# ---- turf_tally_flat ----
Figure 1. Register map, names as in the netlist (turf_tally_flat).
Other sequential cells in the stronger grey, the rest of the logic in the fainter grey.
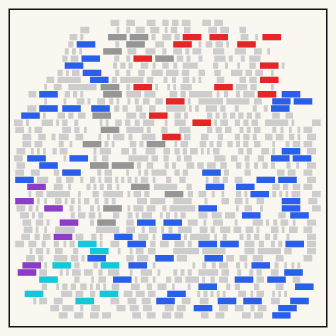

--- config.mk ---
export PLATFORM = sky130hd
export DESIGN_NAME = turf_tally_flat
export DESIGN_NICKNAME = d
export VERILOG_FILES = /design/src/rtl/turf_pkg.sv /design/src/rtl/turf_tally_if.sv /design/src/rtl/turf_argmax.sv /design/src/rtl/turf_tally.sv /design/src/flat_wrapper.sv
export SDC_FILE = /design/constraint.sdc
export NUM_CORES = 1
export LEC_CHECK = 0
export CAP_MARGIN = 0
export CELL_PAD_IN_SITES_DETAIL_PLACEMENT = 1
export CELL_PAD_IN_SITES_GLOBAL_PLACEMENT = 1
export CORE_MARGIN = 1
export CORE_UTILIZATION = 41
export CTS_BUF_LIST = sky130_fd_sc_hd__clkbuf_16
export DETAILED_ROUTE_END_ITERATION = 10
export PLACE_DENSITY = 0.79
export SETUP_SLACK_MARGIN = 0.4
export SLEW_MARGIN = 20
export SYNTH_ARGS = -nofsm -noshare
export SYNTH_HDL_FRONTEND = slang
export SYNTH_SLANG_ARGS = --single-unit
--- constraint.sdc ---
create_clock -name CLOCK_50 -period 3.8 [get_ports CLOCK_50]
set_input_delay 1.14 -clock CLOCK_50 [delete_from_list [all_inputs] [get_ports CLOCK_50]]
set_output_delay 1.14 -clock CLOCK_50 [all_outputs]
set_load 0.03 [all_outputs]
--- src/rtl/turf_pkg.sv ---
// rtl/turf_pkg.sv - shared colour codes, default geometry and tally state enum for turf_tally
package turf_pkg;

  localparam logic [2:0] COLOR_P1   = 3'b001;
  localparam logic [2:0] COLOR_P2   = 3'b010;
  localparam logic [2:0] COLOR_P3   = 3'b100;
  localparam logic [2:0] COLOR_P4   = 3'b110;
  localparam logic [2:0] BACKGROUND = 3'b000;

  localparam int DEF_X_W     = 8;
  localparam int DEF_Y_W     = 7;
  localparam int DEF_X_MAX   = 157;
  localparam int DEF_Y_MAX   = 119;
  localparam int DEF_COLOR_W = 3;

  typedef enum logic [2:0] {
    ST_IDLE,
    ST_CLEAR,
    ST_SCAN,
    ST_DRAIN,
    ST_COMPARE,
    ST_DONE
  } tally_state_t;

  // A count can never exceed the number of addressable pixels.
  function automatic int count_w(input int x_w, input int y_w);
    return x_w + y_w;
  endfunction

endpackage

--- src/rtl/turf_tally_if.sv ---
// rtl/turf_tally_if.sv - RAM read port, control and result bundle of turf_tally
interface turf_tally_if
  import turf_pkg::*;
#(
  parameter int NUM_PLAYERS = 4,
  parameter int X_W         = DEF_X_W,
  parameter int Y_W         = DEF_Y_W,
  parameter int COLOR_W     = DEF_COLOR_W
);
  localparam int CNT_W = count_w(X_W, Y_W);
  localparam int WIN_W = (NUM_PLAYERS > 1) ? $clog2(NUM_PLAYERS) : 1;

  logic                         start;
  logic [X_W+Y_W-1:0]           address;
  logic [COLOR_W-1:0]           rd_data;
  logic                         busy;
  logic                         done;
  logic [NUM_PLAYERS*CNT_W-1:0] counts;
  logic [WIN_W-1:0]             winner;
  logic                         tie;

  modport master (
    output start, rd_data,
    input  address, busy, done, counts, winner, tie
  );

  modport slave (
    input  start, rd_data,
    output address, busy, done, counts, winner, tie
  );

endinterface

--- src/rtl/turf_argmax.sv ---
// rtl/turf_argmax.sv - one-player-per-cycle running max with explicit tie detection
module turf_argmax #(
  parameter int NUM_PLAYERS = 4,
  parameter int CNT_W       = 15,
  parameter int WIN_W       = 2
) (
  input  logic                         clk,
  input  logic                         reset,
  input  logic                         start,
  input  logic [NUM_PLAYERS*CNT_W-1:0] counts,
  output logic [WIN_W-1:0]             winner,
  output logic                         tie
);

  logic [CNT_W-1:0] cnt [NUM_PLAYERS];
  logic [WIN_W-1:0] idx, cur_idx, best_idx, nb_idx;
  logic [CNT_W-1:0] best, cur_val, nb;
  logic             active, tie_run, nt, last;

  always_comb begin
    for (int i = 0; i < NUM_PLAYERS; i++) begin
      cnt[i] = counts[i*CNT_W +: CNT_W];
    end
  end

  // The start cycle seeds the running max with player 0; later cycles only
  // replace it on a strictly greater count, so the lowest index wins ties.
  always_comb begin
    cur_idx = start ? '0 : idx;
    cur_val = cnt[cur_idx];
    nb      = best;
    nb_idx  = best_idx;
    nt      = tie_run;
    if (start) begin
      nb     = cur_val;
      nb_idx = '0;
      nt     = 1'b0;
    end else if (cur_val > best) begin
      nb     = cur_val;
      nb_idx = cur_idx;
      nt     = 1'b0;
    end else if (cur_val == best) begin
      nt = 1'b1;
    end
    last = (cur_idx == WIN_W'(NUM_PLAYERS - 1));
  end

  always_ff @(posedge clk) begin
    if (reset) begin
      idx      <= '0;
      best     <= '0;
      best_idx <= '0;
      tie_run  <= 1'b0;
      active   <= 1'b0;
      winner   <= '0;
      tie      <= 1'b0;
    end else if (start || active) begin
      best     <= nb;
      best_idx <= nb_idx;
      tie_run  <= nt;
      if (last) begin
        winner <= nb_idx;
        tie    <= nt;
        active <= 1'b0;
      end else begin
        idx    <= cur_idx + WIN_W'(1);
        active <= 1'b1;
      end
    end
  end

endmodule

--- src/rtl/turf_tally.sv ---
// rtl/turf_tally.sv - end-of-round paint tallier: scans the paint RAM, counts per colour, picks the winner
module turf_tally
  import turf_pkg::*;
#(
  parameter int NUM_PLAYERS = 4,
  parameter int X_W         = DEF_X_W,
  parameter int Y_W         = DEF_Y_W,
  parameter int X_MAX       = DEF_X_MAX,
  parameter int Y_MAX       = DEF_Y_MAX,
  parameter int COLOR_W     = DEF_COLOR_W,
  parameter int RAM_LATENCY = 1,
  parameter logic [NUM_PLAYERS*COLOR_W-1:0] PLAYER_COLORS =
    {COLOR_P4, COLOR_P3, COLOR_P2, COLOR_P1}
) (
  input  logic         CLOCK_50,
  input  logic         reset,
  turf_tally_if.slave  bus
);

  localparam int CNT_W  = count_w(X_W, Y_W);
  localparam int WIN_W  = (NUM_PLAYERS > 1) ? $clog2(NUM_PLAYERS) : 1;
  localparam int STEP_W = 4;

  tally_state_t state, state_next;

  logic [X_W-1:0]               x;
  logic [Y_W-1:0]               y;
  logic [STEP_W-1:0]            step;
  logic [RAM_LATENCY-1:0]       vld;
  logic [RAM_LATENCY:0]         vld_ext;
  logic [NUM_PLAYERS*CNT_W-1:0] counts;
  logic                         last_pix, issue, cmp_start, busy, done;

  assign last_pix    = (x == X_W'(X_MAX)) && (y == Y_W'(Y_MAX));
  assign issue       = (state == ST_SCAN);
  assign vld_ext     = {vld, issue};
  assign cmp_start   = (state == ST_COMPARE) && (step == '0);
  assign bus.address = {x, y};
  assign bus.counts  = counts;
  assign bus.busy    = busy;
  assign bus.done    = done;

  always_ff @(posedge CLOCK_50) begin
    if (reset) begin
      state <= ST_IDLE;
    end else begin
      state <= state_next;
    end
  end

  always_comb begin
    state_next = state;
    busy       = 1'b0;
    done       = 1'b0;
    case (state)
      ST_IDLE:    if (bus.start) state_next = ST_CLEAR;
      ST_CLEAR:   state_next = ST_SCAN;
      ST_SCAN:    if (last_pix) state_next = ST_DRAIN;
      ST_DRAIN:   if (step == STEP_W'(RAM_LATENCY - 1)) state_next = ST_COMPARE;
      ST_COMPARE: if (step == STEP_W'(NUM_PLAYERS - 1)) state_next = ST_DONE;
      ST_DONE:    if (bus.start) state_next = ST_CLEAR;
      default:    state_next = ST_IDLE;
    endcase
    busy = (state == ST_CLEAR) || (state == ST_SCAN) ||
           (state == ST_DRAIN) || (state == ST_COMPARE);
    done = (state == ST_DONE);
  end

  // step restarts on every state change so DRAIN and COMPARE can share it.
  always_ff @(posedge CLOCK_50) begin
    if (reset) begin
      x      <= '0;
      y      <= '0;
      step   <= '0;
      vld    <= '0;
      counts <= '0;
    end else begin
      step <= (state_next != state) ? '0 : step + STEP_W'(1);
      vld  <= vld_ext[RAM_LATENCY-1:0];
      if (state == ST_CLEAR) begin
        x      <= '0;
        y      <= '0;
        counts <= '0;
      end else begin
        if (issue && !last_pix) begin
          if (y == Y_W'(Y_MAX)) begin
            y <= '0;
            x <= x + X_W'(1);
          end else begin
            y <= y + Y_W'(1);
          end
        end
        // The tag emerging from the valid pipeline marks rd_data as a real pixel.
        if (vld[RAM_LATENCY-1]) begin
          for (int i = 0; i < NUM_PLAYERS; i++) begin
            if (bus.rd_data == PLAYER_COLORS[i*COLOR_W +: COLOR_W] &&
                counts[i*CNT_W +: CNT_W] != {CNT_W{1'b1}}) begin
              counts[i*CNT_W +: CNT_W] <= counts[i*CNT_W +: CNT_W] + CNT_W'(1);
            end
          end
        end
      end
    end
  end

  turf_argmax #(
    .NUM_PLAYERS (NUM_PLAYERS),
    .CNT_W       (CNT_W),
    .WIN_W       (WIN_W)
  ) u_argmax (
    .clk    (CLOCK_50),
    .reset  (reset),
    .start  (cmp_start),
    .counts (counts),
    .winner (bus.winner),
    .tie    (bus.tie)
  );

endmodule

--- src/flat_wrapper.sv ---
// flat-port wrapper written by rule: the top's interface ports become plain ports
module turf_tally_flat import turf_pkg::*;
#(
  parameter int NUM_PLAYERS = 4,
  parameter int X_W         = DEF_X_W,
  parameter int Y_W         = DEF_Y_W,
  parameter int X_MAX       = DEF_X_MAX,
  parameter int Y_MAX       = DEF_Y_MAX,
  parameter int COLOR_W     = DEF_COLOR_W,
  parameter int RAM_LATENCY = 1,
  parameter logic [NUM_PLAYERS*COLOR_W-1:0] PLAYER_COLORS =
    {COLOR_P4, COLOR_P3, COLOR_P2, COLOR_P1}
)
  (CLOCK_50, reset, bus_start, bus_rd_data, bus_address, bus_busy, bus_done, bus_counts, bus_winner, bus_tie);
  turf_tally_if #(.NUM_PLAYERS(NUM_PLAYERS), .X_W(X_W), .Y_W(Y_W), .COLOR_W(COLOR_W)) bus_i ();
  input  logic CLOCK_50;
  input  logic reset;
  input wire logic [$bits(bus_i.start)-1:0] bus_start;
  input wire logic [$bits(bus_i.rd_data)-1:0] bus_rd_data;
  output wire logic [$bits(bus_i.address)-1:0] bus_address;
  output wire logic [$bits(bus_i.busy)-1:0] bus_busy;
  output wire logic [$bits(bus_i.done)-1:0] bus_done;
  output wire logic [$bits(bus_i.counts)-1:0] bus_counts;
  output wire logic [$bits(bus_i.winner)-1:0] bus_winner;
  output wire logic [$bits(bus_i.tie)-1:0] bus_tie;
  assign bus_i.start = bus_start;
  assign bus_i.rd_data = bus_rd_data;
  assign bus_address = bus_i.address;
  assign bus_busy = bus_i.busy;
  assign bus_done = bus_i.done;
  assign bus_counts = bus_i.counts;
  assign bus_winner = bus_i.winner;
  assign bus_tie = bus_i.tie;
  turf_tally #(.NUM_PLAYERS(NUM_PLAYERS), .X_W(X_W), .Y_W(Y_W), .X_MAX(X_MAX), .Y_MAX(Y_MAX), .COLOR_W(COLOR_W), .RAM_LATENCY(RAM_LATENCY), .PLAYER_COLORS(PLAYER_COLORS)) u_core (.CLOCK_50(CLOCK_50), .reset(reset), .bus(bus_i));
endmodule
# ---- fetch_unit ----
`src/rtl/fetch_pkg.sv`:
```
// fetch_pkg: shared types and constants for the instruction fetch front-end.
//   INST_W / ADDR_W  : instruction and address widths
//   PC_STEP          : byte distance between consecutive instruction words
//   fetch_entry_t    : one buffered instruction together with its PC
//   fetch_state_e    : fetch control states
//   align_pc()       : clears the byte-offset bits of a PC
package fetch_pkg;

  localparam int INST_W = 32;
  localparam int ADDR_W = 64;
  localparam logic [ADDR_W-1:0] PC_STEP = 64'd4;

  typedef struct packed {
    logic [ADDR_W-1:0] pc;
    logic [INST_W-1:0] inst;
  } fetch_entry_t;

  typedef enum logic [1:0] {
    RESET,
    RUN,
    DRAIN
  } fetch_state_e;

  function automatic logic [ADDR_W-1:0] align_pc(input logic [ADDR_W-1:0] pc);
    return pc & ~64'h3;
  endfunction

endpackage

```
`src/rtl/fetch_fifo.sv`:
```
// fetch_fifo: small circular FIFO used by the fetch unit, both as the
// instruction prefetch buffer and as the queue of in-flight request addresses.
//   clk, nrst  : clock and synchronous active-low reset
//   push       : write push_data at the tail (caller guarantees space, or a
//                simultaneous pop on a full FIFO)
//   pop        : drop the head entry (ignored when empty)
//   flush      : empty the FIFO; takes precedence over push and pop
//   head       : current head entry, read straight from storage registers
//   count      : number of valid entries (0..DEPTH)
// DEPTH must be a power of two so the pointers wrap naturally.
module fetch_fifo
  import fetch_pkg::*;
#(
  parameter int DEPTH = 4,
  parameter type T = fetch_entry_t,
  localparam int CW = $clog2(DEPTH) + 1
) (
  input  logic          clk,
  input  logic          nrst,
  input  logic          push,
  input  T              push_data,
  input  logic          pop,
  input  logic          flush,
  output T              head,
  output logic [CW-1:0] count
);

  localparam int PW = $clog2(DEPTH);

  T              mem_q [DEPTH];
  T              mem_d [DEPTH];
  logic [PW-1:0] rd_ptr_q, rd_ptr_d;
  logic [PW-1:0] wr_ptr_q, wr_ptr_d;
  logic [CW-1:0] count_q, count_d;
  logic          do_pop;

  // Pointer/count bookkeeping. On a full FIFO a push and a pop may share the
  // same slot: the head is read from mem_q this cycle and overwritten at the edge.
  always_comb begin
    do_pop   = pop && (count_q != '0);
    mem_d    = mem_q;
    rd_ptr_d = rd_ptr_q;
    wr_ptr_d = wr_ptr_q;
    count_d  = count_q;
    if (flush) begin
      rd_ptr_d = '0;
      wr_ptr_d = '0;
      count_d  = '0;
    end else begin
      if (push) begin
        mem_d[wr_ptr_q] = push_data;
        wr_ptr_d        = wr_ptr_q + PW'(1);
      end
      if (do_pop) begin
        rd_ptr_d = rd_ptr_q + PW'(1);
      end
      count_d = count_q + CW'(push) - CW'(do_pop);
    end
  end

  // Storage is cleared on reset so the head reads as zero afterwards.
  always_ff @(posedge clk) begin
    if (!nrst) begin
      for (int i = 0; i < DEPTH; i++) begin
        mem_q[i] <= '0;
      end
      rd_ptr_q <= '0;
      wr_ptr_q <= '0;
      count_q  <= '0;
    end else begin
      mem_q    <= mem_d;
      rd_ptr_q <= rd_ptr_d;
      wr_ptr_q <= wr_ptr_d;
      count_q  <= count_d;
    end
  end

  assign head  = mem_q[rd_ptr_q];
  assign count = count_q;

endmodule

```
`src/rtl/fetch_unit.sv`:
```
// fetch_unit: instruction fetch front-end.
// Issues in-order word requests to the instruction memory, buffers returned
// words with their PCs in a DEPTH-entry prefetch FIFO and hands them to the
// core over a valid/ready handshake. A redirect flushes the FIFO, restarts
// fetch at redirect_pc and discards every response still in flight.
//   clk, nrst                       : clock, synchronous active-low reset
//   imem_req_valid/addr/ready       : request channel (word-aligned byte address)
//   imem_rsp_valid/data             : response channel, in request order, never stalled
//   inst_valid/inst/inst_pc/ready   : instruction channel to the core
//   redirect/redirect_pc            : flush and refetch from redirect_pc (bits [1:0] ignored)
// Optional build macro FETCH_STATS_EN adds stat_fetched / stat_dropped
// counters (32-bit, wrapping) for delivered-to-FIFO and discarded responses.
module fetch_unit
  import fetch_pkg::*;
#(
  parameter int                DEPTH   = 4,
  parameter logic [ADDR_W-1:0] PC_INIT = 64'h0
) (
  input  logic              clk,
  input  logic              nrst,
  output logic              imem_req_valid,
  output logic [ADDR_W-1:0] imem_req_addr,
  input  logic              imem_req_ready,
  input  logic              imem_rsp_valid,
  input  logic [INST_W-1:0] imem_rsp_data,
  output logic              inst_valid,
  output logic [INST_W-1:0] inst,
  output logic [ADDR_W-1:0] inst_pc,
  input  logic              inst_ready,
  input  logic              redirect,
  input  logic [ADDR_W-1:0] redirect_pc
`ifdef FETCH_STATS_EN
  ,
  output logic [31:0]       stat_fetched,
  output logic [31:0]       stat_dropped
`endif
);

  localparam int CW = $clog2(DEPTH) + 1;
  localparam logic [CW:0]       CREDITS  = (CW+1)'(DEPTH);
  localparam logic [ADDR_W-1:0] PC_RESET = align_pc(PC_INIT);

  fetch_state_e      state_q, state_d;
  logic [ADDR_W-1:0] fetch_pc_q, fetch_pc_d;
  logic [CW-1:0]     drop_cnt_q, drop_cnt_d;
  logic [CW-1:0]     count;
  logic [CW-1:0]     outstanding;
  logic [CW-1:0]     outstanding_next;
  logic [CW:0]       credits_used;
  logic              req_fire;
  logic              rsp_drop;
  logic              push;
  logic              pop;
  logic [ADDR_W-1:0] rsp_pc;
  fetch_entry_t      push_entry;
  fetch_entry_t      head_entry;

  // ---------------- FSM: state register ----------------
  always_ff @(posedge clk) begin
    if (!nrst) begin
      state_q <= RESET;
    end else begin
      state_q <= state_d;
    end
  end

  // ---------------- FSM: next state ----------------
  // DRAIN simply mirrors "stale responses still to be discarded".
  always_comb begin
    state_d = state_q;
    unique case (state_q)
      RESET:   state_d = (drop_cnt_d != '0) ? DRAIN : RUN;
      RUN:     if (drop_cnt_d != '0) state_d = DRAIN;
      DRAIN:   if (drop_cnt_d == '0) state_d = RUN;
      default: state_d = RESET;
    endcase
  end

  // ---------------- FSM: outputs ----------------
  // Every buffered word and every in-flight request holds one FIFO slot, so
  // issuing only while their sum is below DEPTH makes FIFO overflow impossible.
  always_comb begin
    credits_used   = {1'b0, count} + {1'b0, outstanding};
    imem_req_valid = (state_q != RESET) && (credits_used < CREDITS);
  end

  assign imem_req_addr = fetch_pc_q;

  // ---------------- Datapath ----------------
  // A response is stale if older than the last redirect (drop_cnt) or if it
  // lands in the redirect cycle itself. On redirect every request still in
  // flight after this edge, including one issued now, becomes stale.
  always_comb begin
    req_fire         = imem_req_valid && imem_req_ready;
    pop              = inst_valid && inst_ready;
    rsp_drop         = imem_rsp_valid && (redirect || (drop_cnt_q != '0));
    push             = imem_rsp_valid && !rsp_drop;
    push_entry       = '{pc: rsp_pc, inst: imem_rsp_data};
    outstanding_next = outstanding + CW'(req_fire) - CW'(imem_rsp_valid);

    drop_cnt_d = drop_cnt_q;
    if (redirect) begin
      drop_cnt_d = outstanding_next;
    end else if (imem_rsp_valid && (drop_cnt_q != '0)) begin
      drop_cnt_d = drop_cnt_q - CW'(1);
    end

    fetch_pc_d = fetch_pc_q;
    if (redirect) begin
      fetch_pc_d = align_pc(redirect_pc);
    end else if (req_fire) begin
      fetch_pc_d = fetch_pc_q + PC_STEP;
    end
  end

  always_ff @(posedge clk) begin
    if (!nrst) begin
      fetch_pc_q <= PC_RESET;
      drop_cnt_q <= '0;
    end else begin
      fetch_pc_q <= fetch_pc_d;
      drop_cnt_q <= drop_cnt_d;
    end
  end

  // Prefetch buffer: flush on redirect wins over any same-cycle pop.
  fetch_fifo #(
    .DEPTH (DEPTH),
    .T     (fetch_entry_t)
  ) u_inst_fifo (
    .clk       (clk),
    .nrst      (nrst),
    .push      (push),
    .push_data (push_entry),
    .pop       (pop),
    .flush     (redirect),
    .head      (head_entry),
    .count     (count)
  );

  // In-flight address queue: its occupancy is the outstanding-request count
  // and its head is the PC of the next response. Never flushed, because stale
  // responses still arrive and must retire their entries.
  fetch_fifo #(
    .DEPTH (DEPTH),
    .T     (logic [ADDR_W-1:0])
  ) u_addr_queue (
    .clk       (clk),
    .nrst      (nrst),
    .push      (req_fire),
    .push_data (fetch_pc_q),
    .pop       (imem_rsp_valid),
    .flush     (1'b0),
    .head      (rsp_pc),
    .count     (outstanding)
  );

  assign inst_valid = (count != '0);
  assign inst       = head_entry.inst;
  assign inst_pc    = head_entry.pc;

`ifdef FETCH_STATS_EN
  logic [31:0] stat_fetched_q, stat_fetched_d;
  logic [31:0] stat_dropped_q, stat_dropped_d;

  // Free-running wrapping event counters.
  always_comb begin
    stat_fetched_d = stat_fetched_q + 32'(push);
    stat_dropped_d = stat_dropped_q + 32'(rsp_drop);
  end

  always_ff @(posedge clk) begin
    if (!nrst) begin
      stat_fetched_q <= '0;
      stat_dropped_q <= '0;
    end else begin
      stat_fetched_q <= stat_fetched_d;
      stat_dropped_q <= stat_dropped_d;
    end
  end

  assign stat_fetched = stat_fetched_q;
  assign stat_dropped = stat_dropped_q;
`endif

endmodule

```
`config.mk`:
```
export PLATFORM = sky130hd
export DESIGN_NAME = fetch_unit
export DESIGN_NICKNAME = d
export VERILOG_FILES = /design/src/rtl/fetch_pkg.sv /design/src/rtl/fetch_fifo.sv /design/src/rtl/fetch_unit.sv
export SDC_FILE = /design/constraint.sdc
export NUM_CORES = 2
export LEC_CHECK = 0
export CAP_MARGIN = 5
export CORE_MARGIN = 1
export CORE_UTILIZATION = 55
export CTS_BUF_LIST = sky130_fd_sc_hd__clkbuf_2 sky130_fd_sc_hd__clkbuf_4 sky130_fd_sc_hd__clkbuf_8
export CTS_CLUSTER_SIZE = 12
export DETAILED_ROUTE_END_ITERATION = 16
export GPL_TIMING_DRIVEN = 1
export PLACE_DENSITY_LB_ADDON = 0.15
export SETUP_SLACK_MARGIN = 0.1
export SYNTH_ARGS = -nofsm -noshare
export SYNTH_HDL_FRONTEND = slang
export SYNTH_SLANG_ARGS = --single-unit
```
`constraint.sdc`:
```
create_clock -name clk -period 4 [get_ports clk]
set_input_delay 0.6 -clock clk [delete_from_list [all_inputs] [get_ports clk]]
set_output_delay 0.6 -clock clk [all_outputs]
set_load 0.01 [all_outputs]
```

==> layout pictures side by side <==
I/O pins on the die edge.
Pins as bars across the die edge, other pins in grey.
shot_01.png
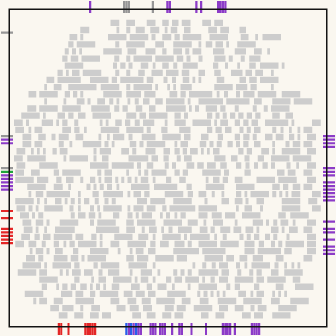
shot_02.png
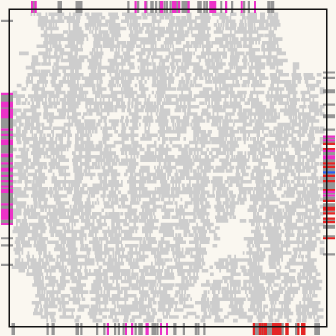
The one with the most pins is shot_02.png.
| from | picture |
|---|---|
| turf_tally_flat | shot_01.png |
| fetch_unit | shot_02.png |

Figure 2. Register map, names as in the netlist (fetch_unit).
Other sequential cells in the stronger grey, the rest of the logic in the fainter grey.
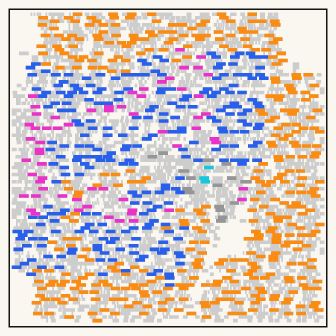
| colour | signal | sequential cells |
|---|---|---|
| magenta | `imem_req_addr` | 62 |
| blue | `u_addr_queue.mem_q` | 248 |
| cyan | `u_inst_fifo.count` | 3 |
| orange | `u_inst_fifo.mem_q` | 376 |

==> flow_metrics.tcl, fetch_unit <==
# metrics dict for downstream scripts
set metrics [dict create \
    status "finished clean" \
    post_cts_buffers 0 \
    comb_area_um2 16030 \
    synthXorXnorAreaFrac 0.008908 \
    layout_top_cell "nand2_1" \
    cts_hold_buf 0 \
    p_comb_mw 2.67 \
    clock_buffers 191 \
    gp_congestion 0.8498 \
    drcViolationCount 0 \
    mux_share 0.1123 \
    layout_setup_ws_ns 0.7179 \
    seq_area_frac 0.3833 \
    comb_area_frac 0.4349 \
    fmax_mhz 304.7 \
    top_cells_by_count "nand2_1 (1290), dfxtp_1 (705), a21boi_0 (626)" \
    ant_nets 0 \
    p_sw_frac 0.2863 \
    tns_ns 0 \
    p_leak_nw 11.92 \
    grt_max_degree 158 \
    slew_viol_final 0 \
    fp.dieH_um 241.2 \
    drive_above_1_share 0.1231 \
    core-area_um2 56500 \
    r2r-start "imem_req_addr[3]" \
    initial_utilization 0.5569 \
    aoi_share 0.1756 \
    largest_class "multi-input combinational cells" \
    vias_per_cell 5.866 \
    crit_cells 3 \
    fill_cells 4621 \
    power_frac_seq 0.457 \
    syn_area_per_cell_um2 8.878 \
    die_x_um 241.2 \
]
Figure 3. Track usage over the die (turf_tally_flat).
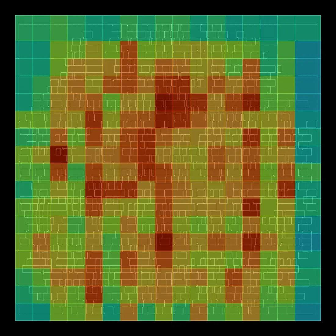
Finished Core Util: 0.5407
GR Util met3: 0.04858
GRT Resource Usage Total: 0.2485
DR WL/cell: 18.89 um

About Figure 1:
| colour | signal | sequential cells |
|---|---|---|
| red | `u_core.u_argmax.best` | 15 |
| cyan | `u_core.x` | 8 |
| purple | `u_core.y` | 7 |
| blue | `u_core.bus.counts` | 60 |

==> flow_metrics.tcl, turf_tally_flat <==
# metrics dict for downstream scripts
set metrics [dict create \
    synth_adder_area_share 0.05214 \
    core-area_um2 13450 \
    maxPowerGroup "sequential cells" \
    vias_per_cell 5.730 \
    min_period_ns 3.270 \
    whs_path_depth 2 \
    ys.flop_type "dfxtp_1" \
    syn_inst 665 \
    worstPathCellList "inv_1, ha_1, or3b_4, o21ai_4, o22ai_1, a21oi_1, ha_1, nand4_1, nor4_4, nand2b_4, a21oi_4, or4b_1, o31ai_1" \
    powerDensity_nw_per_um2 308.4 \
    crit_cells 13 \
    status "finished clean" \
    period_used_share 0.8604 \
    startpoint "u_core.step[0]" \
    ir_worst_vdd_mv 0.2726 \
    area_growth_pct 26.31 \
    post_cts_resized 9 \
    top_regs "u_core.bus.counts x60, u_core.u_argmax.best x15, u_core.x x8" \
    aoi_share 0.1558 \
    crit_family "simple AND/OR/NAND/NOR gates" \
    rsz0062_at_grt "false" \
    drcViolationCount 0 \
    layout_setup_ws_ns 0.5304 \
    yosys_cells 665 \
    p_sw_frac 0.2435 \
]

# ---- md5_feeder_flat ----
**src/rtl/md5_feeder_if.sv**
```systemverilog
// Byte-stream input and round-engine output bundle of md5_feeder.
// The master drives bytes and end strobes; the slave (feeder) drives the engine-side signals.
interface md5_feeder_if;
  logic [7:0]  in_data_i;
  logic        in_valid_i;
  logic        in_ready_o;
  logic        msg_end_i;
  logic [31:0] msg_o;      // first stream byte of a word in [31:24], fourth in [7:0]
  logic        rdy_o;
  logic        fsm_rst_o;
  logic        busy_o;
  logic        done_o;

  modport master (
    output in_data_i, in_valid_i, msg_end_i,
    input  in_ready_o, msg_o, rdy_o, fsm_rst_o, busy_o, done_o
  );

  modport slave (
    input  in_data_i, in_valid_i, msg_end_i,
    output in_ready_o, msg_o, rdy_o, fsm_rst_o, busy_o, done_o
  );
endinterface

```
**src/rtl/md5_feeder.sv**
```systemverilog
// md5_feeder: buffers a byte stream into 512-bit blocks, applies MD5 padding/length, issues words in round order.
// Define MD5_FEED_DBUF_EN for ping-pong block buffers so filling overlaps sending.
module md5_feeder #(
  parameter int unsigned LEN_W = 64
) (
  input logic         clk_i,
  input logic         rst_i,
  md5_feeder_if.slave bus
);

  localparam logic [2:0] S_IDLE  = 3'd0;
  localparam logic [2:0] S_FILL  = 3'd1;
  localparam logic [2:0] S_PAD   = 3'd2;
  localparam logic [2:0] S_LEN   = 3'd3;
  localparam logic [2:0] S_SEND  = 3'd4;
  localparam logic [2:0] S_DONE  = 3'd5;
`ifdef MD5_FEED_DBUF_EN
  localparam logic [2:0] S_DRAIN = 3'd6;
  localparam logic [2:0] S_FIN   = S_DRAIN;
`else
  localparam logic [2:0] S_FIN   = S_DONE;
`endif

  logic [2:0]       state, nxt, after_q, after_c;
  logic [5:0]       idx, round;
  logic [LEN_W-1:0] len;
  logic [63:0]      len64;
  logic             pad80, send_act, fsm_rst_q, in_ready_q, busy_q, done_q;
  logic             we_c, take_byte_c, blk_full_c, start_c;
  logic [7:0]       wbyte_c;
  logic [3:0]       g_c;
  logic [31:0]      rd_word;

  assign len64 = 64'(len);

`ifdef MD5_FEED_DBUF_EN
  logic        wr_sel, rd_sel, can_start_c;
  logic [31:0] blk [2][16];

  // A new block may start while the previous one issues its last round.
  assign can_start_c = !send_act || (round == 6'd63);

  always_ff @(posedge clk_i) begin
    if (we_c) blk[wr_sel][idx[5:2]][{~idx[1:0], 3'b000} +: 8] <= wbyte_c;
  end
  assign rd_word = blk[rd_sel][g_c];

  always_ff @(posedge clk_i) begin
    if (rst_i) begin
      wr_sel <= 1'b0;
      rd_sel <= 1'b0;
    end else if (start_c) begin
      rd_sel <= wr_sel;
      wr_sel <= ~wr_sel;
    end
  end
`else
  logic [31:0] blk [16];

  always_ff @(posedge clk_i) begin
    if (we_c) blk[idx[5:2]][{~idx[1:0], 3'b000} +: 8] <= wbyte_c;
  end
  assign rd_word = blk[g_c];
`endif

  // MD5 message-word schedule g(r).
  always_comb begin
    case (round[5:4])
      2'd0:    g_c = round[3:0];
      2'd1:    g_c = round[3:0] * 4'd5 + 4'd1;
      2'd2:    g_c = round[3:0] * 4'd3 + 4'd5;
      default: g_c = round[3:0] * 4'd7;
    endcase
  end

  always_comb begin
    nxt         = state;
    we_c        = 1'b0;
    wbyte_c     = bus.in_data_i;
    take_byte_c = 1'b0;
    blk_full_c  = 1'b0;
    start_c     = 1'b0;
    after_c     = (state == S_LEN) ? S_FIN : state;
    case (state)
      S_IDLE: begin
        if (bus.in_valid_i) begin
          take_byte_c = 1'b1;
          nxt         = S_FILL;
        end else if (bus.msg_end_i) begin
          nxt = S_PAD;
        end
      end
      S_FILL: begin
        if (bus.in_valid_i) begin
          take_byte_c = 1'b1;
          blk_full_c  = (idx == 6'd63);
        end else if (bus.msg_end_i) begin
          nxt = S_PAD;
        end
      end
      S_PAD: begin
        we_c    = 1'b1;
        wbyte_c = pad80 ? 8'h00 : 8'h80;
        if (idx == 6'd55) nxt = S_LEN;
        else              blk_full_c = (idx == 6'd63);
      end
      S_LEN: begin
        we_c       = 1'b1;
        wbyte_c    = len64[{idx[2:0], 3'b000} +: 8];
        blk_full_c = (idx == 6'd63);
      end
`ifdef MD5_FEED_DBUF_EN
      S_SEND: begin
        if (can_start_c) begin
          start_c = 1'b1;
          nxt     = after_q;
        end
      end
      S_DRAIN: if (send_act && (round == 6'd63)) nxt = S_DONE;
`else
      S_SEND: if (round == 6'd63) nxt = after_q;
`endif
      S_DONE:  nxt = S_IDLE;
      default: nxt = S_IDLE;
    endcase
    if (take_byte_c) we_c = 1'b1;
    // A completed block is handed to the round sequencer.
    if (blk_full_c) begin
`ifdef MD5_FEED_DBUF_EN
      if (can_start_c) begin
        start_c = 1'b1;
        nxt     = after_c;
      end else begin
        nxt = S_SEND;
      end
`else
      start_c = 1'b1;
      nxt     = S_SEND;
`endif
    end
  end

  always_ff @(posedge clk_i) begin
    if (rst_i) begin
      state      <= S_IDLE;
      after_q    <= S_IDLE;
      idx        <= 6'd0;
      round      <= 6'd0;
      len        <= '0;
      pad80      <= 1'b0;
      send_act   <= 1'b0;
      fsm_rst_q  <= 1'b0;
      in_ready_q <= 1'b1;
      busy_q     <= 1'b0;
      done_q     <= 1'b0;
    end else begin
      state      <= nxt;
      fsm_rst_q  <= (state == S_IDLE) && (nxt != S_IDLE);
      in_ready_q <= (nxt == S_IDLE) || (nxt == S_FILL);
      busy_q     <= (nxt != S_IDLE) && (nxt != S_DONE);
      done_q     <= (nxt == S_DONE);
      if (we_c) idx <= idx + 6'd1;
      if (state == S_IDLE) begin
        len   <= take_byte_c ? LEN_W'(8) : '0;
        pad80 <= 1'b0;
      end else begin
        if (take_byte_c)     len   <= len + LEN_W'(8);
        if (state == S_PAD)  pad80 <= 1'b1;
      end
      if (blk_full_c) after_q <= after_c;
      if (start_c) begin
        send_act <= 1'b1;
        round    <= 6'd0;
      end else if (send_act) begin
        round <= round + 6'd1;
        if (round == 6'd63) send_act <= 1'b0;
      end
    end
  end

  assign bus.in_ready_o = in_ready_q;
  assign bus.rdy_o      = send_act;
  assign bus.msg_o      = send_act ? rd_word : 32'h0;
  assign bus.fsm_rst_o  = rst_i | fsm_rst_q;
  assign bus.busy_o     = busy_q;
  assign bus.done_o     = done_q;

endmodule

```
**src/flat_wrapper.sv**
```systemverilog
// flat-port wrapper written by rule: the top's interface ports become plain ports
module md5_feeder_flat 
#(
  parameter int unsigned LEN_W = 64
)
  (clk_i, rst_i, bus_in_data_i, bus_in_valid_i, bus_msg_end_i, bus_in_ready_o, bus_msg_o, bus_rdy_o, bus_fsm_rst_o, bus_busy_o, bus_done_o);
  md5_feeder_if bus_i ();
  input logic clk_i;
  input logic rst_i;
  input wire logic [$bits(bus_i.in_data_i)-1:0] bus_in_data_i;
  input wire logic [$bits(bus_i.in_valid_i)-1:0] bus_in_valid_i;
  input wire logic [$bits(bus_i.msg_end_i)-1:0] bus_msg_end_i;
  output wire logic [$bits(bus_i.in_ready_o)-1:0] bus_in_ready_o;
  output wire logic [$bits(bus_i.msg_o)-1:0] bus_msg_o;
  output wire logic [$bits(bus_i.rdy_o)-1:0] bus_rdy_o;
  output wire logic [$bits(bus_i.fsm_rst_o)-1:0] bus_fsm_rst_o;
  output wire logic [$bits(bus_i.busy_o)-1:0] bus_busy_o;
  output wire logic [$bits(bus_i.done_o)-1:0] bus_done_o;
  assign bus_i.in_data_i = bus_in_data_i;
  assign bus_i.in_valid_i = bus_in_valid_i;
  assign bus_i.msg_end_i = bus_msg_end_i;
  assign bus_in_ready_o = bus_i.in_ready_o;
  assign bus_msg_o = bus_i.msg_o;
  assign bus_rdy_o = bus_i.rdy_o;
  assign bus_fsm_rst_o = bus_i.fsm_rst_o;
  assign bus_busy_o = bus_i.busy_o;
  assign bus_done_o = bus_i.done_o;
  md5_feeder #(.LEN_W(LEN_W)) u_core (.clk_i(clk_i), .rst_i(rst_i), .bus(bus_i));
endmodule
```
**config.mk**
```make
export PLATFORM = sky130hd
export DESIGN_NAME = md5_feeder_flat
export DESIGN_NICKNAME = d
export VERILOG_FILES = /design/src/rtl/md5_feeder_if.sv /design/src/rtl/md5_feeder.sv /design/src/flat_wrapper.sv
export SDC_FILE = /design/constraint.sdc
export NUM_CORES = 1
export LEC_CHECK = 0
export CAP_MARGIN = 5
export CORE_ASPECT_RATIO = 2
export CORE_MARGIN = 5
export CORE_UTILIZATION = 55
export CTS_CLUSTER_SIZE = 28
export DETAILED_ROUTE_END_ITERATION = 10
export PLACE_DENSITY = 0.84
export RECOVER_POWER = 25
export SYNTH_ARGS = -nofsm -noshare
export SYNTH_HDL_FRONTEND = slang
export SYNTH_SLANG_ARGS = --single-unit
```
**constraint.sdc**
```tcl
create_clock -name clk_i -period 3.8 [get_ports clk_i]
set_input_delay 1.14 -clock clk_i [delete_from_list [all_inputs] [get_ports clk_i]]
set_output_delay 1.14 -clock clk_i [all_outputs]
set_load 0.02 [all_outputs]
```
# ---- logic_axi4_stream_packet_buffer ----
**config.mk**
```make
export PLATFORM = sky130hd
export DESIGN_NAME = logic_axi4_stream_packet_buffer
export DESIGN_NICKNAME = d
export VERILOG_FILES = /design/src/rtl/logic_axi4_stream_packet_buffer.sv
export SDC_FILE = /design/constraint.sdc
export NUM_CORES = 1
export LEC_CHECK = 0
export ABC_CLOCK_PERIOD_IN_PS = 3000
export CORE_UTILIZATION = 40
export CTS_BUF_LIST = sky130_fd_sc_hd__clkbuf_8 sky130_fd_sc_hd__clkbuf_16
export DETAILED_ROUTE_END_ITERATION = 7
export SYNTH_ARGS = -nofsm -noshare
export SYNTH_HDL_FRONTEND = slang
export SYNTH_SLANG_ARGS = --single-unit
```
**constraint.sdc**
```tcl
create_clock -name aclk -period 3 [get_ports aclk]
set_input_delay 0.6 -clock aclk [delete_from_list [all_inputs] [get_ports aclk]]
set_output_delay 0.6 -clock aclk [all_outputs]
set_load 0.01 [all_outputs]
```
**src/rtl/logic_axi4_stream_packet_buffer.sv**
```systemverilog
// rtl/logic_axi4_stream_packet_buffer.sv - AXI4-Stream FIFO with cut-through or store-and-forward release
//
// Purpose: single-clock stream buffer of CAPACITY beats. In packet mode a
// packet is only presented once its tlast beat is stored. An oversize packet
// that fills the buffer without a tlast forces cut-through release instead of
// deadlocking.
//
// Ports:
//   aclk, areset_n     clock, asynchronous active-low reset
//   rx_t*              input stream (tdata/tstrb/tkeep/tlast/tid/tdest/tuser/tvalid/tready)
//   tx_t*              output stream (same fields)
//   level              stored beats
//   packets            stored tlast beats
//   overflow           sticky flag: an oversize packet forced release

package logic_pkg;
    typedef enum int {
        TARGET_GENERIC,
        TARGET_XILINX,
        TARGET_INTEL
    } target_t;
endpackage

module logic_axi4_stream_packet_buffer #(
    parameter int                 TDATA_BYTES = 1,
    parameter int                 TDEST_WIDTH = 1,
    parameter int                 TUSER_WIDTH = 1,
    parameter int                 TID_WIDTH   = 1,
    parameter bit                 USE_TLAST   = 1,
    parameter bit                 USE_TKEEP   = 1,
    parameter bit                 USE_TSTRB   = 1,
    parameter int                 CAPACITY    = 16,
    parameter bit                 PACKET_MODE = 0,
    parameter logic_pkg::target_t TARGET      = logic_pkg::TARGET_GENERIC,
    localparam int                CW          = $clog2(CAPACITY + 1)
) (
    input  logic                       aclk,
    input  logic                       areset_n,
    input  logic [8*TDATA_BYTES-1:0]   rx_tdata,
    input  logic [TDATA_BYTES-1:0]     rx_tstrb,
    input  logic [TDATA_BYTES-1:0]     rx_tkeep,
    input  logic                       rx_tlast,
    input  logic [TID_WIDTH-1:0]       rx_tid,
    input  logic [TDEST_WIDTH-1:0]     rx_tdest,
    input  logic [TUSER_WIDTH-1:0]     rx_tuser,
    input  logic                       rx_tvalid,
    output logic                       rx_tready,
    output logic [8*TDATA_BYTES-1:0]   tx_tdata,
    output logic [TDATA_BYTES-1:0]     tx_tstrb,
    output logic [TDATA_BYTES-1:0]     tx_tkeep,
    output logic                       tx_tlast,
    output logic [TID_WIDTH-1:0]       tx_tid,
    output logic [TDEST_WIDTH-1:0]     tx_tdest,
    output logic [TUSER_WIDTH-1:0]     tx_tuser,
    output logic                       tx_tvalid,
    input  logic                       tx_tready,
    output logic [CW-1:0]              level,
    output logic [CW-1:0]              packets,
    output logic                       overflow
);

    localparam int DW = 8 * TDATA_BYTES;
    localparam int PW = DW + 2 * TDATA_BYTES + 1 + TID_WIDTH + TDEST_WIDTH + TUSER_WIDTH;
    localparam int AW = $clog2(CAPACITY);

    logic [PW-1:0]   mem [CAPACITY];
    logic [AW-1:0]   wr_ptr, rd_ptr;
    logic [CW-1:0]   level_q, packets_q;
    logic            ready_en, forced_q, overflow_q;
    logic [PW-1:0]   w_beat, r_beat;
    logic            w_last, r_last;
    logic            wr_en, rd_en, force_set, release_ok;

    function automatic logic [AW-1:0] next_ptr(input logic [AW-1:0] p);
        return (p == AW'(CAPACITY - 1)) ? '0 : p + 1'b1;
    endfunction

    // Disabled sideband fields are stored as constants so they read back as
    // ones and synthesis trims the corresponding storage.
    assign w_last = USE_TLAST ? rx_tlast : 1'b1;
    assign w_beat = {rx_tdata,
                     USE_TSTRB ? rx_tstrb : {TDATA_BYTES{1'b1}},
                     USE_TKEEP ? rx_tkeep : {TDATA_BYTES{1'b1}},
                     w_last, rx_tid, rx_tdest, rx_tuser};

    assign {tx_tdata, tx_tstrb, tx_tkeep, r_last, tx_tid, tx_tdest, tx_tuser} = r_beat;
    assign tx_tlast = r_last;

    // A full buffer with no complete packet can never release on its own.
    assign force_set  = PACKET_MODE && (level_q == CW'(CAPACITY)) && (packets_q == '0);
    assign release_ok = !PACKET_MODE || (packets_q != '0) || forced_q || force_set;

    // ready_en keeps rx_tready low until the first edge after reset release.
    assign rx_tready = ready_en && (level_q != CW'(CAPACITY));
    assign tx_tvalid = (level_q != '0) && release_ok;
    assign wr_en     = rx_tvalid && rx_tready;
    assign rd_en     = tx_tvalid && tx_tready;

    assign level    = level_q;
    assign packets  = packets_q;
    assign overflow = overflow_q || force_set;

    always_ff @(posedge aclk or negedge areset_n) begin
        if (!areset_n) begin
            wr_ptr     <= '0;
            rd_ptr     <= '0;
            level_q    <= '0;
            packets_q  <= '0;
            ready_en   <= 1'b0;
            forced_q   <= 1'b0;
            overflow_q <= 1'b0;
        end else begin
            ready_en <= 1'b1;
            if (wr_en) wr_ptr <= next_ptr(wr_ptr);
            if (rd_en) rd_ptr <= next_ptr(rd_ptr);
            case ({wr_en, rd_en})
                2'b10:   level_q <= level_q + 1'b1;
                2'b01:   level_q <= level_q - 1'b1;
                default: level_q <= level_q;
            endcase
            case ({wr_en && w_last, rd_en && r_last})
                2'b10:   packets_q <= packets_q + 1'b1;
                2'b01:   packets_q <= packets_q - 1'b1;
                default: packets_q <= packets_q;
            endcase
            // Forced release lasts until the oversize packet's tlast leaves.
            if (rd_en && r_last) forced_q <= 1'b0;
            else if (force_set)  forced_q <= 1'b1;
            if (force_set) overflow_q <= 1'b1;
        end
    end

    always_ff @(posedge aclk) begin
        if (wr_en) mem[wr_ptr] <= w_beat;
    end

    generate
        if (TARGET == logic_pkg::TARGET_GENERIC) begin : g_regs
            assign r_beat = mem[rd_ptr];
        end else begin : g_sync_mem
            // Synchronous-read memory: fetch the head for the next cycle one
            // edge early, bypassing a same-edge write to that address, so the
            // visible timing matches the register array.
            logic [AW-1:0] rd_ptr_next;
            logic [PW-1:0] r_q;
            assign rd_ptr_next = rd_en ? next_ptr(rd_ptr) : rd_ptr;
            always_ff @(posedge aclk) begin
                r_q <= (wr_en && (wr_ptr == rd_ptr_next)) ? w_beat : mem[rd_ptr_next];
            end
            assign r_beat = r_q;
        end
    endgenerate

endmodule

```

==> notes/layouts.md <==
Pictures saved along the way, in no particular order.

Register map, names as in the netlist.
Other sequential cells in the stronger grey, the rest of the logic in the fainter grey.
(a)
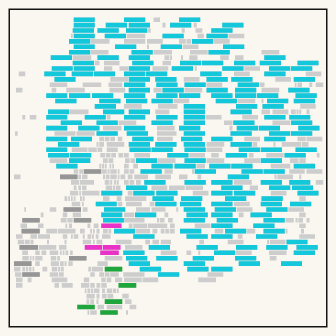
(b)
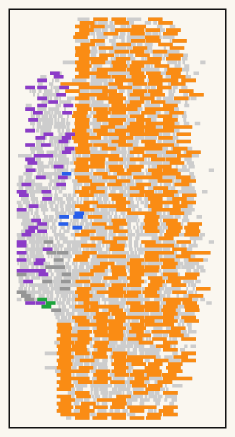
- md5_feeder_flat = (b)
- logic_axi4_stream_packet_buffer = (a)

Key to (a):
| colour | signal | sequential cells |
|---|---|---|
| magenta | `rd_ptr` | 4 |
| green | `packets` | 5 |
| cyan | `mem` | 224 |

Figure 4. Metal 3 (logic_axi4_stream_packet_buffer).
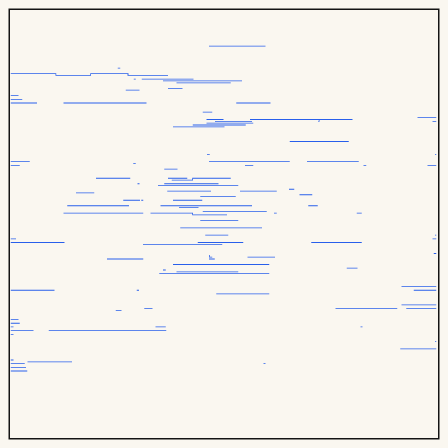
longest straight run: 43.2 um
wire length on this layer: 1230 um
share of all routed wire: 5.6%
main direction: horizontal

==> flow_metrics.tcl, logic_axi4_stream_packet_buffer <==
# metrics dict for downstream scripts
set metrics [dict create \
    ff2ff_path_depth 10 \
    power_frac_seq 0.362 \
    top_usage_layer "met2" \
    crit_cells 7 \
    path_buffers 4 \
    grt_usage 0.1819 \
    slew-limit-headroom 0.4897 \
    comb_area_frac 0.2112 \
    postSynthSeqShare 0.7347 \
    synth_area_um2 9802 \
    r2r-start "level[1]" \
    hp-class "reg2reg" \
    comb_area_um2 2575 \
    die_area_um2 25130 \
    taps 319 \
    drcViolationCount 0 \
    utilization 0.5133 \
    place_ws_ns -0.1916 \
    layout_setup_ws_ns 0.02899 \
    final_cell_mix "edfxtp_1 (224), buf_4 (55), mux4_2 (47), nand2_1 (31), clkdlybuf4s50_1 (29)" \
    routedWlPerCell_um 23.35 \
    hold_path.startpoint "packets[3]" \
    antenna_cells 0 \
    warnings 31 \
    clock_buffers 26 \
    top_cells_by_count "edfxtp_1 (224), mux4_2 (41), nand2_1 (33)" \
    use_met2 0.3108 \
    status "finished clean" \
    n_all_inverters 10 \
]
Figure 5. Wiring by layer (md5_feeder_flat).
Only two layers are drawn.
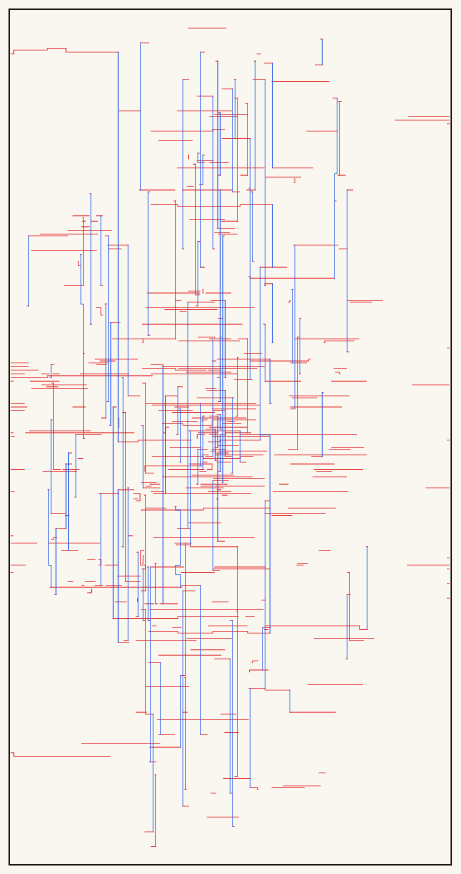
| colour | layer | wire length |
|---|---|---|
| red | met3 | 3660 um |
| blue | met4 | 4500 um |

==> flow_metrics.tcl, md5_feeder_flat <==
# metrics dict for downstream scripts
set metrics [dict create \
    status "finished with violations" \
    violations "negative setup slack" \
    grt_pass1_vias 17000 \
    topCellsByArea "edfxtp_1 (60%), mux2i_1 (7.7%), dfxtp_1 (6.6%), mux2_2 (5.8%), nor2_1 (4.7%)" \
    comb_area_frac 0.2826 \
    seq_area_frac 0.5595 \
    clock_latency_ns 0.60 \
    setup_viol 32 \
    r2r-start "u_core.idx[0]" \
    die_x_um 162.9 \
    synth.cellmix.simpleShare 0.08881 \
    row_count 112 \
    first_pass_iters 5 \
    start_kind "register" \
    fp.dieH_um 315.8 \
    placed_area_um2 28210 \
    comb_area_um2 8627 \
    slowest_stage "mux4_4" \
    crit_end "bus_msg_o[1]" \
    layout_setup_ws_ns -1.342 \
    cts_hold_buf 0 \
    rsz0062_at_grt "true" \
    cp-end-kind "output pin" \
    syn_area_per_cell_um2 13.77 \
    p_sw_frac 0.2114 \
    powerDensity_nw_per_um2 418.4 \
    crit_family "multiplexers" \
    warnings 37 \
    overflow 0 \
    fmax_mhz 194.5 \
]

# ---- custom_axi_engine ----
Figure 6. Track usage over the die (custom_axi_engine).
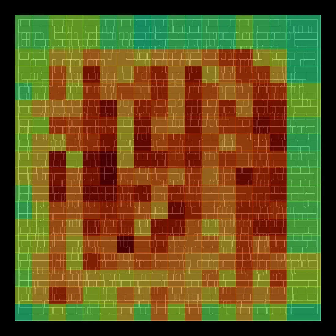

`src/rtl/custom_axi_engine.sv`:
```
// Iterative arithmetic engine: applies add/sub/shl to a latched operand once per cycle for N iterations.
// Latency: start accepted in IDLE -> N BUSY cycles -> DONE (data_o, done_o) N+1 cycles after start.
// Backpressure: none; DONE/ERROR are held until ack_i, and start_i is only sampled while IDLE.
//
// Ports:
//   clk_i, rst_ni            clock, asynchronous active-low reset
//   start_i                  job request (IDLE only)
//   data_i, step_i, iter_i   initial operand, per-iteration operand, iteration count
//   mode_i                   00 add, 01 sub, 10 shift-left by 1, 11 reserved
//   abort_i                  cancel a running job (BUSY only)
//   ack_i                    release DONE/ERROR back to IDLE
//   data_o                   result register, loaded only on successful completion
//   status_o, busy_o         registered state and its BUSY decode
//   done_o                   one-cycle pulse on entry to DONE
//   ovf_o                    sticky overflow/underflow of the current job
//   err_code_o               00 none, 01 zero count, 10 bad mode, 11 aborted
//   iter_left_o              remaining iterations

package custom_axi_ip_pkg;
    typedef enum logic [1:0] {
        ST_IDLE  = 2'd0,
        ST_BUSY  = 2'd1,
        ST_DONE  = 2'd2,
        ST_ERROR = 2'd3
    } status_e;
endpackage

module custom_axi_engine #(
    parameter int DATA_WIDTH = 32,
    parameter int CNT_WIDTH  = 8,
    parameter int SATURATE   = 0
) (
    input  logic                            clk_i,
    input  logic                            rst_ni,
    input  logic                            start_i,
    input  logic [DATA_WIDTH-1:0]           data_i,
    input  logic [DATA_WIDTH-1:0]           step_i,
    input  logic [CNT_WIDTH-1:0]            iter_i,
    input  logic [1:0]                      mode_i,
    input  logic                            abort_i,
    input  logic                            ack_i,
    output logic [DATA_WIDTH-1:0]           data_o,
    output custom_axi_ip_pkg::status_e      status_o,
    output logic                            busy_o,
    output logic                            done_o,
    output logic                            ovf_o,
    output logic [1:0]                      err_code_o,
    output logic [CNT_WIDTH-1:0]            iter_left_o
);
    import custom_axi_ip_pkg::*;

    localparam logic [CNT_WIDTH-1:0] CNT_ONE = CNT_WIDTH'(1);

    localparam logic [1:0] MODE_ADD = 2'b00;
    localparam logic [1:0] MODE_SUB = 2'b01;
    localparam logic [1:0] MODE_SHL = 2'b10;
    localparam logic [1:0] MODE_RSV = 2'b11;

    localparam logic [1:0] ERR_NONE  = 2'b00;
    localparam logic [1:0] ERR_ZERO  = 2'b01;
    localparam logic [1:0] ERR_MODE  = 2'b10;
    localparam logic [1:0] ERR_ABORT = 2'b11;

    status_e                state_q, state_d;
    logic [DATA_WIDTH-1:0]  acc_q;
    logic [DATA_WIDTH-1:0]  step_q;
    logic [DATA_WIDTH-1:0]  data_q;
    logic [1:0]             mode_q;
    logic [1:0]             err_q;
    logic [CNT_WIDTH-1:0]   cnt_q;
    logic                   ovf_q;
    logic                   done_q;

    // FSM decisions, shared with the datapath register block
    logic                   accept;
    logic                   err_zero;
    logic                   err_mode;
    logic                   abort_hit;
    logic                   step_en;
    logic                   last_iter;

    // One iteration of the selected operation
    logic [DATA_WIDTH:0]    add_w;
    logic [DATA_WIDTH:0]    sub_w;
    logic [DATA_WIDTH-1:0]  op_res;
    logic                   op_ovf;

    assign add_w = {1'b0, acc_q} + {1'b0, step_q};
    assign sub_w = {1'b0, acc_q} - {1'b0, step_q};

    always_comb begin
        op_res = acc_q;
        op_ovf = 1'b0;
        case (mode_q)
            MODE_ADD: begin
                op_res = add_w[DATA_WIDTH-1:0];
                op_ovf = add_w[DATA_WIDTH];
            end
            MODE_SUB: begin
                op_res = sub_w[DATA_WIDTH-1:0];
                op_ovf = sub_w[DATA_WIDTH];
            end
            MODE_SHL: begin
                op_res = {acc_q[DATA_WIDTH-2:0], 1'b0};
                op_ovf = acc_q[DATA_WIDTH-1];
            end
            default: begin
                // reserved mode is rejected at start, so it never reaches BUSY
                op_res = acc_q;
                op_ovf = 1'b0;
            end
        endcase
        // Clamp: subtract underflows toward zero, add/shift overflow toward all-ones
        if ((SATURATE != 0) && op_ovf) begin
            op_res = (mode_q == MODE_SUB) ? '0 : '1;
        end
    end

    // Next-state logic
    always_comb begin
        state_d   = state_q;
        accept    = 1'b0;
        err_zero  = 1'b0;
        err_mode  = 1'b0;
        abort_hit = 1'b0;
        step_en   = 1'b0;
        last_iter = 1'b0;
        case (state_q)
            ST_IDLE: begin
                if (start_i) begin
                    // zero count is checked first so it wins over a bad mode
                    if (iter_i == '0) begin
                        err_zero = 1'b1;
                        state_d  = ST_ERROR;
                    end else if (mode_i == MODE_RSV) begin
                        err_mode = 1'b1;
                        state_d  = ST_ERROR;
                    end else begin
                        accept  = 1'b1;
                        state_d = ST_BUSY;
                    end
                end
            end
            ST_BUSY: begin
                // abort beats the final iteration: no result, no done pulse
                if (abort_i) begin
                    abort_hit = 1'b1;
                    state_d   = ST_ERROR;
                end else begin
                    step_en = 1'b1;
                    if (cnt_q == CNT_ONE) begin
                        last_iter = 1'b1;
                        state_d   = ST_DONE;
                    end
                end
            end
            ST_DONE, ST_ERROR: begin
                if (ack_i) begin
                    state_d = ST_IDLE;
                end
            end
            default: state_d = ST_IDLE;
        endcase
    end

    always_ff @(posedge clk_i or negedge rst_ni) begin
        if (!rst_ni) begin
            state_q <= ST_IDLE;
        end else begin
            state_q <= state_d;
        end
    end

    // Datapath registers
    always_ff @(posedge clk_i or negedge rst_ni) begin
        if (!rst_ni) begin
            acc_q  <= '0;
            step_q <= '0;
            data_q <= '0;
            mode_q <= MODE_ADD;
            err_q  <= ERR_NONE;
            cnt_q  <= '0;
            ovf_q  <= 1'b0;
            done_q <= 1'b0;
        end else begin
            done_q <= 1'b0;
            if (err_zero) begin
                err_q <= ERR_ZERO;
            end
            if (err_mode) begin
                err_q <= ERR_MODE;
            end
            if (accept) begin
                acc_q  <= data_i;
                step_q <= step_i;
                mode_q <= mode_i;
                cnt_q  <= iter_i;
                ovf_q  <= 1'b0;
                err_q  <= ERR_NONE;
            end
            if (abort_hit) begin
                err_q <= ERR_ABORT;
            end
            if (step_en) begin
                acc_q <= op_res;
                cnt_q <= cnt_q - CNT_ONE;
                ovf_q <= ovf_q | op_ovf;
            end
            if (last_iter) begin
                data_q <= op_res;
                done_q <= 1'b1;
            end
        end
    end

    assign data_o      = data_q;
    assign status_o    = state_q;
    assign busy_o      = (state_q == ST_BUSY);
    assign done_o      = done_q;
    assign ovf_o       = ovf_q;
    assign err_code_o  = err_q;
    assign iter_left_o = cnt_q;

endmodule
```
`config.mk`:
```
export PLATFORM = sky130hd
export DESIGN_NAME = custom_axi_engine
export DESIGN_NICKNAME = d
export VERILOG_FILES = /design/src/rtl/custom_axi_engine.sv
export SDC_FILE = /design/constraint.sdc
export NUM_CORES = 1
export LEC_CHECK = 0
export CAP_MARGIN = 40
export CORE_UTILIZATION = 59
export DETAILED_ROUTE_END_ITERATION = 12
export GPL_TIMING_DRIVEN = 0
export PLACE_DENSITY = 0.85
export SLEW_MARGIN = 20
export SYNTH_ARGS = -nofsm -noshare
export SYNTH_HDL_FRONTEND = slang
export SYNTH_SLANG_ARGS = --single-unit
```
`constraint.sdc`:
```
create_clock -name clk_i -period 7.5 [get_ports clk_i]
set_input_delay 1.5 -clock clk_i [delete_from_list [all_inputs] [get_ports clk_i]]
set_output_delay 1.5 -clock clk_i [all_outputs]
set_load 0.02 [all_outputs]
```
# ---- multi_led_blinker ----
--- src/rtl/multi_led_blinker.sv ---
// N-channel LED blink sequencer sharing one prescaler tick; optional exclusive priority mode.
// Define HOLD_EN to add the per-channel hold input that freezes the toggle count.
module multi_led_blinker #(
   parameter int                 CLK_FREQ      = 40_000_000,
   parameter int                 TICK_HZ       = 4,
   parameter int                 N_CH          = 2,
   parameter logic [8*N_CH-1:0]  HALF_TICKS    = {8'd4, 8'd2},
   parameter logic [8*N_CH-1:0]  TOGGLES       = {8'd6, 8'd20},
   parameter int                 PRIORITY_MODE = 0
) (
   input  logic            clk,
   input  logic            reset_n,
   input  logic [N_CH-1:0] trig,
`ifdef HOLD_EN
   input  logic [N_CH-1:0] hold,
`endif
   output logic [N_CH-1:0] led,
   output logic [N_CH-1:0] busy,
   output logic [N_CH-1:0] done,
   output logic            tick
);

   localparam int P_DIV = CLK_FREQ / TICK_HZ;
   localparam int P     = (P_DIV < 1) ? 1 : P_DIV;
   localparam int CW    = $clog2(P) + 1;
   localparam logic [CW-1:0] CNT_LAST = CW'(P - 1);

   typedef enum logic {IDLE = 1'b0, ACTIVE = 1'b1} state_t;

   logic [CW-1:0]   cnt_reg, cnt_next;
   logic            tick_reg;
   logic [N_CH-1:0] trig_q_reg;
   logic [N_CH-1:0] rise;
   logic [N_CH-1:0] tog_nz;
   logic [N_CH-1:0] start;
   logic [N_CH-1:0] abort;
   logic [N_CH-1:0] busy_int;
   logic [N_CH-1:0] hold_int;

`ifdef HOLD_EN
   assign hold_int = hold;
`else
   assign hold_int = '0;
`endif

   always_comb begin
      cnt_next = (cnt_reg == CNT_LAST) ? '0 : cnt_reg + CW'(1);
   end

   // tick is registered so it is 0 in reset and high exactly while cnt_reg == P-1
   always_ff @(posedge clk or negedge reset_n) begin
      if (!reset_n) begin
         cnt_reg    <= '0;
         tick_reg   <= 1'b0;
         trig_q_reg <= '0;
      end else begin
         cnt_reg    <= cnt_next;
         tick_reg   <= (cnt_next == CNT_LAST);
         trig_q_reg <= trig;
      end
   end

   assign rise = trig & ~trig_q_reg;
   assign tick = tick_reg;
   assign busy = busy_int;

   always_comb begin : arbitration
      logic lower_start;
      logic lower_busy;
      start       = '0;
      abort       = '0;
      lower_start = 1'b0;
      lower_busy  = 1'b0;
      for (int i = 0; i < N_CH; i++) begin
         if (PRIORITY_MODE != 0) begin
            // a lower-index start pre-empts everything above it
            start[i]    = rise[i] & tog_nz[i] & ~lower_start & ~lower_busy;
            abort[i]    = lower_start;
            lower_start = lower_start | start[i];
            lower_busy  = lower_busy | busy_int[i];
         end else begin
            start[i] = rise[i] & tog_nz[i];
         end
      end
   end

   genvar gi;
   generate
      for (gi = 0; gi < N_CH; gi++) begin : g_ch
         localparam logic [7:0] H_RAW  = HALF_TICKS[8*gi +: 8];
         localparam logic [7:0] H_LAST = (H_RAW == 8'd0) ? 8'd0 : H_RAW - 8'd1;
         localparam logic [7:0] TOG    = TOGGLES[8*gi +: 8];

         state_t     state_reg, state_next;
         logic [7:0] phase_reg, phase_next;
         logic [7:0] tcnt_reg, tcnt_next;
         logic       led_reg, led_next;
         logic       done_reg, done_next;

         assign tog_nz[gi] = (TOG != 8'd0);

         always_ff @(posedge clk or negedge reset_n) begin
            if (!reset_n) begin
               state_reg <= IDLE;
               phase_reg <= '0;
               tcnt_reg  <= '0;
               led_reg   <= 1'b0;
               done_reg  <= 1'b0;
            end else begin
               state_reg <= state_next;
               phase_reg <= phase_next;
               tcnt_reg  <= tcnt_next;
               led_reg   <= led_next;
               done_reg  <= done_next;
            end
         end

         always_comb begin
            state_next = state_reg;
            phase_next = phase_reg;
            tcnt_next  = tcnt_reg;
            led_next   = led_reg;
            done_next  = 1'b0;
            if (start[gi]) begin
               state_next = ACTIVE;
               phase_next = '0;
               tcnt_next  = '0;
               led_next   = 1'b1;
            end else if (abort[gi]) begin
               state_next = IDLE;
               phase_next = '0;
               tcnt_next  = '0;
               led_next   = 1'b0;
            end else if (state_reg == ACTIVE && tick_reg) begin
               if (phase_reg == H_LAST) begin
                  phase_next = '0;
                  if (hold_int[gi]) begin
                     led_next = ~led_reg;
                  end else if (tcnt_reg + 8'd1 == TOG) begin
                     // final toggle: LED forced off regardless of parity
                     state_next = IDLE;
                     tcnt_next  = '0;
                     led_next   = 1'b0;
                     done_next  = 1'b1;
                  end else begin
                     led_next  = ~led_reg;
                     tcnt_next = tcnt_reg + 8'd1;
                  end
               end else begin
                  phase_next = phase_reg + 8'd1;
               end
            end
         end

         assign led[gi]      = led_reg;
         assign done[gi]     = done_reg;
         assign busy_int[gi] = (state_reg == ACTIVE);
      end
   endgenerate

endmodule

--- config.mk ---
export PLATFORM = sky130hd
export DESIGN_NAME = multi_led_blinker
export DESIGN_NICKNAME = d
export VERILOG_FILES = /design/src/rtl/multi_led_blinker.sv
export SDC_FILE = /design/constraint.sdc
export NUM_CORES = 1
export LEC_CHECK = 0
export CORE_MARGIN = 2
export CORE_UTILIZATION = 55
export DETAILED_ROUTE_END_ITERATION = 8
export HOLD_SLACK_MARGIN = 0.15
export PLACE_DENSITY_LB_ADDON = 0.12
export SLEW_MARGIN = 20
export SYNTH_ARGS = -nofsm -noshare
export SYNTH_HDL_FRONTEND = slang
export SYNTH_SLANG_ARGS = --single-unit
--- constraint.sdc ---
create_clock -name clk -period 4.85 [get_ports clk]
set_input_delay 0.97 -clock clk [delete_from_list [all_inputs] [get_ports clk]]
set_output_delay 0.97 -clock clk [all_outputs]
set_load 0.02 [all_outputs]
# ---- axis_frame_arbiter ----
### src/rtl/axis_frame_arbiter.sv
// axis_frame_arbiter
//   Packet-level round-robin arbiter that shares one byte-wide framer among
//   NUM_CH AXI4-Stream byte sources. A source is granted for a whole packet
//   and keeps the grant until its tlast byte. If ID_ENABLE is set, every
//   packet is preceded by a channel-ID byte (ID_BASE + channel index) so the
//   far-end deframer can demultiplex the stream.
//
// Ports
//   aclk, aresetn        clock, asynchronous active-low reset
//   s_tvalid/s_tready    per-channel handshake (NUM_CH bits)
//   s_tdata              per-channel byte, channel i at [8i+7:8i]
//   s_tlast              per-channel end of packet
//   m_tvalid/m_tready    handshake toward the framer target interface
//   m_tdata, m_tlast     registered output byte and end-of-packet flag
//   grant                index of the current / most recently granted channel
//   busy                 high while a packet is in progress
module axis_frame_arbiter #(
    parameter int unsigned NUM_CH    = 4,
    parameter bit          ID_ENABLE = 1'b1,
    parameter logic [7:0]  ID_BASE   = 8'h00,
    localparam int unsigned GW       = $clog2(NUM_CH)
) (
    input  logic                aclk,
    input  logic                aresetn,
    input  logic [NUM_CH-1:0]   s_tvalid,
    output logic [NUM_CH-1:0]   s_tready,
    input  logic [8*NUM_CH-1:0] s_tdata,
    input  logic [NUM_CH-1:0]   s_tlast,
    output logic                m_tvalid,
    input  logic                m_tready,
    output logic [7:0]          m_tdata,
    output logic                m_tlast,
    output logic [GW-1:0]       grant,
    output logic                busy
);

    if (NUM_CH < 2 || NUM_CH > 16) begin : g_bad_num_ch
        $error("axis_frame_arbiter: NUM_CH must be in 2..16");
    end

    // ID bytes are not escaped by the framer, so they must stay below the
    // framing byte values.
    if ((32'(ID_BASE) + NUM_CH - 1) >= 32'h7D) begin : g_bad_id_base
        $error("axis_frame_arbiter: ID_BASE + NUM_CH - 1 must be below 8'h7D");
    end

    typedef enum logic [1:0] {
        IDLE,
        SEND_ID,
        STREAM
    } state_t;

    state_t         state_q;
    state_t         state_d;
    logic [GW-1:0]  grant_d;
    logic [GW-1:0]  cand;
    logic [GW-1:0]  pick;
    logic           found;
    logic           out_free;
    logic           load;
    logic [7:0]     load_data;
    logic           load_last;

    assign out_free = !m_tvalid || m_tready;
    assign busy     = (state_q != IDLE);

    always_comb begin
        state_d   = state_q;
        grant_d   = grant;
        s_tready  = '0;
        load      = 1'b0;
        load_data = '0;
        load_last = 1'b0;
        cand      = '0;
        pick      = grant;
        found     = 1'b0;

        // Round-robin search starting one past the last grant, wrapping.
        for (int unsigned i = 1; i <= NUM_CH; i++) begin
            cand = GW'((32'(grant) + i) % NUM_CH);
            if (!found && s_tvalid[cand]) begin
                found = 1'b1;
                pick  = cand;
            end
        end

        unique case (state_q)
            IDLE: begin
                // May run while the previous packet's last byte still drains.
                if (found) begin
                    grant_d = pick;
                    state_d = ID_ENABLE ? SEND_ID : STREAM;
                end
            end
            SEND_ID: begin
                if (out_free) begin
                    load      = 1'b1;
                    load_data = ID_BASE + 8'(grant);
                    state_d   = STREAM;
                end
            end
            STREAM: begin
                s_tready[grant] = out_free;
                if (s_tvalid[grant] && out_free) begin
                    load      = 1'b1;
                    load_data = s_tdata[{grant, 3'b000} +: 8];
                    load_last = s_tlast[grant];
                    if (s_tlast[grant]) begin
                        state_d = IDLE;
                    end
                end
            end
            default: state_d = IDLE;
        endcase
    end

    always_ff @(posedge aclk or negedge aresetn) begin
        if (!aresetn) begin
            state_q  <= IDLE;
            grant    <= GW'(NUM_CH - 1);
            m_tvalid <= 1'b0;
            m_tdata  <= '0;
            m_tlast  <= 1'b0;
        end else begin
            state_q <= state_d;
            grant   <= grant_d;
            if (load) begin
                m_tvalid <= 1'b1;
                m_tdata  <= load_data;
                m_tlast  <= load_last;
            end else if (m_tready) begin
                m_tvalid <= 1'b0;
            end
        end
    end

endmodule

### config.mk
export PLATFORM = sky130hd
export DESIGN_NAME = axis_frame_arbiter
export DESIGN_NICKNAME = d
export VERILOG_FILES = /design/src/rtl/axis_frame_arbiter.sv
export SDC_FILE = /design/constraint.sdc
export NUM_CORES = 1
export LEC_CHECK = 0
export CAP_MARGIN = 20
export CORE_MARGIN = 1
export CORE_UTILIZATION = 30
export DETAILED_ROUTE_END_ITERATION = 8
export PLACE_DENSITY = 0.64
export SETUP_SLACK_MARGIN = 0.5
export SLEW_MARGIN = 25
export SYNTH_ARGS = -nofsm -noshare
export SYNTH_HDL_FRONTEND = slang
export SYNTH_SLANG_ARGS = --single-unit
### constraint.sdc
create_clock -name aclk -period 2.8 [get_ports aclk]
set_input_delay 0.42 -clock aclk [delete_from_list [all_inputs] [get_ports aclk]]
set_output_delay 0.42 -clock aclk [all_outputs]
set_load 0.05 [all_outputs]

==> notes/layouts.md <==
Pictures saved along the way, in no particular order.

Wiring by layer.
Only two layers are drawn.
panel A
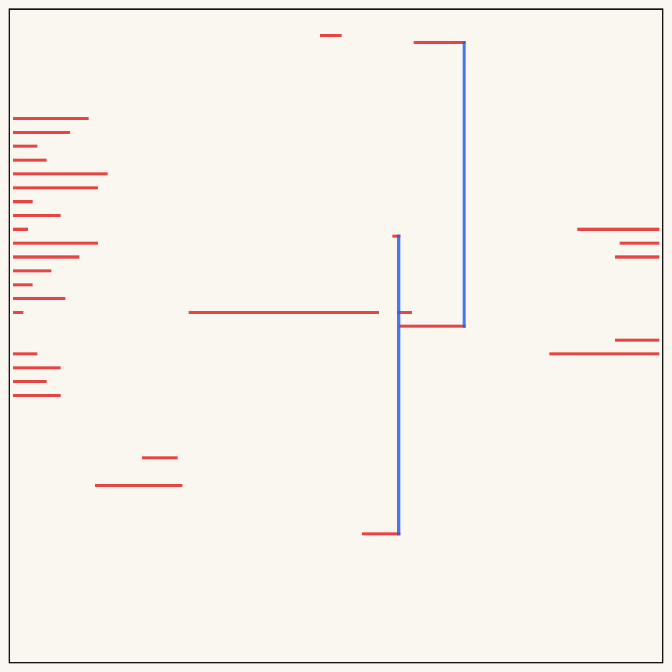
panel B
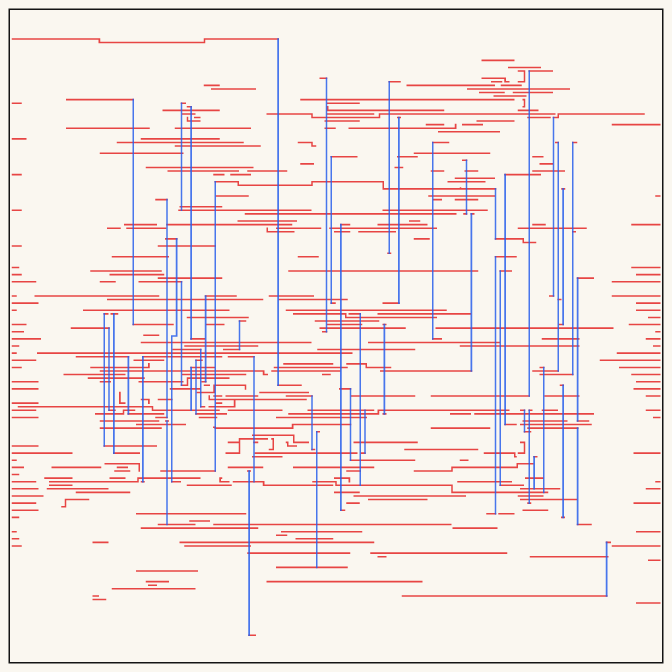
panel C
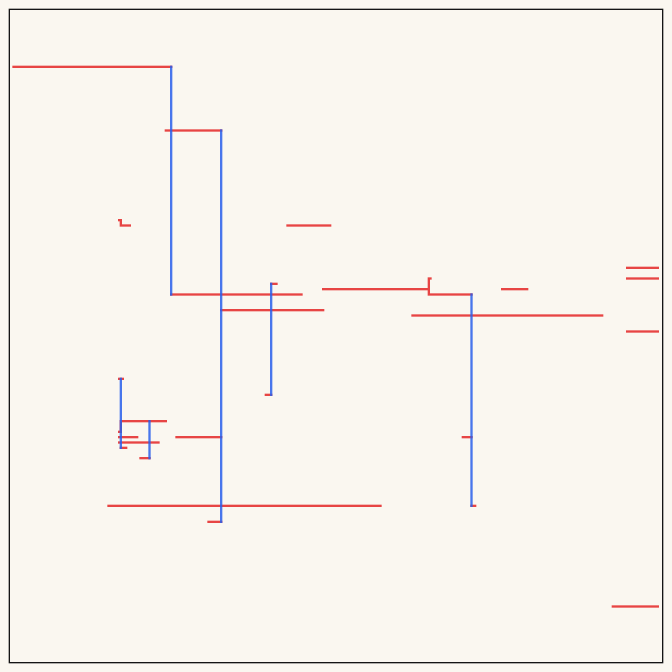
Of these, least wire: panel A
Of these, most wire: panel B
multi_led_blinker: panel C
custom_axi_engine: panel B
axis_frame_arbiter: panel A

Figure 7. Metal 3 (custom_axi_engine).
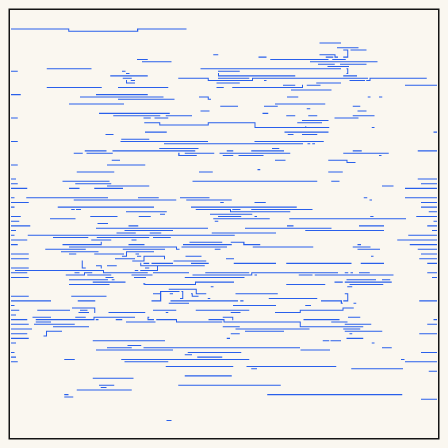
longest straight run: 59.8 um
share of all routed wire: 10%
main direction: horizontal

About Figure 6:
Finished Core Util: 0.7311
met2 GRT Util: 0.6419
met1 Track Usage GR: 0.5424
DR WL/cell: 21.90 um
GRT Resource Usage Total: 0.4106

==> flow_metrics.tcl, custom_axi_engine <==
# metrics dict for downstream scripts
set metrics [dict create \
    topCellsByArea "dfrtp_1 (32%), ha_1 (9.4%), o21ai_0 (6.3%), a21oi_1 (5.2%), nand2_1 (4.9%)" \
    path_clk_slew_ns 0.08 \
    crit_cells 9 \
    r2r-start "acc_q[13]" \
    warnings 59 \
    status "finished clean" \
    design_area_um2 10630 \
    dp.cells 1396 \
    p_int_mw 2.762 \
    mux_share 0.04319 \
    ys.flop_type "dfrtp_1" \
    path_class "in2reg" \
    grt_pass1_wl_um 46590 \
    worst-slew-pin-transition_ns 0.8499 \
    cp_common_cell "clkbuf_1" \
    wl_met2_um 13900 \
    pwr-share-clk 0.086 \
    p_leak_nw 4.606 \
    overflow 0 \
    hp-class "reg2reg" \
    taps 184 \
    register_area_um2 2803 \
    cts_tree "built" \
    p_switching_mw 3.228 \
    slowest_stage "clkbuf_1" \
    final-nonclk-buf-share 0.1478 \
    vias_per_cell 6.577 \
    edf_count 0 \
    fp.dieH_um 124.2 \
]
Figure 8. I/O pins on the die edge (multi_led_blinker).
Pins as bars across the die edge, other pins in grey.
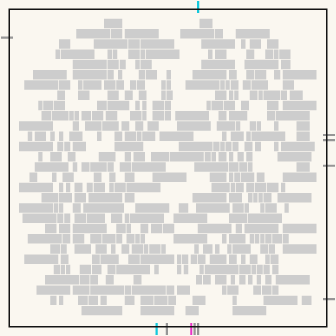
| colour | port | pins | direction | edge |
|---|---|---|---|---|
| cyan | `trig` | 2 | input | 1 south, 1 north |
| magenta | `tick` | 1 | output | south |
all pins by edge: 5 south, 4 east, 1 west, 1 north

==> flow_metrics.tcl, multi_led_blinker <==
# metrics dict for downstream scripts
set metrics [dict create \
    taps 77 \
    cts_tree "built" \
    min_period_ns 2.669 \
    fill_cells 516 \
    maxPowerGroup "sequential cells" \
    dp.cells 434 \
    power_frac_seq 0.507 \
    layout_setup_ws_ns 2.181 \
    crit_family "simple AND/OR/NAND/NOR gates" \
    ant_nets 0 \
    grt_pass1_vias 2471 \
    crit_cells 7 \
    status "finished clean" \
    p_clk_uw 513 \
    clock_buffers 11 \
    wl_met2_um 2717 \
    p_leak_nw 1.688 \
    area_growth_pct 10.04 \
    core-area_um2 6241 \
    p_int_uw 860.0 \
    gp_congestion 0.8396 \
    routedWlPerCell_um 14.13 \
    place_ws_ns 1.832 \
    ir_worst_vdd_mv 0.1936 \
    tns_ns 0 \
    largest_register_ffs 25 \
    drt_iter0_drc 101 \
    p_switching_uw 231.0 \
    grt_max_degree 48 \
    finalHoldViolCount 0 \
    path_buffers 1 \
    worst-slew-pin-transition_ns 0.6310 \
    buffers 12 \
    n_all_inverters 6 \
    critPathMaxFanout 10 \
    aoi_share 0.07429 \
    first_pass_iters 4 \
    antenna_found_initial 0 \
    post_cts_resized 0 \
    register_area_um2 1652 \
    seq_power_uw 554 \
    setup_viol 0 \
    warnings 29 \
]
Figure 9. I/O pins on the die edge (axis_frame_arbiter).
Pins as bars across the die edge, other pins in grey.
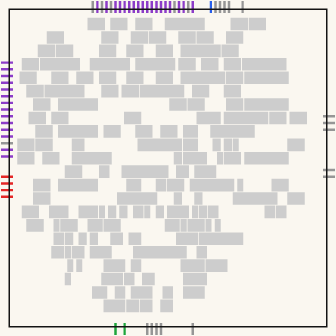
| colour | port | pins | direction | edge |
|---|---|---|---|---|
| purple | `s_tdata` | 32 | input | 18 north, 14 west |
| green | `grant` | 2 | output | south |
| red | `s_tvalid` | 4 | input | west |
| blue | `aclk` | 1 | input | north |
all pins by edge: 29 north, 19 west, 7 south, 5 east

==> flow_metrics.tcl, axis_frame_arbiter <==
# metrics dict for downstream scripts
set metrics [dict create \
    status "finished clean" \
    worst_hold_path.endpoint "m_tdata[0]" \
    vias 1108 \
    maxPowerGroup "combinational cells" \
    top_regs "m_tdata x8, grant x2, state_q x2" \
    fmax_mhz 466.8 \
    synth_adder_area_share 0.07584 \
    p_sw_frac 0.4872 \
    register_area_um2 356.6 \
    crit_cells 4 \
    p_int_mw 1.043 \
    final-nonclk-buf-share 0.3246 \
    path_clk_slew_ns 0.06 \
    ff_count 14 \
    fp_nets 153 \
    final_cell_mix "clkdlybuf4s50_1 (52), dfrtp_1 (12), mux4_2 (11), a32o_1 (7), ha_1 (7)" \
    hold_path.startpoint "m_tdata[0]" \
    clkSinkCount 14 \
    seq_power_uw 455 \
    synth_area_um2 1155 \
    reg2reg_slack_ns 0.67 \
    powerDensity_nw_per_um2 1115 \
    yosysUniqueCellTypes 36 \
    dp_hpwl_um 2606 \
    yosys_warnings 0 \
    largest_register_ffs 8 \
]

# ---- sel_split_feeder ----
Figure 10. Wiring by layer (sel_split_feeder).
Only two layers are drawn.
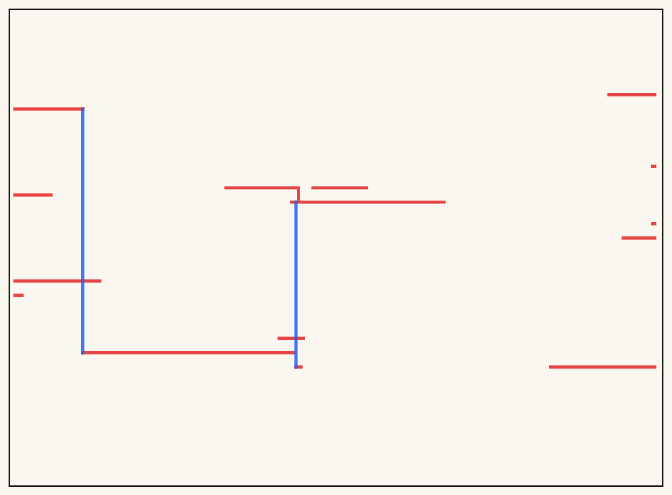

**src/rtl/sel_split_feeder.sv**
```systemverilog
// sel_split_feeder: buffers route tags and hands them one at a time to the select-split stage.
// Optional WAIT watchdog is compiled in with SEL_SPLIT_FEEDER_TIMEOUT_EN.
module sel_split_feeder #(
   parameter int DEPTH        = 4,
   parameter int DRIVE_CYCLES = 2,
   parameter int TIMEOUT      = 255
) (
   input  logic                    clk,
   input  logic                    rst,
   input  logic                    in_valid,
   output logic                    in_ready,
   input  logic                    in_sel,
   output logic                    o_valid0,
   output logic                    o_valid1,
   output logic                    o_drive,
   input  logic                    i_free,
   output logic                    busy,
   output logic [$clog2(DEPTH):0]  count,
   output logic                    err_timeout
);
   localparam int AW = $clog2(DEPTH);
   typedef enum logic [1:0] {IDLE, SETUP, DRIVE, WAIT} stateT;
   stateT state;
   logic [DEPTH-1:0] mem;
   logic [AW-1:0] wrPtr, rdPtr;
   logic [3:0] driveCnt;
   logic selQ, freeMeta, freeSync, freeDly, freeEvt, push, pop;
   assign in_ready = count != (AW+1)'(DEPTH);
   assign push     = in_valid & in_ready;
   assign pop      = state == IDLE && count != '0;
   assign freeEvt  = freeSync & ~freeDly;
   assign busy     = state != IDLE;
   always_ff @(posedge clk)
      if (push) mem[wrPtr] <= in_sel;
   always_ff @(posedge clk or negedge rst)
      if (!rst) begin
         wrPtr <= '0;
         rdPtr <= '0;
         count <= '0;
      end else begin
         wrPtr <= wrPtr + AW'(push);
         rdPtr <= rdPtr + AW'(pop);
         count <= count + (AW+1)'(push) - (AW+1)'(pop);
      end
   // i_free is asynchronous: two flops to resynchronise, a third for edge detect
   always_ff @(posedge clk or negedge rst)
      if (!rst) {freeMeta, freeSync, freeDly} <= '0;
      else {freeMeta, freeSync, freeDly} <= {i_free, freeMeta, freeSync};
   always_ff @(posedge clk or negedge rst)
      if (!rst) begin
         state    <= IDLE;
         selQ     <= 1'b0;
         driveCnt <= '0;
         o_valid0 <= 1'b0;
         o_valid1 <= 1'b0;
         o_drive  <= 1'b0;
      end else
         case (state)
            IDLE:
               if (pop) begin
                  selQ     <= mem[rdPtr];
                  o_valid0 <= ~mem[rdPtr];
                  o_valid1 <= mem[rdPtr];
                  state    <= SETUP;
               end
            SETUP: begin
               o_valid0 <= ~selQ;
               o_valid1 <= selQ;
               o_drive  <= 1'b1;
               driveCnt <= '0;
               state    <= DRIVE;
            end
            DRIVE:
               if (driveCnt == 4'(DRIVE_CYCLES - 1)) begin
                  o_drive <= 1'b0;
                  state   <= WAIT;
               end else driveCnt <= driveCnt + 4'd1;
            WAIT:
               if (freeEvt) begin
                  o_valid0 <= 1'b0;
                  o_valid1 <= 1'b0;
                  state    <= IDLE;
               end
         endcase
`ifdef SEL_SPLIT_FEEDER_TIMEOUT_EN
   logic [15:0] waitCnt;
   // counter is held at zero outside WAIT, so it restarts on every WAIT entry
   always_ff @(posedge clk or negedge rst)
      if (!rst) begin
         waitCnt     <= '0;
         err_timeout <= 1'b0;
      end else if (state != WAIT) waitCnt <= '0;
      else begin
         if (waitCnt != 16'(TIMEOUT)) waitCnt <= waitCnt + 16'd1;
         if (waitCnt == 16'(TIMEOUT - 1)) err_timeout <= 1'b1;
      end
`else
   assign err_timeout = 1'b0;
`endif
endmodule

```
**config.mk**
```make
export PLATFORM = sky130hd
export DESIGN_NAME = sel_split_feeder
export DESIGN_NICKNAME = d
export VERILOG_FILES = /design/src/rtl/sel_split_feeder.sv
export SDC_FILE = /design/constraint.sdc
export NUM_CORES = 1
export LEC_CHECK = 0
export CORE_ASPECT_RATIO = 0.7
export CORE_MARGIN = 3
export CORE_UTILIZATION = 53
export CTS_CLUSTER_DIAMETER = 60
export DETAILED_ROUTE_END_ITERATION = 10
export PLACE_DENSITY = 0.81
export SYNTH_ARGS = -nofsm -noshare
export SYNTH_HDL_FRONTEND = slang
export SYNTH_SLANG_ARGS = --single-unit
```
**constraint.sdc**
```tcl
create_clock -name clk -period 2.6 [get_ports clk]
set_input_delay 0.52 -clock clk [delete_from_list [all_inputs] [get_ports clk]]
set_output_delay 0.52 -clock clk [all_outputs]
set_load 0.01 [all_outputs]
```
# ---- comp_serial_frame ----
`src/rtl/comp_pkg.sv`:
```
// Shared definitions for the digit-serial frame comparator.
// Holds the FSM state encoding and the default frame geometry.
package comp_pkg;

  typedef enum logic [1:0] {
    ST_IDLE = 2'd0,
    ST_RUN  = 2'd1,
    ST_DONE = 2'd2
  } state_t;

  localparam int DEF_DIGIT_W    = 1;
  localparam int DEF_NUM_DIGITS = 8;

endpackage

```
`src/rtl/comp_digit.sv`:
```
// Combinational magnitude compare of one DIGIT_W-wide digit pair.
module comp_digit
  import comp_pkg::*;
#(
  parameter int DIGIT_W = DEF_DIGIT_W
) (
  input  logic [DIGIT_W-1:0] a,
  input  logic [DIGIT_W-1:0] b,
  output logic               dlt,
  output logic               deq,
  output logic               dgt
);

  assign dlt = (a < b);
  assign deq = (a == b);
  assign dgt = (a > b);

endmodule

```
`src/rtl/comp_serial_frame.sv`:
```
// Digit-serial, MSB-first frame comparator producing lt/eq/gt and a done pulse.
// Define COMP_SERIAL_SIGNED_EN to compare two's-complement operands.
//
// state | meaning
// IDLE  | waiting for a start digit
// RUN   | frame in progress, digits 1..NUM_DIGITS-1 expected
// DONE  | final result presented for one cycle (done=1)
module comp_serial_frame
  import comp_pkg::*;
#(
  parameter int DIGIT_W    = DEF_DIGIT_W,
  parameter int NUM_DIGITS = DEF_NUM_DIGITS
) (
  input  logic               clk,
  input  logic               reset,
  input  logic               start,
  input  logic               valid,
  input  logic [DIGIT_W-1:0] a,
  input  logic [DIGIT_W-1:0] b,
  output logic               busy,
  output logic               done,
  output logic               lt,
  output logic               eq,
  output logic               gt
);

  localparam int CNT_W = (NUM_DIGITS > 1) ? $clog2(NUM_DIGITS) : 1;
  localparam logic [CNT_W-1:0] LAST_CNT = CNT_W'(NUM_DIGITS - 1);

  state_t             state;
  logic [CNT_W-1:0]   cnt;
  logic [DIGIT_W-1:0] a_cmp;
  logic [DIGIT_W-1:0] b_cmp;
  logic               dlt;
  logic               deq;
  logic               dgt;
  logic               take_start;
  logic               take_next;

  assign take_start = valid & start;
  assign take_next  = valid & ~start & (state == ST_RUN);

`ifdef COMP_SERIAL_SIGNED_EN
  // Flipping the sign bit of the MSB digit turns a signed compare into unsigned.
  localparam logic [DIGIT_W-1:0] SIGN_MASK = DIGIT_W'(1) << (DIGIT_W - 1);
  assign a_cmp = take_start ? (a ^ SIGN_MASK) : a;
  assign b_cmp = take_start ? (b ^ SIGN_MASK) : b;
`else
  assign a_cmp = a;
  assign b_cmp = b;
`endif

  comp_digit #(
    .DIGIT_W (DIGIT_W)
  ) u_digit (
    .a   (a_cmp),
    .b   (b_cmp),
    .dlt (dlt),
    .deq (deq),
    .dgt (dgt)
  );

  always_ff @(posedge clk or posedge reset) begin
    if (reset) begin
      state <= ST_IDLE;
      cnt   <= '0;
      busy  <= 1'b0;
      done  <= 1'b0;
      lt    <= 1'b0;
      eq    <= 1'b1;
      gt    <= 1'b0;
    end else begin
      done <= 1'b0;
      if (take_start) begin
        // A start digit always opens a fresh frame, aborting any partial one.
        lt    <= dlt;
        eq    <= deq;
        gt    <= dgt;
        cnt   <= CNT_W'(1);
        state <= ST_RUN;
        busy  <= 1'b1;
      end else if (take_next) begin
        if (eq) begin
          lt <= dlt;
          eq <= deq;
          gt <= dgt;
        end
        if (cnt == LAST_CNT) begin
          cnt   <= '0;
          state <= ST_DONE;
          busy  <= 1'b0;
          done  <= 1'b1;
        end else begin
          cnt <= cnt + CNT_W'(1);
        end
      end else if (state == ST_DONE) begin
        state <= ST_IDLE;
      end
    end
  end

endmodule

```
`config.mk`:
```
export PLATFORM = sky130hd
export DESIGN_NAME = comp_serial_frame
export DESIGN_NICKNAME = d
export VERILOG_FILES = /design/src/rtl/comp_pkg.sv /design/src/rtl/comp_digit.sv /design/src/rtl/comp_serial_frame.sv
export SDC_FILE = /design/constraint.sdc
export NUM_CORES = 1
export LEC_CHECK = 0
export CORE_AREA = 2 2 39 41
export CTS_CLUSTER_DIAMETER = 200
export DETAILED_ROUTE_END_ITERATION = 7
export DIE_AREA = 0 0 41 43
export HOLD_SLACK_MARGIN = 0.1
export PLACE_DENSITY = 0.69
export SLEW_MARGIN = 0
export SYNTH_ARGS = -nofsm -noshare
export SYNTH_HDL_FRONTEND = slang
export SYNTH_HIERARCHICAL = 1
export SYNTH_SLANG_ARGS = --single-unit
```
`constraint.sdc`:
```
create_clock -name clk -period 1.78 [get_ports clk]
set_clock_uncertainty 0.2 [all_clocks]
set_input_delay 0.534 -clock clk [delete_from_list [all_inputs] [get_ports clk]]
set_output_delay 0.534 -clock clk [all_outputs]
set_load 0.01 [all_outputs]
```
# ---- fphub_square ----
===== config.mk =====
export PLATFORM = sky130hd
export DESIGN_NAME = fphub_square
export DESIGN_NICKNAME = d
export VERILOG_FILES = /design/src/rtl/fphub_pkg.sv /design/src/rtl/fphub_sq_datapath.sv /design/src/rtl/fphub_square.sv
export SDC_FILE = /design/constraint.sdc
export NUM_CORES = 1
export LEC_CHECK = 0
export ABC_CLOCK_PERIOD_IN_PS = 4000
export CAP_MARGIN = 25
export CORE_AREA = 10 10 151 153
export DETAILED_ROUTE_END_ITERATION = 7
export DIE_AREA = 0 0 161 163
export PLACE_DENSITY = 0.89
export SLEW_MARGIN = 20
export SYNTH_ARGS = -nofsm -noshare
export SYNTH_HDL_FRONTEND = slang
export SYNTH_SLANG_ARGS = --single-unit
export TNS_END_PERCENT = 50

===== constraint.sdc =====
create_clock -name clk -period 4 [get_ports clk]
set_input_delay 1 -clock clk [delete_from_list [all_inputs] [get_ports clk]]
set_output_delay 1 -clock clk [all_outputs]
set_load 0.02 [all_outputs]

===== src/rtl/fphub_pkg.sv =====
// Shared FPHUB format definitions for the square and square-root units.
// Default field widths, bias, field helpers and the common state encoding.
package fphub_pkg;

    localparam int FPHUB_M = 23;
    localparam int FPHUB_E = 8;

    localparam logic [FPHUB_E-1:0] FPHUB_EXP_ZERO = '0;
    localparam logic [FPHUB_E-1:0] FPHUB_EXP_ONES = '1;

    typedef enum logic [1:0] {
        IDLE = 2'd0,
        ITER = 2'd1,
        NORM = 2'd2
    } fphub_state_e;

    function automatic int fphub_bias(input int e);
        return (1 << (e - 1)) - 1;
    endfunction

    function automatic logic [FPHUB_E-1:0] fphub_exp(input logic [FPHUB_M+FPHUB_E:0] v);
        return v[FPHUB_M+FPHUB_E-1:FPHUB_M];
    endfunction

    function automatic logic [FPHUB_M-1:0] fphub_mant(input logic [FPHUB_M+FPHUB_E:0] v);
        return v[FPHUB_M-1:0];
    endfunction

endpackage


===== src/rtl/fphub_sq_datapath.sv =====
// Radix-2 shift-add squaring accumulator with iteration counter.
// Only the product bits that survive normalization are exported.
module fphub_sq_datapath #(
    parameter int M = 23
) (
    input  logic         clk,
    input  logic         rst_l,
    input  logic         load,
    input  logic         step,
    input  logic [M+1:0] mx,
    output logic [M+1:0] p_hi,
    output logic         done
);

    localparam int PW = 2 * M + 4;
    localparam int CW = $clog2(M + 2);
    localparam logic [CW-1:0] LAST = CW'(M + 1);

    logic [PW-1:0]  mcand_q;
    logic [M+1:0]   mplier_q;
    logic [PW-1:0]  p_q;
    logic [CW-1:0]  cnt_q;

    always_ff @(posedge clk or negedge rst_l) begin
        if (!rst_l) begin
            mcand_q  <= '0;
            mplier_q <= '0;
            p_q      <= '0;
            cnt_q    <= '0;
        end else if (load) begin
            mcand_q  <= {{(PW-M-2){1'b0}}, mx};
            mplier_q <= mx;
            p_q      <= '0;
            cnt_q    <= '0;
        end else if (step) begin
            if (mplier_q[0]) begin
                p_q <= p_q + mcand_q;
            end
            mcand_q  <= mcand_q << 1;
            mplier_q <= mplier_q >> 1;
            cnt_q    <= cnt_q + CW'(1);
        end
    end

    // Product is in [1,4) with 2M+2 fraction bits; bits below PW-M-2 are truncated.
    assign p_hi = p_q[PW-1 -: M+2];
    assign done = (cnt_q == LAST);

endmodule


===== src/rtl/fphub_square.sv =====
// Iterative FPHUB squaring unit: x*x with HUB round-to-nearest by truncation.
//   state | meaning
//   IDLE  | waiting for start; decodes special operands
//   ITER  | one shift-add step per cycle, M+2 steps
//   NORM  | normalize, form exponent, publish res and pulse finish
module fphub_square
    import fphub_pkg::*;
#(
    parameter int M = FPHUB_M,
    parameter int E = FPHUB_E
) (
    input  logic         clk,
    input  logic         rst_l,
    input  logic         start,
    input  logic [M+E:0] x,
    output logic [M+E:0] res,
    output logic         finish,
    output logic         computing
);

    localparam int T = M + E;
    localparam logic [E+1:0] BIAS_W = (E+2)'(fphub_bias(E));
    localparam logic [E+1:0] INF_E  = {2'b00, {E{1'b1}}};

    fphub_state_e state_q, state_d;

    logic [E-1:0] e_x_q, e_x_d;
    logic         special_q, special_d;
    logic [T:0]   spec_res_q, spec_res_d;
    logic [T:0]   res_q, res_d;
    logic         finish_q, finish_d;
    logic         computing_q, computing_d;

    logic         load, step, done;
    logic [M+1:0] p_hi;

    logic [E-1:0] exp_x;
    logic [M-1:0] man_x;
    logic         is_special;
    logic [T:0]   spec_val;

    assign exp_x      = x[T-1:M];
    assign man_x      = x[M-1:0];
    assign is_special = (exp_x == '0) || (&exp_x);

    always_comb begin
        spec_val = '0;
        if (&exp_x) begin
            if (man_x == '0) begin
                spec_val = {1'b0, {E{1'b1}}, {M{1'b0}}};
            end else begin
                spec_val = x & {1'b0, {T{1'b1}}};
            end
        end
    end

    fphub_sq_datapath #(.M(M)) u_dp (
        .clk   (clk),
        .rst_l (rst_l),
        .load  (load),
        .step  (step),
        .mx    ({1'b1, man_x, 1'b1}),
        .p_hi  (p_hi),
        .done  (done)
    );

    logic         n_shift;
    logic [M-1:0] mant;
    logic [E+1:0] e_r;
    logic [T:0]   norm_res;

    assign n_shift = p_hi[M+1];
    assign mant    = n_shift ? p_hi[M -: M] : p_hi[M-1 -: M];
    assign e_r     = {1'b0, e_x_q, 1'b0} - BIAS_W + {{(E+1){1'b0}}, n_shift};

    always_comb begin
        if ($signed(e_r) >= $signed(INF_E)) begin
            norm_res = {1'b0, {E{1'b1}}, {M{1'b0}}};
        end else if (e_r[E+1] || (e_r == '0)) begin
            norm_res = '0;
        end else begin
            norm_res = {1'b0, e_r[E-1:0], mant};
        end
    end

    always_comb begin
        state_d     = state_q;
        e_x_d       = e_x_q;
        special_d   = special_q;
        spec_res_d  = spec_res_q;
        res_d       = res_q;
        finish_d    = 1'b0;
        computing_d = computing_q;
        load        = 1'b0;
        step        = 1'b0;
        case (state_q)
            IDLE: begin
                if (start) begin
                    e_x_d      = exp_x;
                    special_d  = is_special;
                    spec_res_d = spec_val;
                    if (is_special) begin
                        state_d = NORM;
                    end else begin
                        load    = 1'b1;
                        state_d = ITER;
                    end
                end
            end
            ITER: begin
                step        = 1'b1;
                computing_d = 1'b1;
                if (done) begin
                    state_d = NORM;
                end
            end
            NORM: begin
                computing_d = 1'b0;
                finish_d    = 1'b1;
                res_d       = special_q ? spec_res_q : norm_res;
                state_d     = IDLE;
            end
            default: state_d = IDLE;
        endcase
    end

    always_ff @(posedge clk or negedge rst_l) begin
        if (!rst_l) begin
            state_q     <= IDLE;
            e_x_q       <= '0;
            special_q   <= 1'b0;
            spec_res_q  <= '0;
            res_q       <= '0;
            finish_q    <= 1'b0;
            computing_q <= 1'b0;
        end else begin
            state_q     <= state_d;
            e_x_q       <= e_x_d;
            special_q   <= special_d;
            spec_res_q  <= spec_res_d;
            res_q       <= res_d;
            finish_q    <= finish_d;
            computing_q <= computing_d;
        end
    end

    assign res       = res_q;
    assign finish    = finish_q;
    assign computing = computing_q;

endmodule


# ---- core_wb_unit_flat ----
<file path="config.mk">
export PLATFORM = sky130hd
export DESIGN_NAME = core_wb_unit_flat
export DESIGN_NICKNAME = d
export VERILOG_FILES = /design/src/rtl/core_wb_pkg.sv /design/src/rtl/core_wb_if.sv /design/src/rtl/core_wb_unit_load_align.sv /design/src/rtl/core_wb_unit.sv /design/src/flat_wrapper.sv
export SDC_FILE = /design/constraint.sdc
export NUM_CORES = 1
export LEC_CHECK = 0
export ABC_AREA = 1
export CORE_MARGIN = 1.5
export CORE_UTILIZATION = 42
export CTS_BUF_LIST = sky130_fd_sc_hd__clkbuf_8
export DETAILED_ROUTE_END_ITERATION = 10
export PLACE_DENSITY = 0.83
export SLEW_MARGIN = 40
export SYNTH_ARGS = -nofsm -noshare
export SYNTH_HDL_FRONTEND = slang
export SYNTH_HIERARCHICAL = 1
export SYNTH_SLANG_ARGS = --single-unit
</file>
<file path="constraint.sdc">
create_clock -name i_clk -period 2.15 [get_ports i_clk]
set_input_delay 0.215 -clock i_clk [delete_from_list [all_inputs] [get_ports i_clk]]
set_output_delay 0.215 -clock i_clk [all_outputs]
set_load 0.01 [all_outputs]
</file>
<file path="src/rtl/core_wb_pkg.sv">
// core_wb_pkg: shared types and helpers for the write-back stage.
// Optional feature macro used by the stage: CORE_WB_FWD_EN.
package core_wb_pkg;

   typedef enum logic [2:0] {
      SRC_ALU  = 3'b000,
      SRC_DMEM = 3'b001,
      SRC_PC4  = 3'b010,
      SRC_IMM  = 3'b011,
      SRC_CSR  = 3'b100
   } wb_src_e;

   typedef enum logic [1:0] {
      SZ_B = 2'b00,
      SZ_H = 2'b01,
      SZ_W = 2'b10,
      SZ_D = 2'b11
   } mem_size_e;

   typedef enum logic [0:0] {
      S_IDLE = 1'b0,
      S_WAIT = 1'b1
   } wb_state_e;

   // A double on a 32-bit datapath behaves as a word.
   function automatic logic is_misaligned(
      mem_size_e   size,
      logic [2:0]  offset,
      int unsigned nbytes
   );
      int unsigned span;
      span = (size == SZ_D && nbytes >= 8) ? 8 : 4;
      unique case (size)
         SZ_H:       return offset[0];
         SZ_W, SZ_D: return (32'(offset) + span) > nbytes;
         default:    return 1'b0;
      endcase
   endfunction

endpackage

</file>
<file path="src/rtl/core_wb_if.sv">
// core_wb_if: MEM -> WB bundle with valid/ready handshake.
// Master is the MEM stage, slave is the write-back stage.
interface core_wb_if #(
   parameter int XLEN = 32
);
   localparam int OFFW = $clog2(XLEN/8);

   logic            i_valid;
   logic            o_ready;
   logic [2:0]      i_mem_to_reg;
   logic            i_rd_we;
   logic [4:0]      i_rd_addr;
   logic [1:0]      i_d_size;
   logic            i_d_unsigned;
   logic [OFFW-1:0] i_d_offset;
   logic [XLEN-1:0] i_alu_result;
   logic [XLEN-1:0] i_imm;
   logic [XLEN-1:0] i_pc_plus_4;
   logic [XLEN-1:0] i_csr_rdata;

   modport master (
      output i_valid, i_mem_to_reg, i_rd_we, i_rd_addr,
      output i_d_size, i_d_unsigned, i_d_offset,
      output i_alu_result, i_imm, i_pc_plus_4, i_csr_rdata,
      input  o_ready
   );

   modport slave (
      input  i_valid, i_mem_to_reg, i_rd_we, i_rd_addr,
      input  i_d_size, i_d_unsigned, i_d_offset,
      input  i_alu_result, i_imm, i_pc_plus_4, i_csr_rdata,
      output o_ready
   );

endinterface

</file>
<file path="src/rtl/core_wb_unit_load_align.sv">
// core_load_align: shifts a raw load word down by its byte offset,
// then zero- or sign-extends the selected size to XLEN.
module core_load_align
   import core_wb_pkg::*;
#(
   parameter int XLEN = 32,
   localparam int OFFW = $clog2(XLEN/8)
) (
   input  logic [XLEN-1:0] i_rdata,
   input  logic [OFFW-1:0] i_offset,
   input  mem_size_e       i_size,
   input  logic            i_unsigned,
   output logic [XLEN-1:0] o_data
);

   localparam logic [XLEN-1:0] M_B = XLEN'(8'hFF);
   localparam logic [XLEN-1:0] M_H = XLEN'(16'hFFFF);
   localparam logic [XLEN-1:0] M_W = XLEN'(32'hFFFF_FFFF);

   logic [XLEN-1:0] sh;
   logic [XLEN-1:0] mask;
   logic            sgn;

   assign sh = i_rdata >> {i_offset, 3'b000};

   always_comb begin
      mask = {XLEN{1'b1}};
      sgn  = 1'b0;
      unique case (i_size)
         SZ_B: begin mask = M_B; sgn = sh[7];  end
         SZ_H: begin mask = M_H; sgn = sh[15]; end
         SZ_W: begin mask = M_W; sgn = sh[31]; end
         SZ_D: begin mask = (XLEN > 32) ? {XLEN{1'b1}} : M_W; sgn = 1'b0; end
      endcase
   end

   assign o_data = (sh & mask)
                 | ({XLEN{sgn & ~i_unsigned}} & ~mask);

endmodule

</file>
<file path="src/rtl/core_wb_unit.sv">
// core_wb_unit: registered write-back stage with decoupled load wait.
// Define CORE_WB_FWD_EN to drive the early-forward port.
module core_wb_unit
   import core_wb_pkg::*;
#(
   parameter int XLEN    = 32,
   parameter int TIMEOUT = 255
) (
   input  logic            i_clk,
   input  logic            i_rst,
   core_wb_if.slave        mem_if,
   input  logic            i_dmem_rvalid,
   input  logic [XLEN-1:0] i_dmem_rdata,
   output logic            o_rd_we,
   output logic [4:0]      o_rd_addr,
   output logic [XLEN-1:0] o_rd_din,
   output logic            o_stall,
   output logic            o_misaligned,
   output logic            o_timeout,
   output logic            o_resp_err,
   output logic            o_fwd_valid,
   output logic [4:0]      o_fwd_rd,
   output logic [XLEN-1:0] o_fwd_data
);

   localparam int OFFW = $clog2(XLEN/8);
   localparam int CW   = $clog2(TIMEOUT+1);

   wb_state_e       state_q, state_d;
   logic [CW-1:0]   cnt_q, cnt_d;
   logic [4:0]      ld_rd_q, ld_rd_d;
   logic            ld_we_q, ld_we_d;
   mem_size_e       ld_sz_q, ld_sz_d;
   logic            ld_un_q, ld_un_d;
   logic [OFFW-1:0] ld_off_q, ld_off_d;
   logic            we_q, we_d;
   logic [4:0]      addr_q, addr_d;
   logic [XLEN-1:0] din_q, din_d;
   logic            mis_q, mis_d;
   logic            tmo_q, tmo_d;
   logic            err_q, err_d;

   logic            accept;
   logic [XLEN-1:0] src_val;
   logic [XLEN-1:0] ld_data;

   assign mem_if.o_ready = (state_q == S_IDLE);
   assign accept = mem_if.i_valid & (state_q == S_IDLE);

   always_comb begin
      case (mem_if.i_mem_to_reg)
         SRC_PC4: src_val = mem_if.i_pc_plus_4;
         SRC_IMM: src_val = mem_if.i_imm;
         SRC_CSR: src_val = mem_if.i_csr_rdata;
         default: src_val = mem_if.i_alu_result;
      endcase
   end

   core_load_align #(.XLEN(XLEN)) u_align (
      .i_rdata    (i_dmem_rdata),
      .i_offset   (ld_off_q),
      .i_size     (ld_sz_q),
      .i_unsigned (ld_un_q),
      .o_data     (ld_data)
   );

   always_comb begin
      state_d  = state_q;
      cnt_d    = cnt_q;
      ld_rd_d  = ld_rd_q;
      ld_we_d  = ld_we_q;
      ld_sz_d  = ld_sz_q;
      ld_un_d  = ld_un_q;
      ld_off_d = ld_off_q;
      we_d     = 1'b0;
      addr_d   = addr_q;
      din_d    = din_q;
      mis_d    = 1'b0;
      tmo_d    = 1'b0;
      // A response arriving while idle has no owner.
      err_d    = i_dmem_rvalid & (state_q == S_IDLE);
      unique case (state_q)
         S_IDLE: begin
            if (accept && mem_if.i_mem_to_reg == SRC_DMEM) begin
               state_d  = S_WAIT;
               cnt_d    = '0;
               ld_rd_d  = mem_if.i_rd_addr;
               ld_we_d  = mem_if.i_rd_we;
               ld_sz_d  = mem_size_e'(mem_if.i_d_size);
               ld_un_d  = mem_if.i_d_unsigned;
               ld_off_d = mem_if.i_d_offset;
            end else if (accept) begin
               we_d   = mem_if.i_rd_we & (|mem_if.i_rd_addr);
               addr_d = mem_if.i_rd_addr;
               din_d  = src_val;
            end
         end
         S_WAIT: begin
            if (i_dmem_rvalid) begin
               state_d = S_IDLE;
               we_d    = ld_we_q & (|ld_rd_q);
               addr_d  = ld_rd_q;
               din_d   = ld_data;
               mis_d   = is_misaligned(ld_sz_q, 3'(ld_off_q), XLEN/8);
            end else if (cnt_q == CW'(TIMEOUT-1)) begin
               state_d = S_IDLE;
               tmo_d   = 1'b1;
            end else begin
               cnt_d = cnt_q + CW'(1);
            end
         end
      endcase
   end

   always_ff @(posedge i_clk) begin
      if (i_rst) begin
         state_q  <= S_IDLE;
         cnt_q    <= '0;
         ld_rd_q  <= '0;
         ld_we_q  <= 1'b0;
         ld_sz_q  <= SZ_B;
         ld_un_q  <= 1'b0;
         ld_off_q <= '0;
         we_q     <= 1'b0;
         addr_q   <= '0;
         din_q    <= '0;
         mis_q    <= 1'b0;
         tmo_q    <= 1'b0;
         err_q    <= 1'b0;
      end else begin
         state_q  <= state_d;
         cnt_q    <= cnt_d;
         ld_rd_q  <= ld_rd_d;
         ld_we_q  <= ld_we_d;
         ld_sz_q  <= ld_sz_d;
         ld_un_q  <= ld_un_d;
         ld_off_q <= ld_off_d;
         we_q     <= we_d;
         addr_q   <= addr_d;
         din_q    <= din_d;
         mis_q    <= mis_d;
         tmo_q    <= tmo_d;
         err_q    <= err_d;
      end
   end

   assign o_rd_we      = we_q;
   assign o_rd_addr    = addr_q;
   assign o_rd_din     = din_q;
   assign o_stall      = (state_q == S_WAIT);
   assign o_misaligned = mis_q;
   assign o_timeout    = tmo_q;
   assign o_resp_err   = err_q;

`ifdef CORE_WB_FWD_EN
   assign o_fwd_valid = we_d & ~i_rst;
   assign o_fwd_rd    = addr_d;
   assign o_fwd_data  = din_d;
`else
   assign o_fwd_valid = 1'b0;
   assign o_fwd_rd    = '0;
   assign o_fwd_data  = '0;
`endif

endmodule

</file>
<file path="src/flat_wrapper.sv">
// flat-port wrapper written by rule: the top's interface ports become plain ports
module core_wb_unit_flat import core_wb_pkg::*;
#(
   parameter int XLEN    = 32,
   parameter int TIMEOUT = 255
)
  (i_clk, i_rst, i_dmem_rvalid, i_dmem_rdata, o_rd_we, o_rd_addr, o_rd_din, o_stall, o_misaligned, o_timeout, o_resp_err, o_fwd_valid, o_fwd_rd, o_fwd_data, mem_if_i_valid, mem_if_i_mem_to_reg, mem_if_i_rd_we, mem_if_i_rd_addr, mem_if_i_d_size, mem_if_i_d_unsigned, mem_if_i_d_offset, mem_if_i_alu_result, mem_if_i_imm, mem_if_i_pc_plus_4, mem_if_i_csr_rdata, mem_if_o_ready);
  core_wb_if #(.XLEN(XLEN)) mem_if_i ();
  input  logic i_clk;
  input  logic i_rst;
  input  logic i_dmem_rvalid;
  input  logic [XLEN-1:0] i_dmem_rdata;
  output logic o_rd_we;
  output logic [4:0] o_rd_addr;
  output logic [XLEN-1:0] o_rd_din;
  output logic o_stall;
  output logic o_misaligned;
  output logic o_timeout;
  output logic o_resp_err;
  output logic o_fwd_valid;
  output logic [4:0] o_fwd_rd;
  output logic [XLEN-1:0] o_fwd_data;
  input wire logic [$bits(mem_if_i.i_valid)-1:0] mem_if_i_valid;
  input wire logic [$bits(mem_if_i.i_mem_to_reg)-1:0] mem_if_i_mem_to_reg;
  input wire logic [$bits(mem_if_i.i_rd_we)-1:0] mem_if_i_rd_we;
  input wire logic [$bits(mem_if_i.i_rd_addr)-1:0] mem_if_i_rd_addr;
  input wire logic [$bits(mem_if_i.i_d_size)-1:0] mem_if_i_d_size;
  input wire logic [$bits(mem_if_i.i_d_unsigned)-1:0] mem_if_i_d_unsigned;
  input wire logic [$bits(mem_if_i.i_d_offset)-1:0] mem_if_i_d_offset;
  input wire logic [$bits(mem_if_i.i_alu_result)-1:0] mem_if_i_alu_result;
  input wire logic [$bits(mem_if_i.i_imm)-1:0] mem_if_i_imm;
  input wire logic [$bits(mem_if_i.i_pc_plus_4)-1:0] mem_if_i_pc_plus_4;
  input wire logic [$bits(mem_if_i.i_csr_rdata)-1:0] mem_if_i_csr_rdata;
  output wire logic [$bits(mem_if_i.o_ready)-1:0] mem_if_o_ready;
  assign mem_if_i.i_valid = mem_if_i_valid;
  assign mem_if_i.i_mem_to_reg = mem_if_i_mem_to_reg;
  assign mem_if_i.i_rd_we = mem_if_i_rd_we;
  assign mem_if_i.i_rd_addr = mem_if_i_rd_addr;
  assign mem_if_i.i_d_size = mem_if_i_d_size;
  assign mem_if_i.i_d_unsigned = mem_if_i_d_unsigned;
  assign mem_if_i.i_d_offset = mem_if_i_d_offset;
  assign mem_if_i.i_alu_result = mem_if_i_alu_result;
  assign mem_if_i.i_imm = mem_if_i_imm;
  assign mem_if_i.i_pc_plus_4 = mem_if_i_pc_plus_4;
  assign mem_if_i.i_csr_rdata = mem_if_i_csr_rdata;
  assign mem_if_o_ready = mem_if_i.o_ready;
  core_wb_unit #(.XLEN(XLEN), .TIMEOUT(TIMEOUT)) u_core (.i_clk(i_clk), .i_rst(i_rst), .mem_if(mem_if_i), .i_dmem_rvalid(i_dmem_rvalid), .i_dmem_rdata(i_dmem_rdata), .o_rd_we(o_rd_we), .o_rd_addr(o_rd_addr), .o_rd_din(o_rd_din), .o_stall(o_stall), .o_misaligned(o_misaligned), .o_timeout(o_timeout), .o_resp_err(o_resp_err), .o_fwd_valid(o_fwd_valid), .o_fwd_rd(o_fwd_rd), .o_fwd_data(o_fwd_data));
endmodule
</file>
Figure 11. I/O pins on the die edge (core_wb_unit_flat).
Pins as bars across the die edge, other pins in grey.
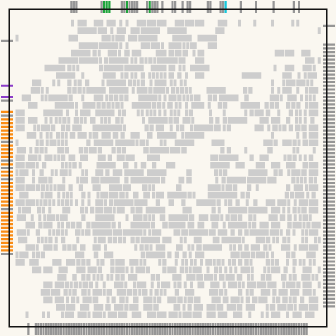
| colour | port | pins | direction | edge |
|---|---|---|---|---|
| purple | `mem_if_i_d_offset` | 2 | input | west |
| green | `o_rd_addr` | 5 | output | north |
| cyan | `o_stall` | 1 | output | north |
| orange | `i_dmem_rdata` | 32 | input | west |
all pins by edge: 109 south, 72 east, 43 west, 35 north

Figure 12. Metal 3 (core_wb_unit_flat).
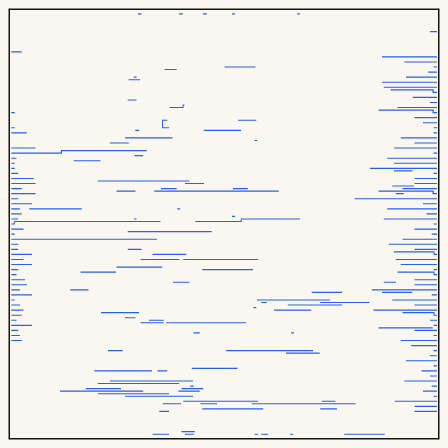
wire length on this layer: 1480 um
longest straight run: 39.1 um
main direction: horizontal

==> flow_metrics.tcl, core_wb_unit_flat <==
# metrics dict for downstream scripts
set metrics [dict create \
    register_area_um2 1224 \
    powerDensity_nw_per_um2 485.0 \
    status "finished clean" \
    clock_latency_ns 0.34 \
    multi_input_comb_cells 646 \
    warnings 27 \
    ff_count 61 \
    use_met2 0.4528 \
    antenna_found_initial 0 \
    placed_area_um2 7417 \
    syn_area_per_cell_um2 6.126 \
    clkSinkCount 61 \
    buffers 248 \
    layout_setup_ws_ns 0.2121 \
    r2r_end "u_core/o_rd_din[17]" \
    crit_family "buffers and inverters" \
    antenna_cells 0 \
    fp.dieH_um 114.9 \
    final-nonclk-buf-share 0.3180 \
    top_logic_kind "simple AND/OR/NAND/NOR gates" \
    ys.flop_type "dfxtp_1" \
    maxPowerGroup "clock" \
    fill_cells 1139 \
    ant_nets 0 \
    p_clk_mw 1.26 \
    aoi_share 0.1602 \
    power_frac_seq 0.335 \
    initial_utilization 0.4345 \
    startpoint "u_core/o_stall" \
    grt_usage 0.2687 \
    fin_nets 1239 \
    wl_um 18200 \
    fmax_mhz 516.0 \
    edf_count 0 \
    whs_path_depth 3 \
    largest_area_cell "dfxtp_1" \
    async_flop_share 0 \
    cp-end-kind "output pin" \
    synth_adder_area_share 0.004755 \
    top_cell_area_share 0.2320 \
]
Figure 13. I/O pins on the die edge (sel_split_feeder).
Pins as bars across the die edge, other pins in grey.
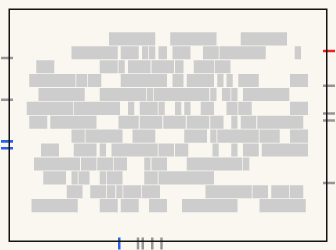
| colour | port | pins | direction | edge |
|---|---|---|---|---|
| blue | `count` | 3 | output | 2 west, 1 south |
| red | `err_timeout` | 1 | output | east |
all pins by edge: 5 south, 5 east, 4 west

Figure 14. Register map, names as in the netlist (sel_split_feeder).
Other sequential cells in the stronger grey, the rest of the logic in the fainter grey.
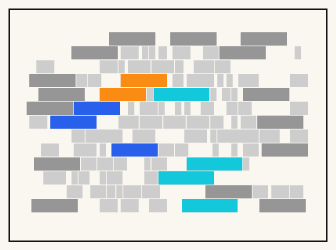
| colour | signal | sequential cells |
|---|---|---|
| blue | `count` | 3 |
| cyan | `mem` | 4 |
| orange | `state` | 2 |
not coloured: 15

About Figure 10:
| colour | layer | wire length |
|---|---|---|
| red | met3 | 86.2 um |
| blue | met4 | 38.8 um |

==> flow_metrics.tcl, sel_split_feeder <==
# metrics dict for downstream scripts
set metrics [dict create \
    seq_area_frac 0.4675 \
    worstPathCellList "inv_1, ha_1, inv_1, clkdlybuf4s50_1" \
    register_area_um2 620.6 \
    first_pass_iters 4 \
    r2r-start "count[1]" \
    cp.required_ns 2.08 \
    worst-slew-pin-transition_ns 0.5911 \
    powerDensity_nw_per_um2 1253 \
    min_period_ns 2.187 \
    utilization 0.6801 \
    wl_um 1911 \
    yosys_cells 93 \
    pwr-share-clk 0.102 \
    initial_utilization 0.5929 \
    finalPower_mw 1.663 \
    post_cts_resized 0 \
    mux_share 0.08324 \
    crit_family "buffers and inverters" \
    ff_count 24 \
    syn_area_per_cell_um2 12.44 \
    antenna_cells 0 \
    tns_ns 0 \
    power_frac_seq 0.411 \
    status "finished clean" \
    synth.cellmix.simpleShare 0.1211 \
    top_regs "driveCnt x4, mem x4, count x3" \
    ant_nets 0 \
    p_int_mw 1.036 \
    warnings 31 \
    slew_viol_final 0 \
    fmax_mhz 457.2 \
]
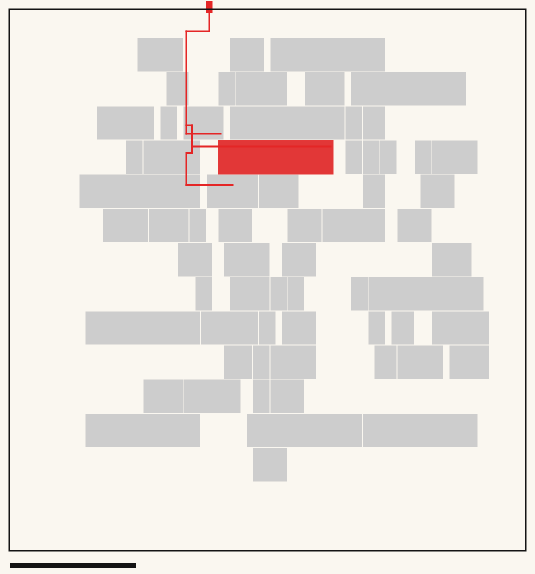
Figure 15: comp_serial_frame, port wiring.
The bar under the picture is 10 um long.
| colour | port | direction | edge | end cells | buffers | wire |
|---|---|---|---|---|---|---|
| red | `lt` | output | north | 1 | 1 | 34.6 um |

Figure 16. Track usage over the die (comp_serial_frame).
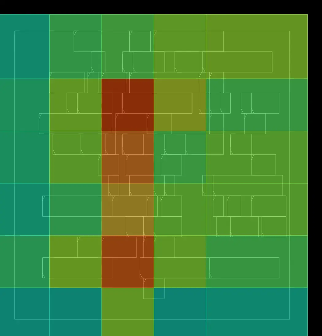
GRT Resource Usage Total: 0.1378
GR Util met3: 0.03141
busiest grt layer: met2
met2 GRT Util: 0.1906

==> flow_metrics.tcl, comp_serial_frame <==
# metrics dict for downstream scripts
set metrics [dict create \
    yosysMostFrequentCell "dfrtp_1" \
    worstPathCellList "dlygate4sd2_1" \
    design_area_um2 670.6 \
    n_all_inverters 8 \
    status "finished clean" \
    drv_cap 0 \
    pwr-share-comb 0.248 \
    crit_family "flip-flops" \
    wl_um 953 \
    area_growth_pct 35.70 \
    finalPower_uw 597.8 \
    routed-wl-met3_um 43 \
    post_cts_resized 6 \
    final-nonclk-buf-share 0.1940 \
    finalHoldViolCount 0 \
    routedWlPerCell_um 11.77 \
    die_area_um2 1763 \
    ant_nets 0 \
    top_layer "met4" \
    row_count 14 \
    pwr-share-clk 0.280 \
    seq_power_uw 282 \
]
Figure 17. Track usage over the die (fphub_square).
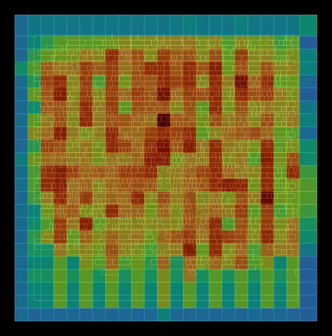
met2 GRT Util: 0.3961
Finished Core Util: 0.6816
DR WL/cell: 20.03 um

==> flow_metrics.tcl, fphub_square <==
# metrics dict for downstream scripts
set metrics [dict create \
    synth_adder_area_share 0.06216 \
    seq_area_frac 0.3762 \
    n_all_inverters 25 \
    numCtsBuffers 22 \
    post_cts_buffers 0 \
    clkSinkCount 204 \
    ys.flop_type "dfrtp_1" \
    period_used_share 0.8951 \
    p_int_mw 6.225 \
    final-nonclk-buf-share 0.06316 \
    async_flop_share 1.000 \
    status "finished clean" \
    vias_per_cell 6.302 \
    wl_met2_um 15310 \
    worst_hold_path.endpoint "spec_res_q[28]" \
    drcViolationCount 0 \
    clock_latency_ns 0.51 \
    p_sw_frac 0.4142 \
    finalHoldViolCount 0 \
    worstPathCellList "ha_1, fa_1, a21o_1, a221oi_2, o21bai_1, o31a_1, a31o_2, a311o_1, a21oi_4, or3b_2, nand3_1" \
    fin_skew_ns 0.01365 \
]

==> layout pictures side by side <==
Wiring by layer.
Only two layers are drawn.
image #1
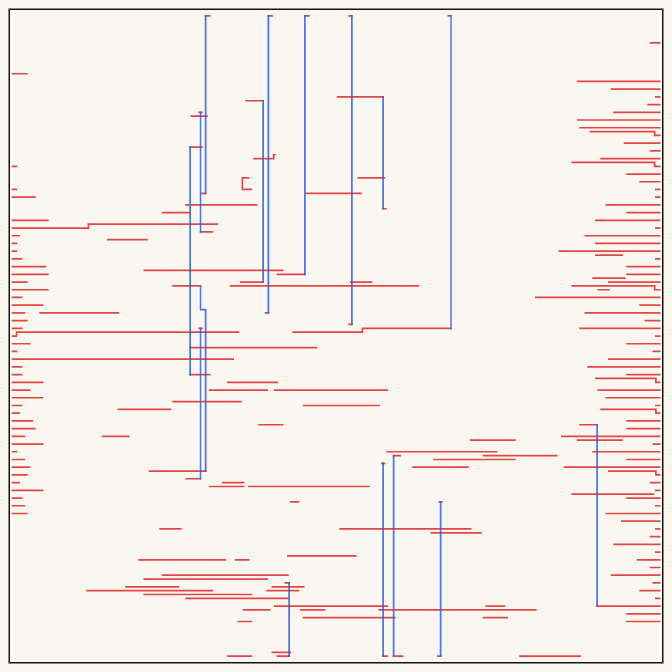
image #2
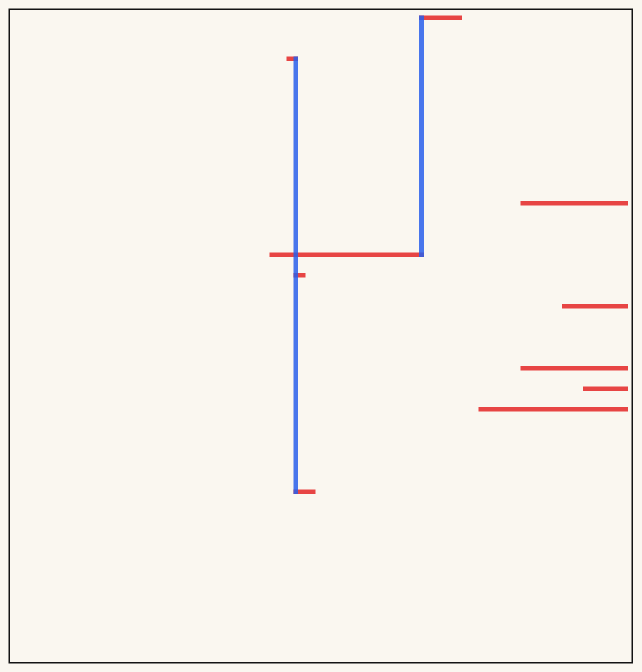
image #3
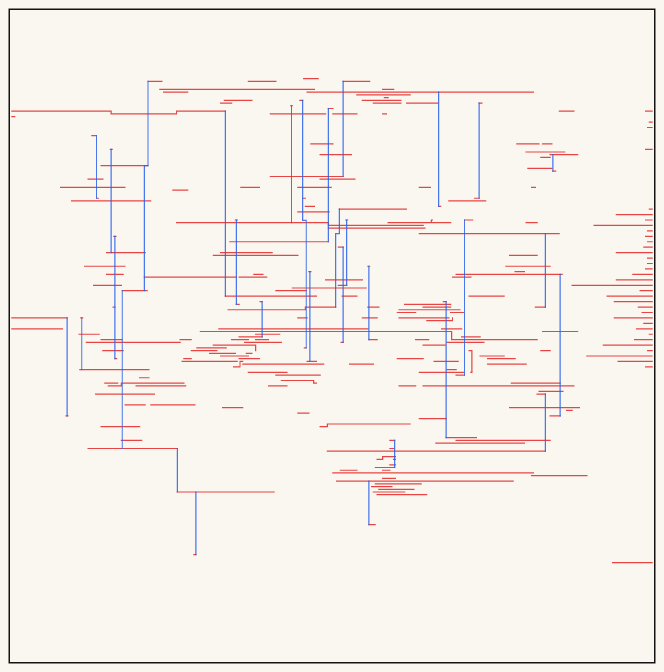
| picture | from |
|---|---|
| image #2 | comp_serial_frame |
| image #3 | fphub_square |
| image #1 | core_wb_unit_flat |



==> layout pictures side by side <==
Metal 3.
picture 1
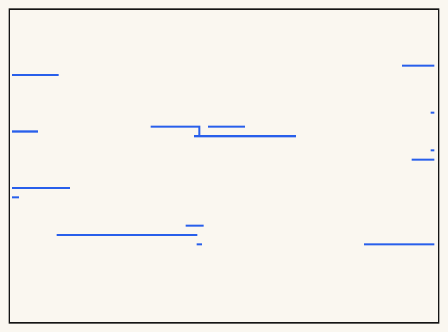
picture 2
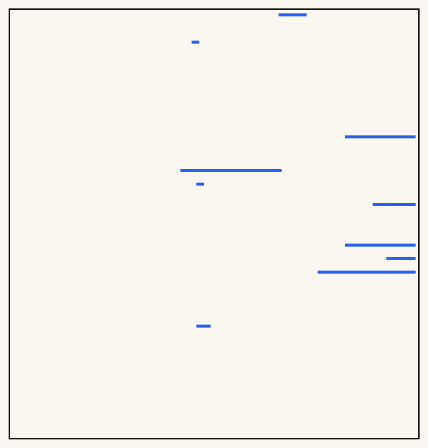
picture 3
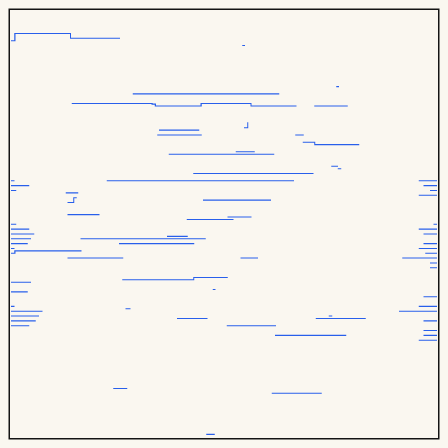
picture 4
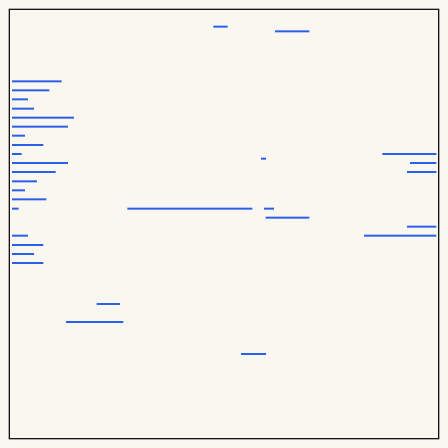
picture 5
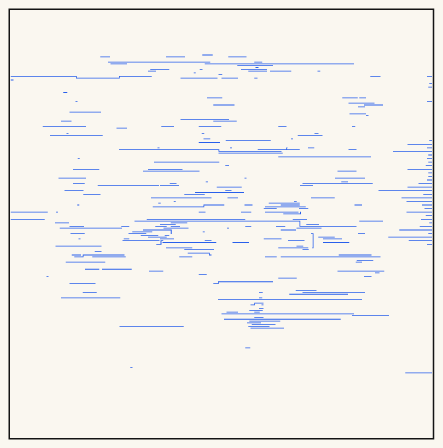
picture 6
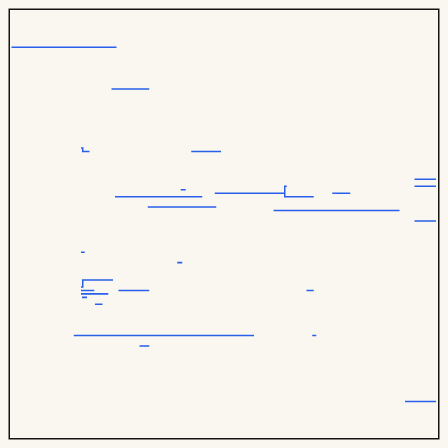
| from | picture |
|---|---|
| fphub_square | picture 5 |
| multi_led_blinker | picture 6 |
| comp_serial_frame | picture 2 |
| turf_tally_flat | picture 3 |
| sel_split_feeder | picture 1 |
| axis_frame_arbiter | picture 4 |


## Gallery

Track usage over the die.
Plate I
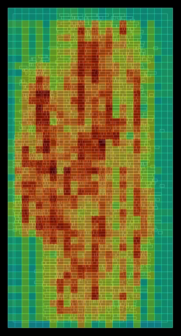
Plate II
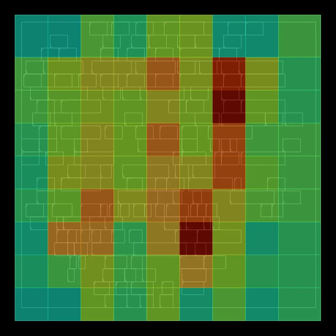
Plate III
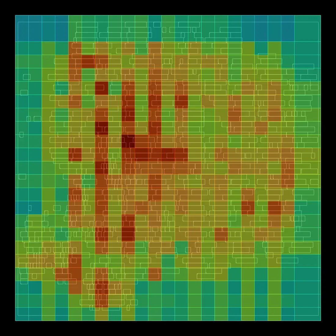
Plate IV
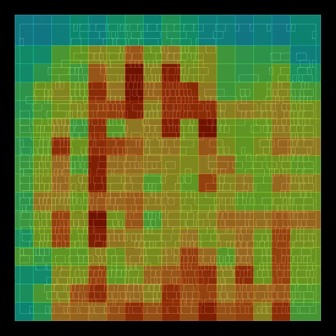
Plate V
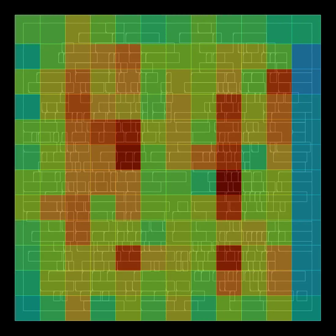
Plate VI
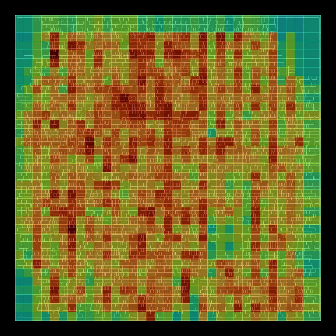
logic_axi4_stream_packet_buffer is Plate III.
axis_frame_arbiter is Plate II.
core_wb_unit_flat is Plate IV.
multi_led_blinker is Plate V.
fetch_unit is Plate VI.
md5_feeder_flat is Plate I.

Power is estimated from default activity; no workload was simulated.
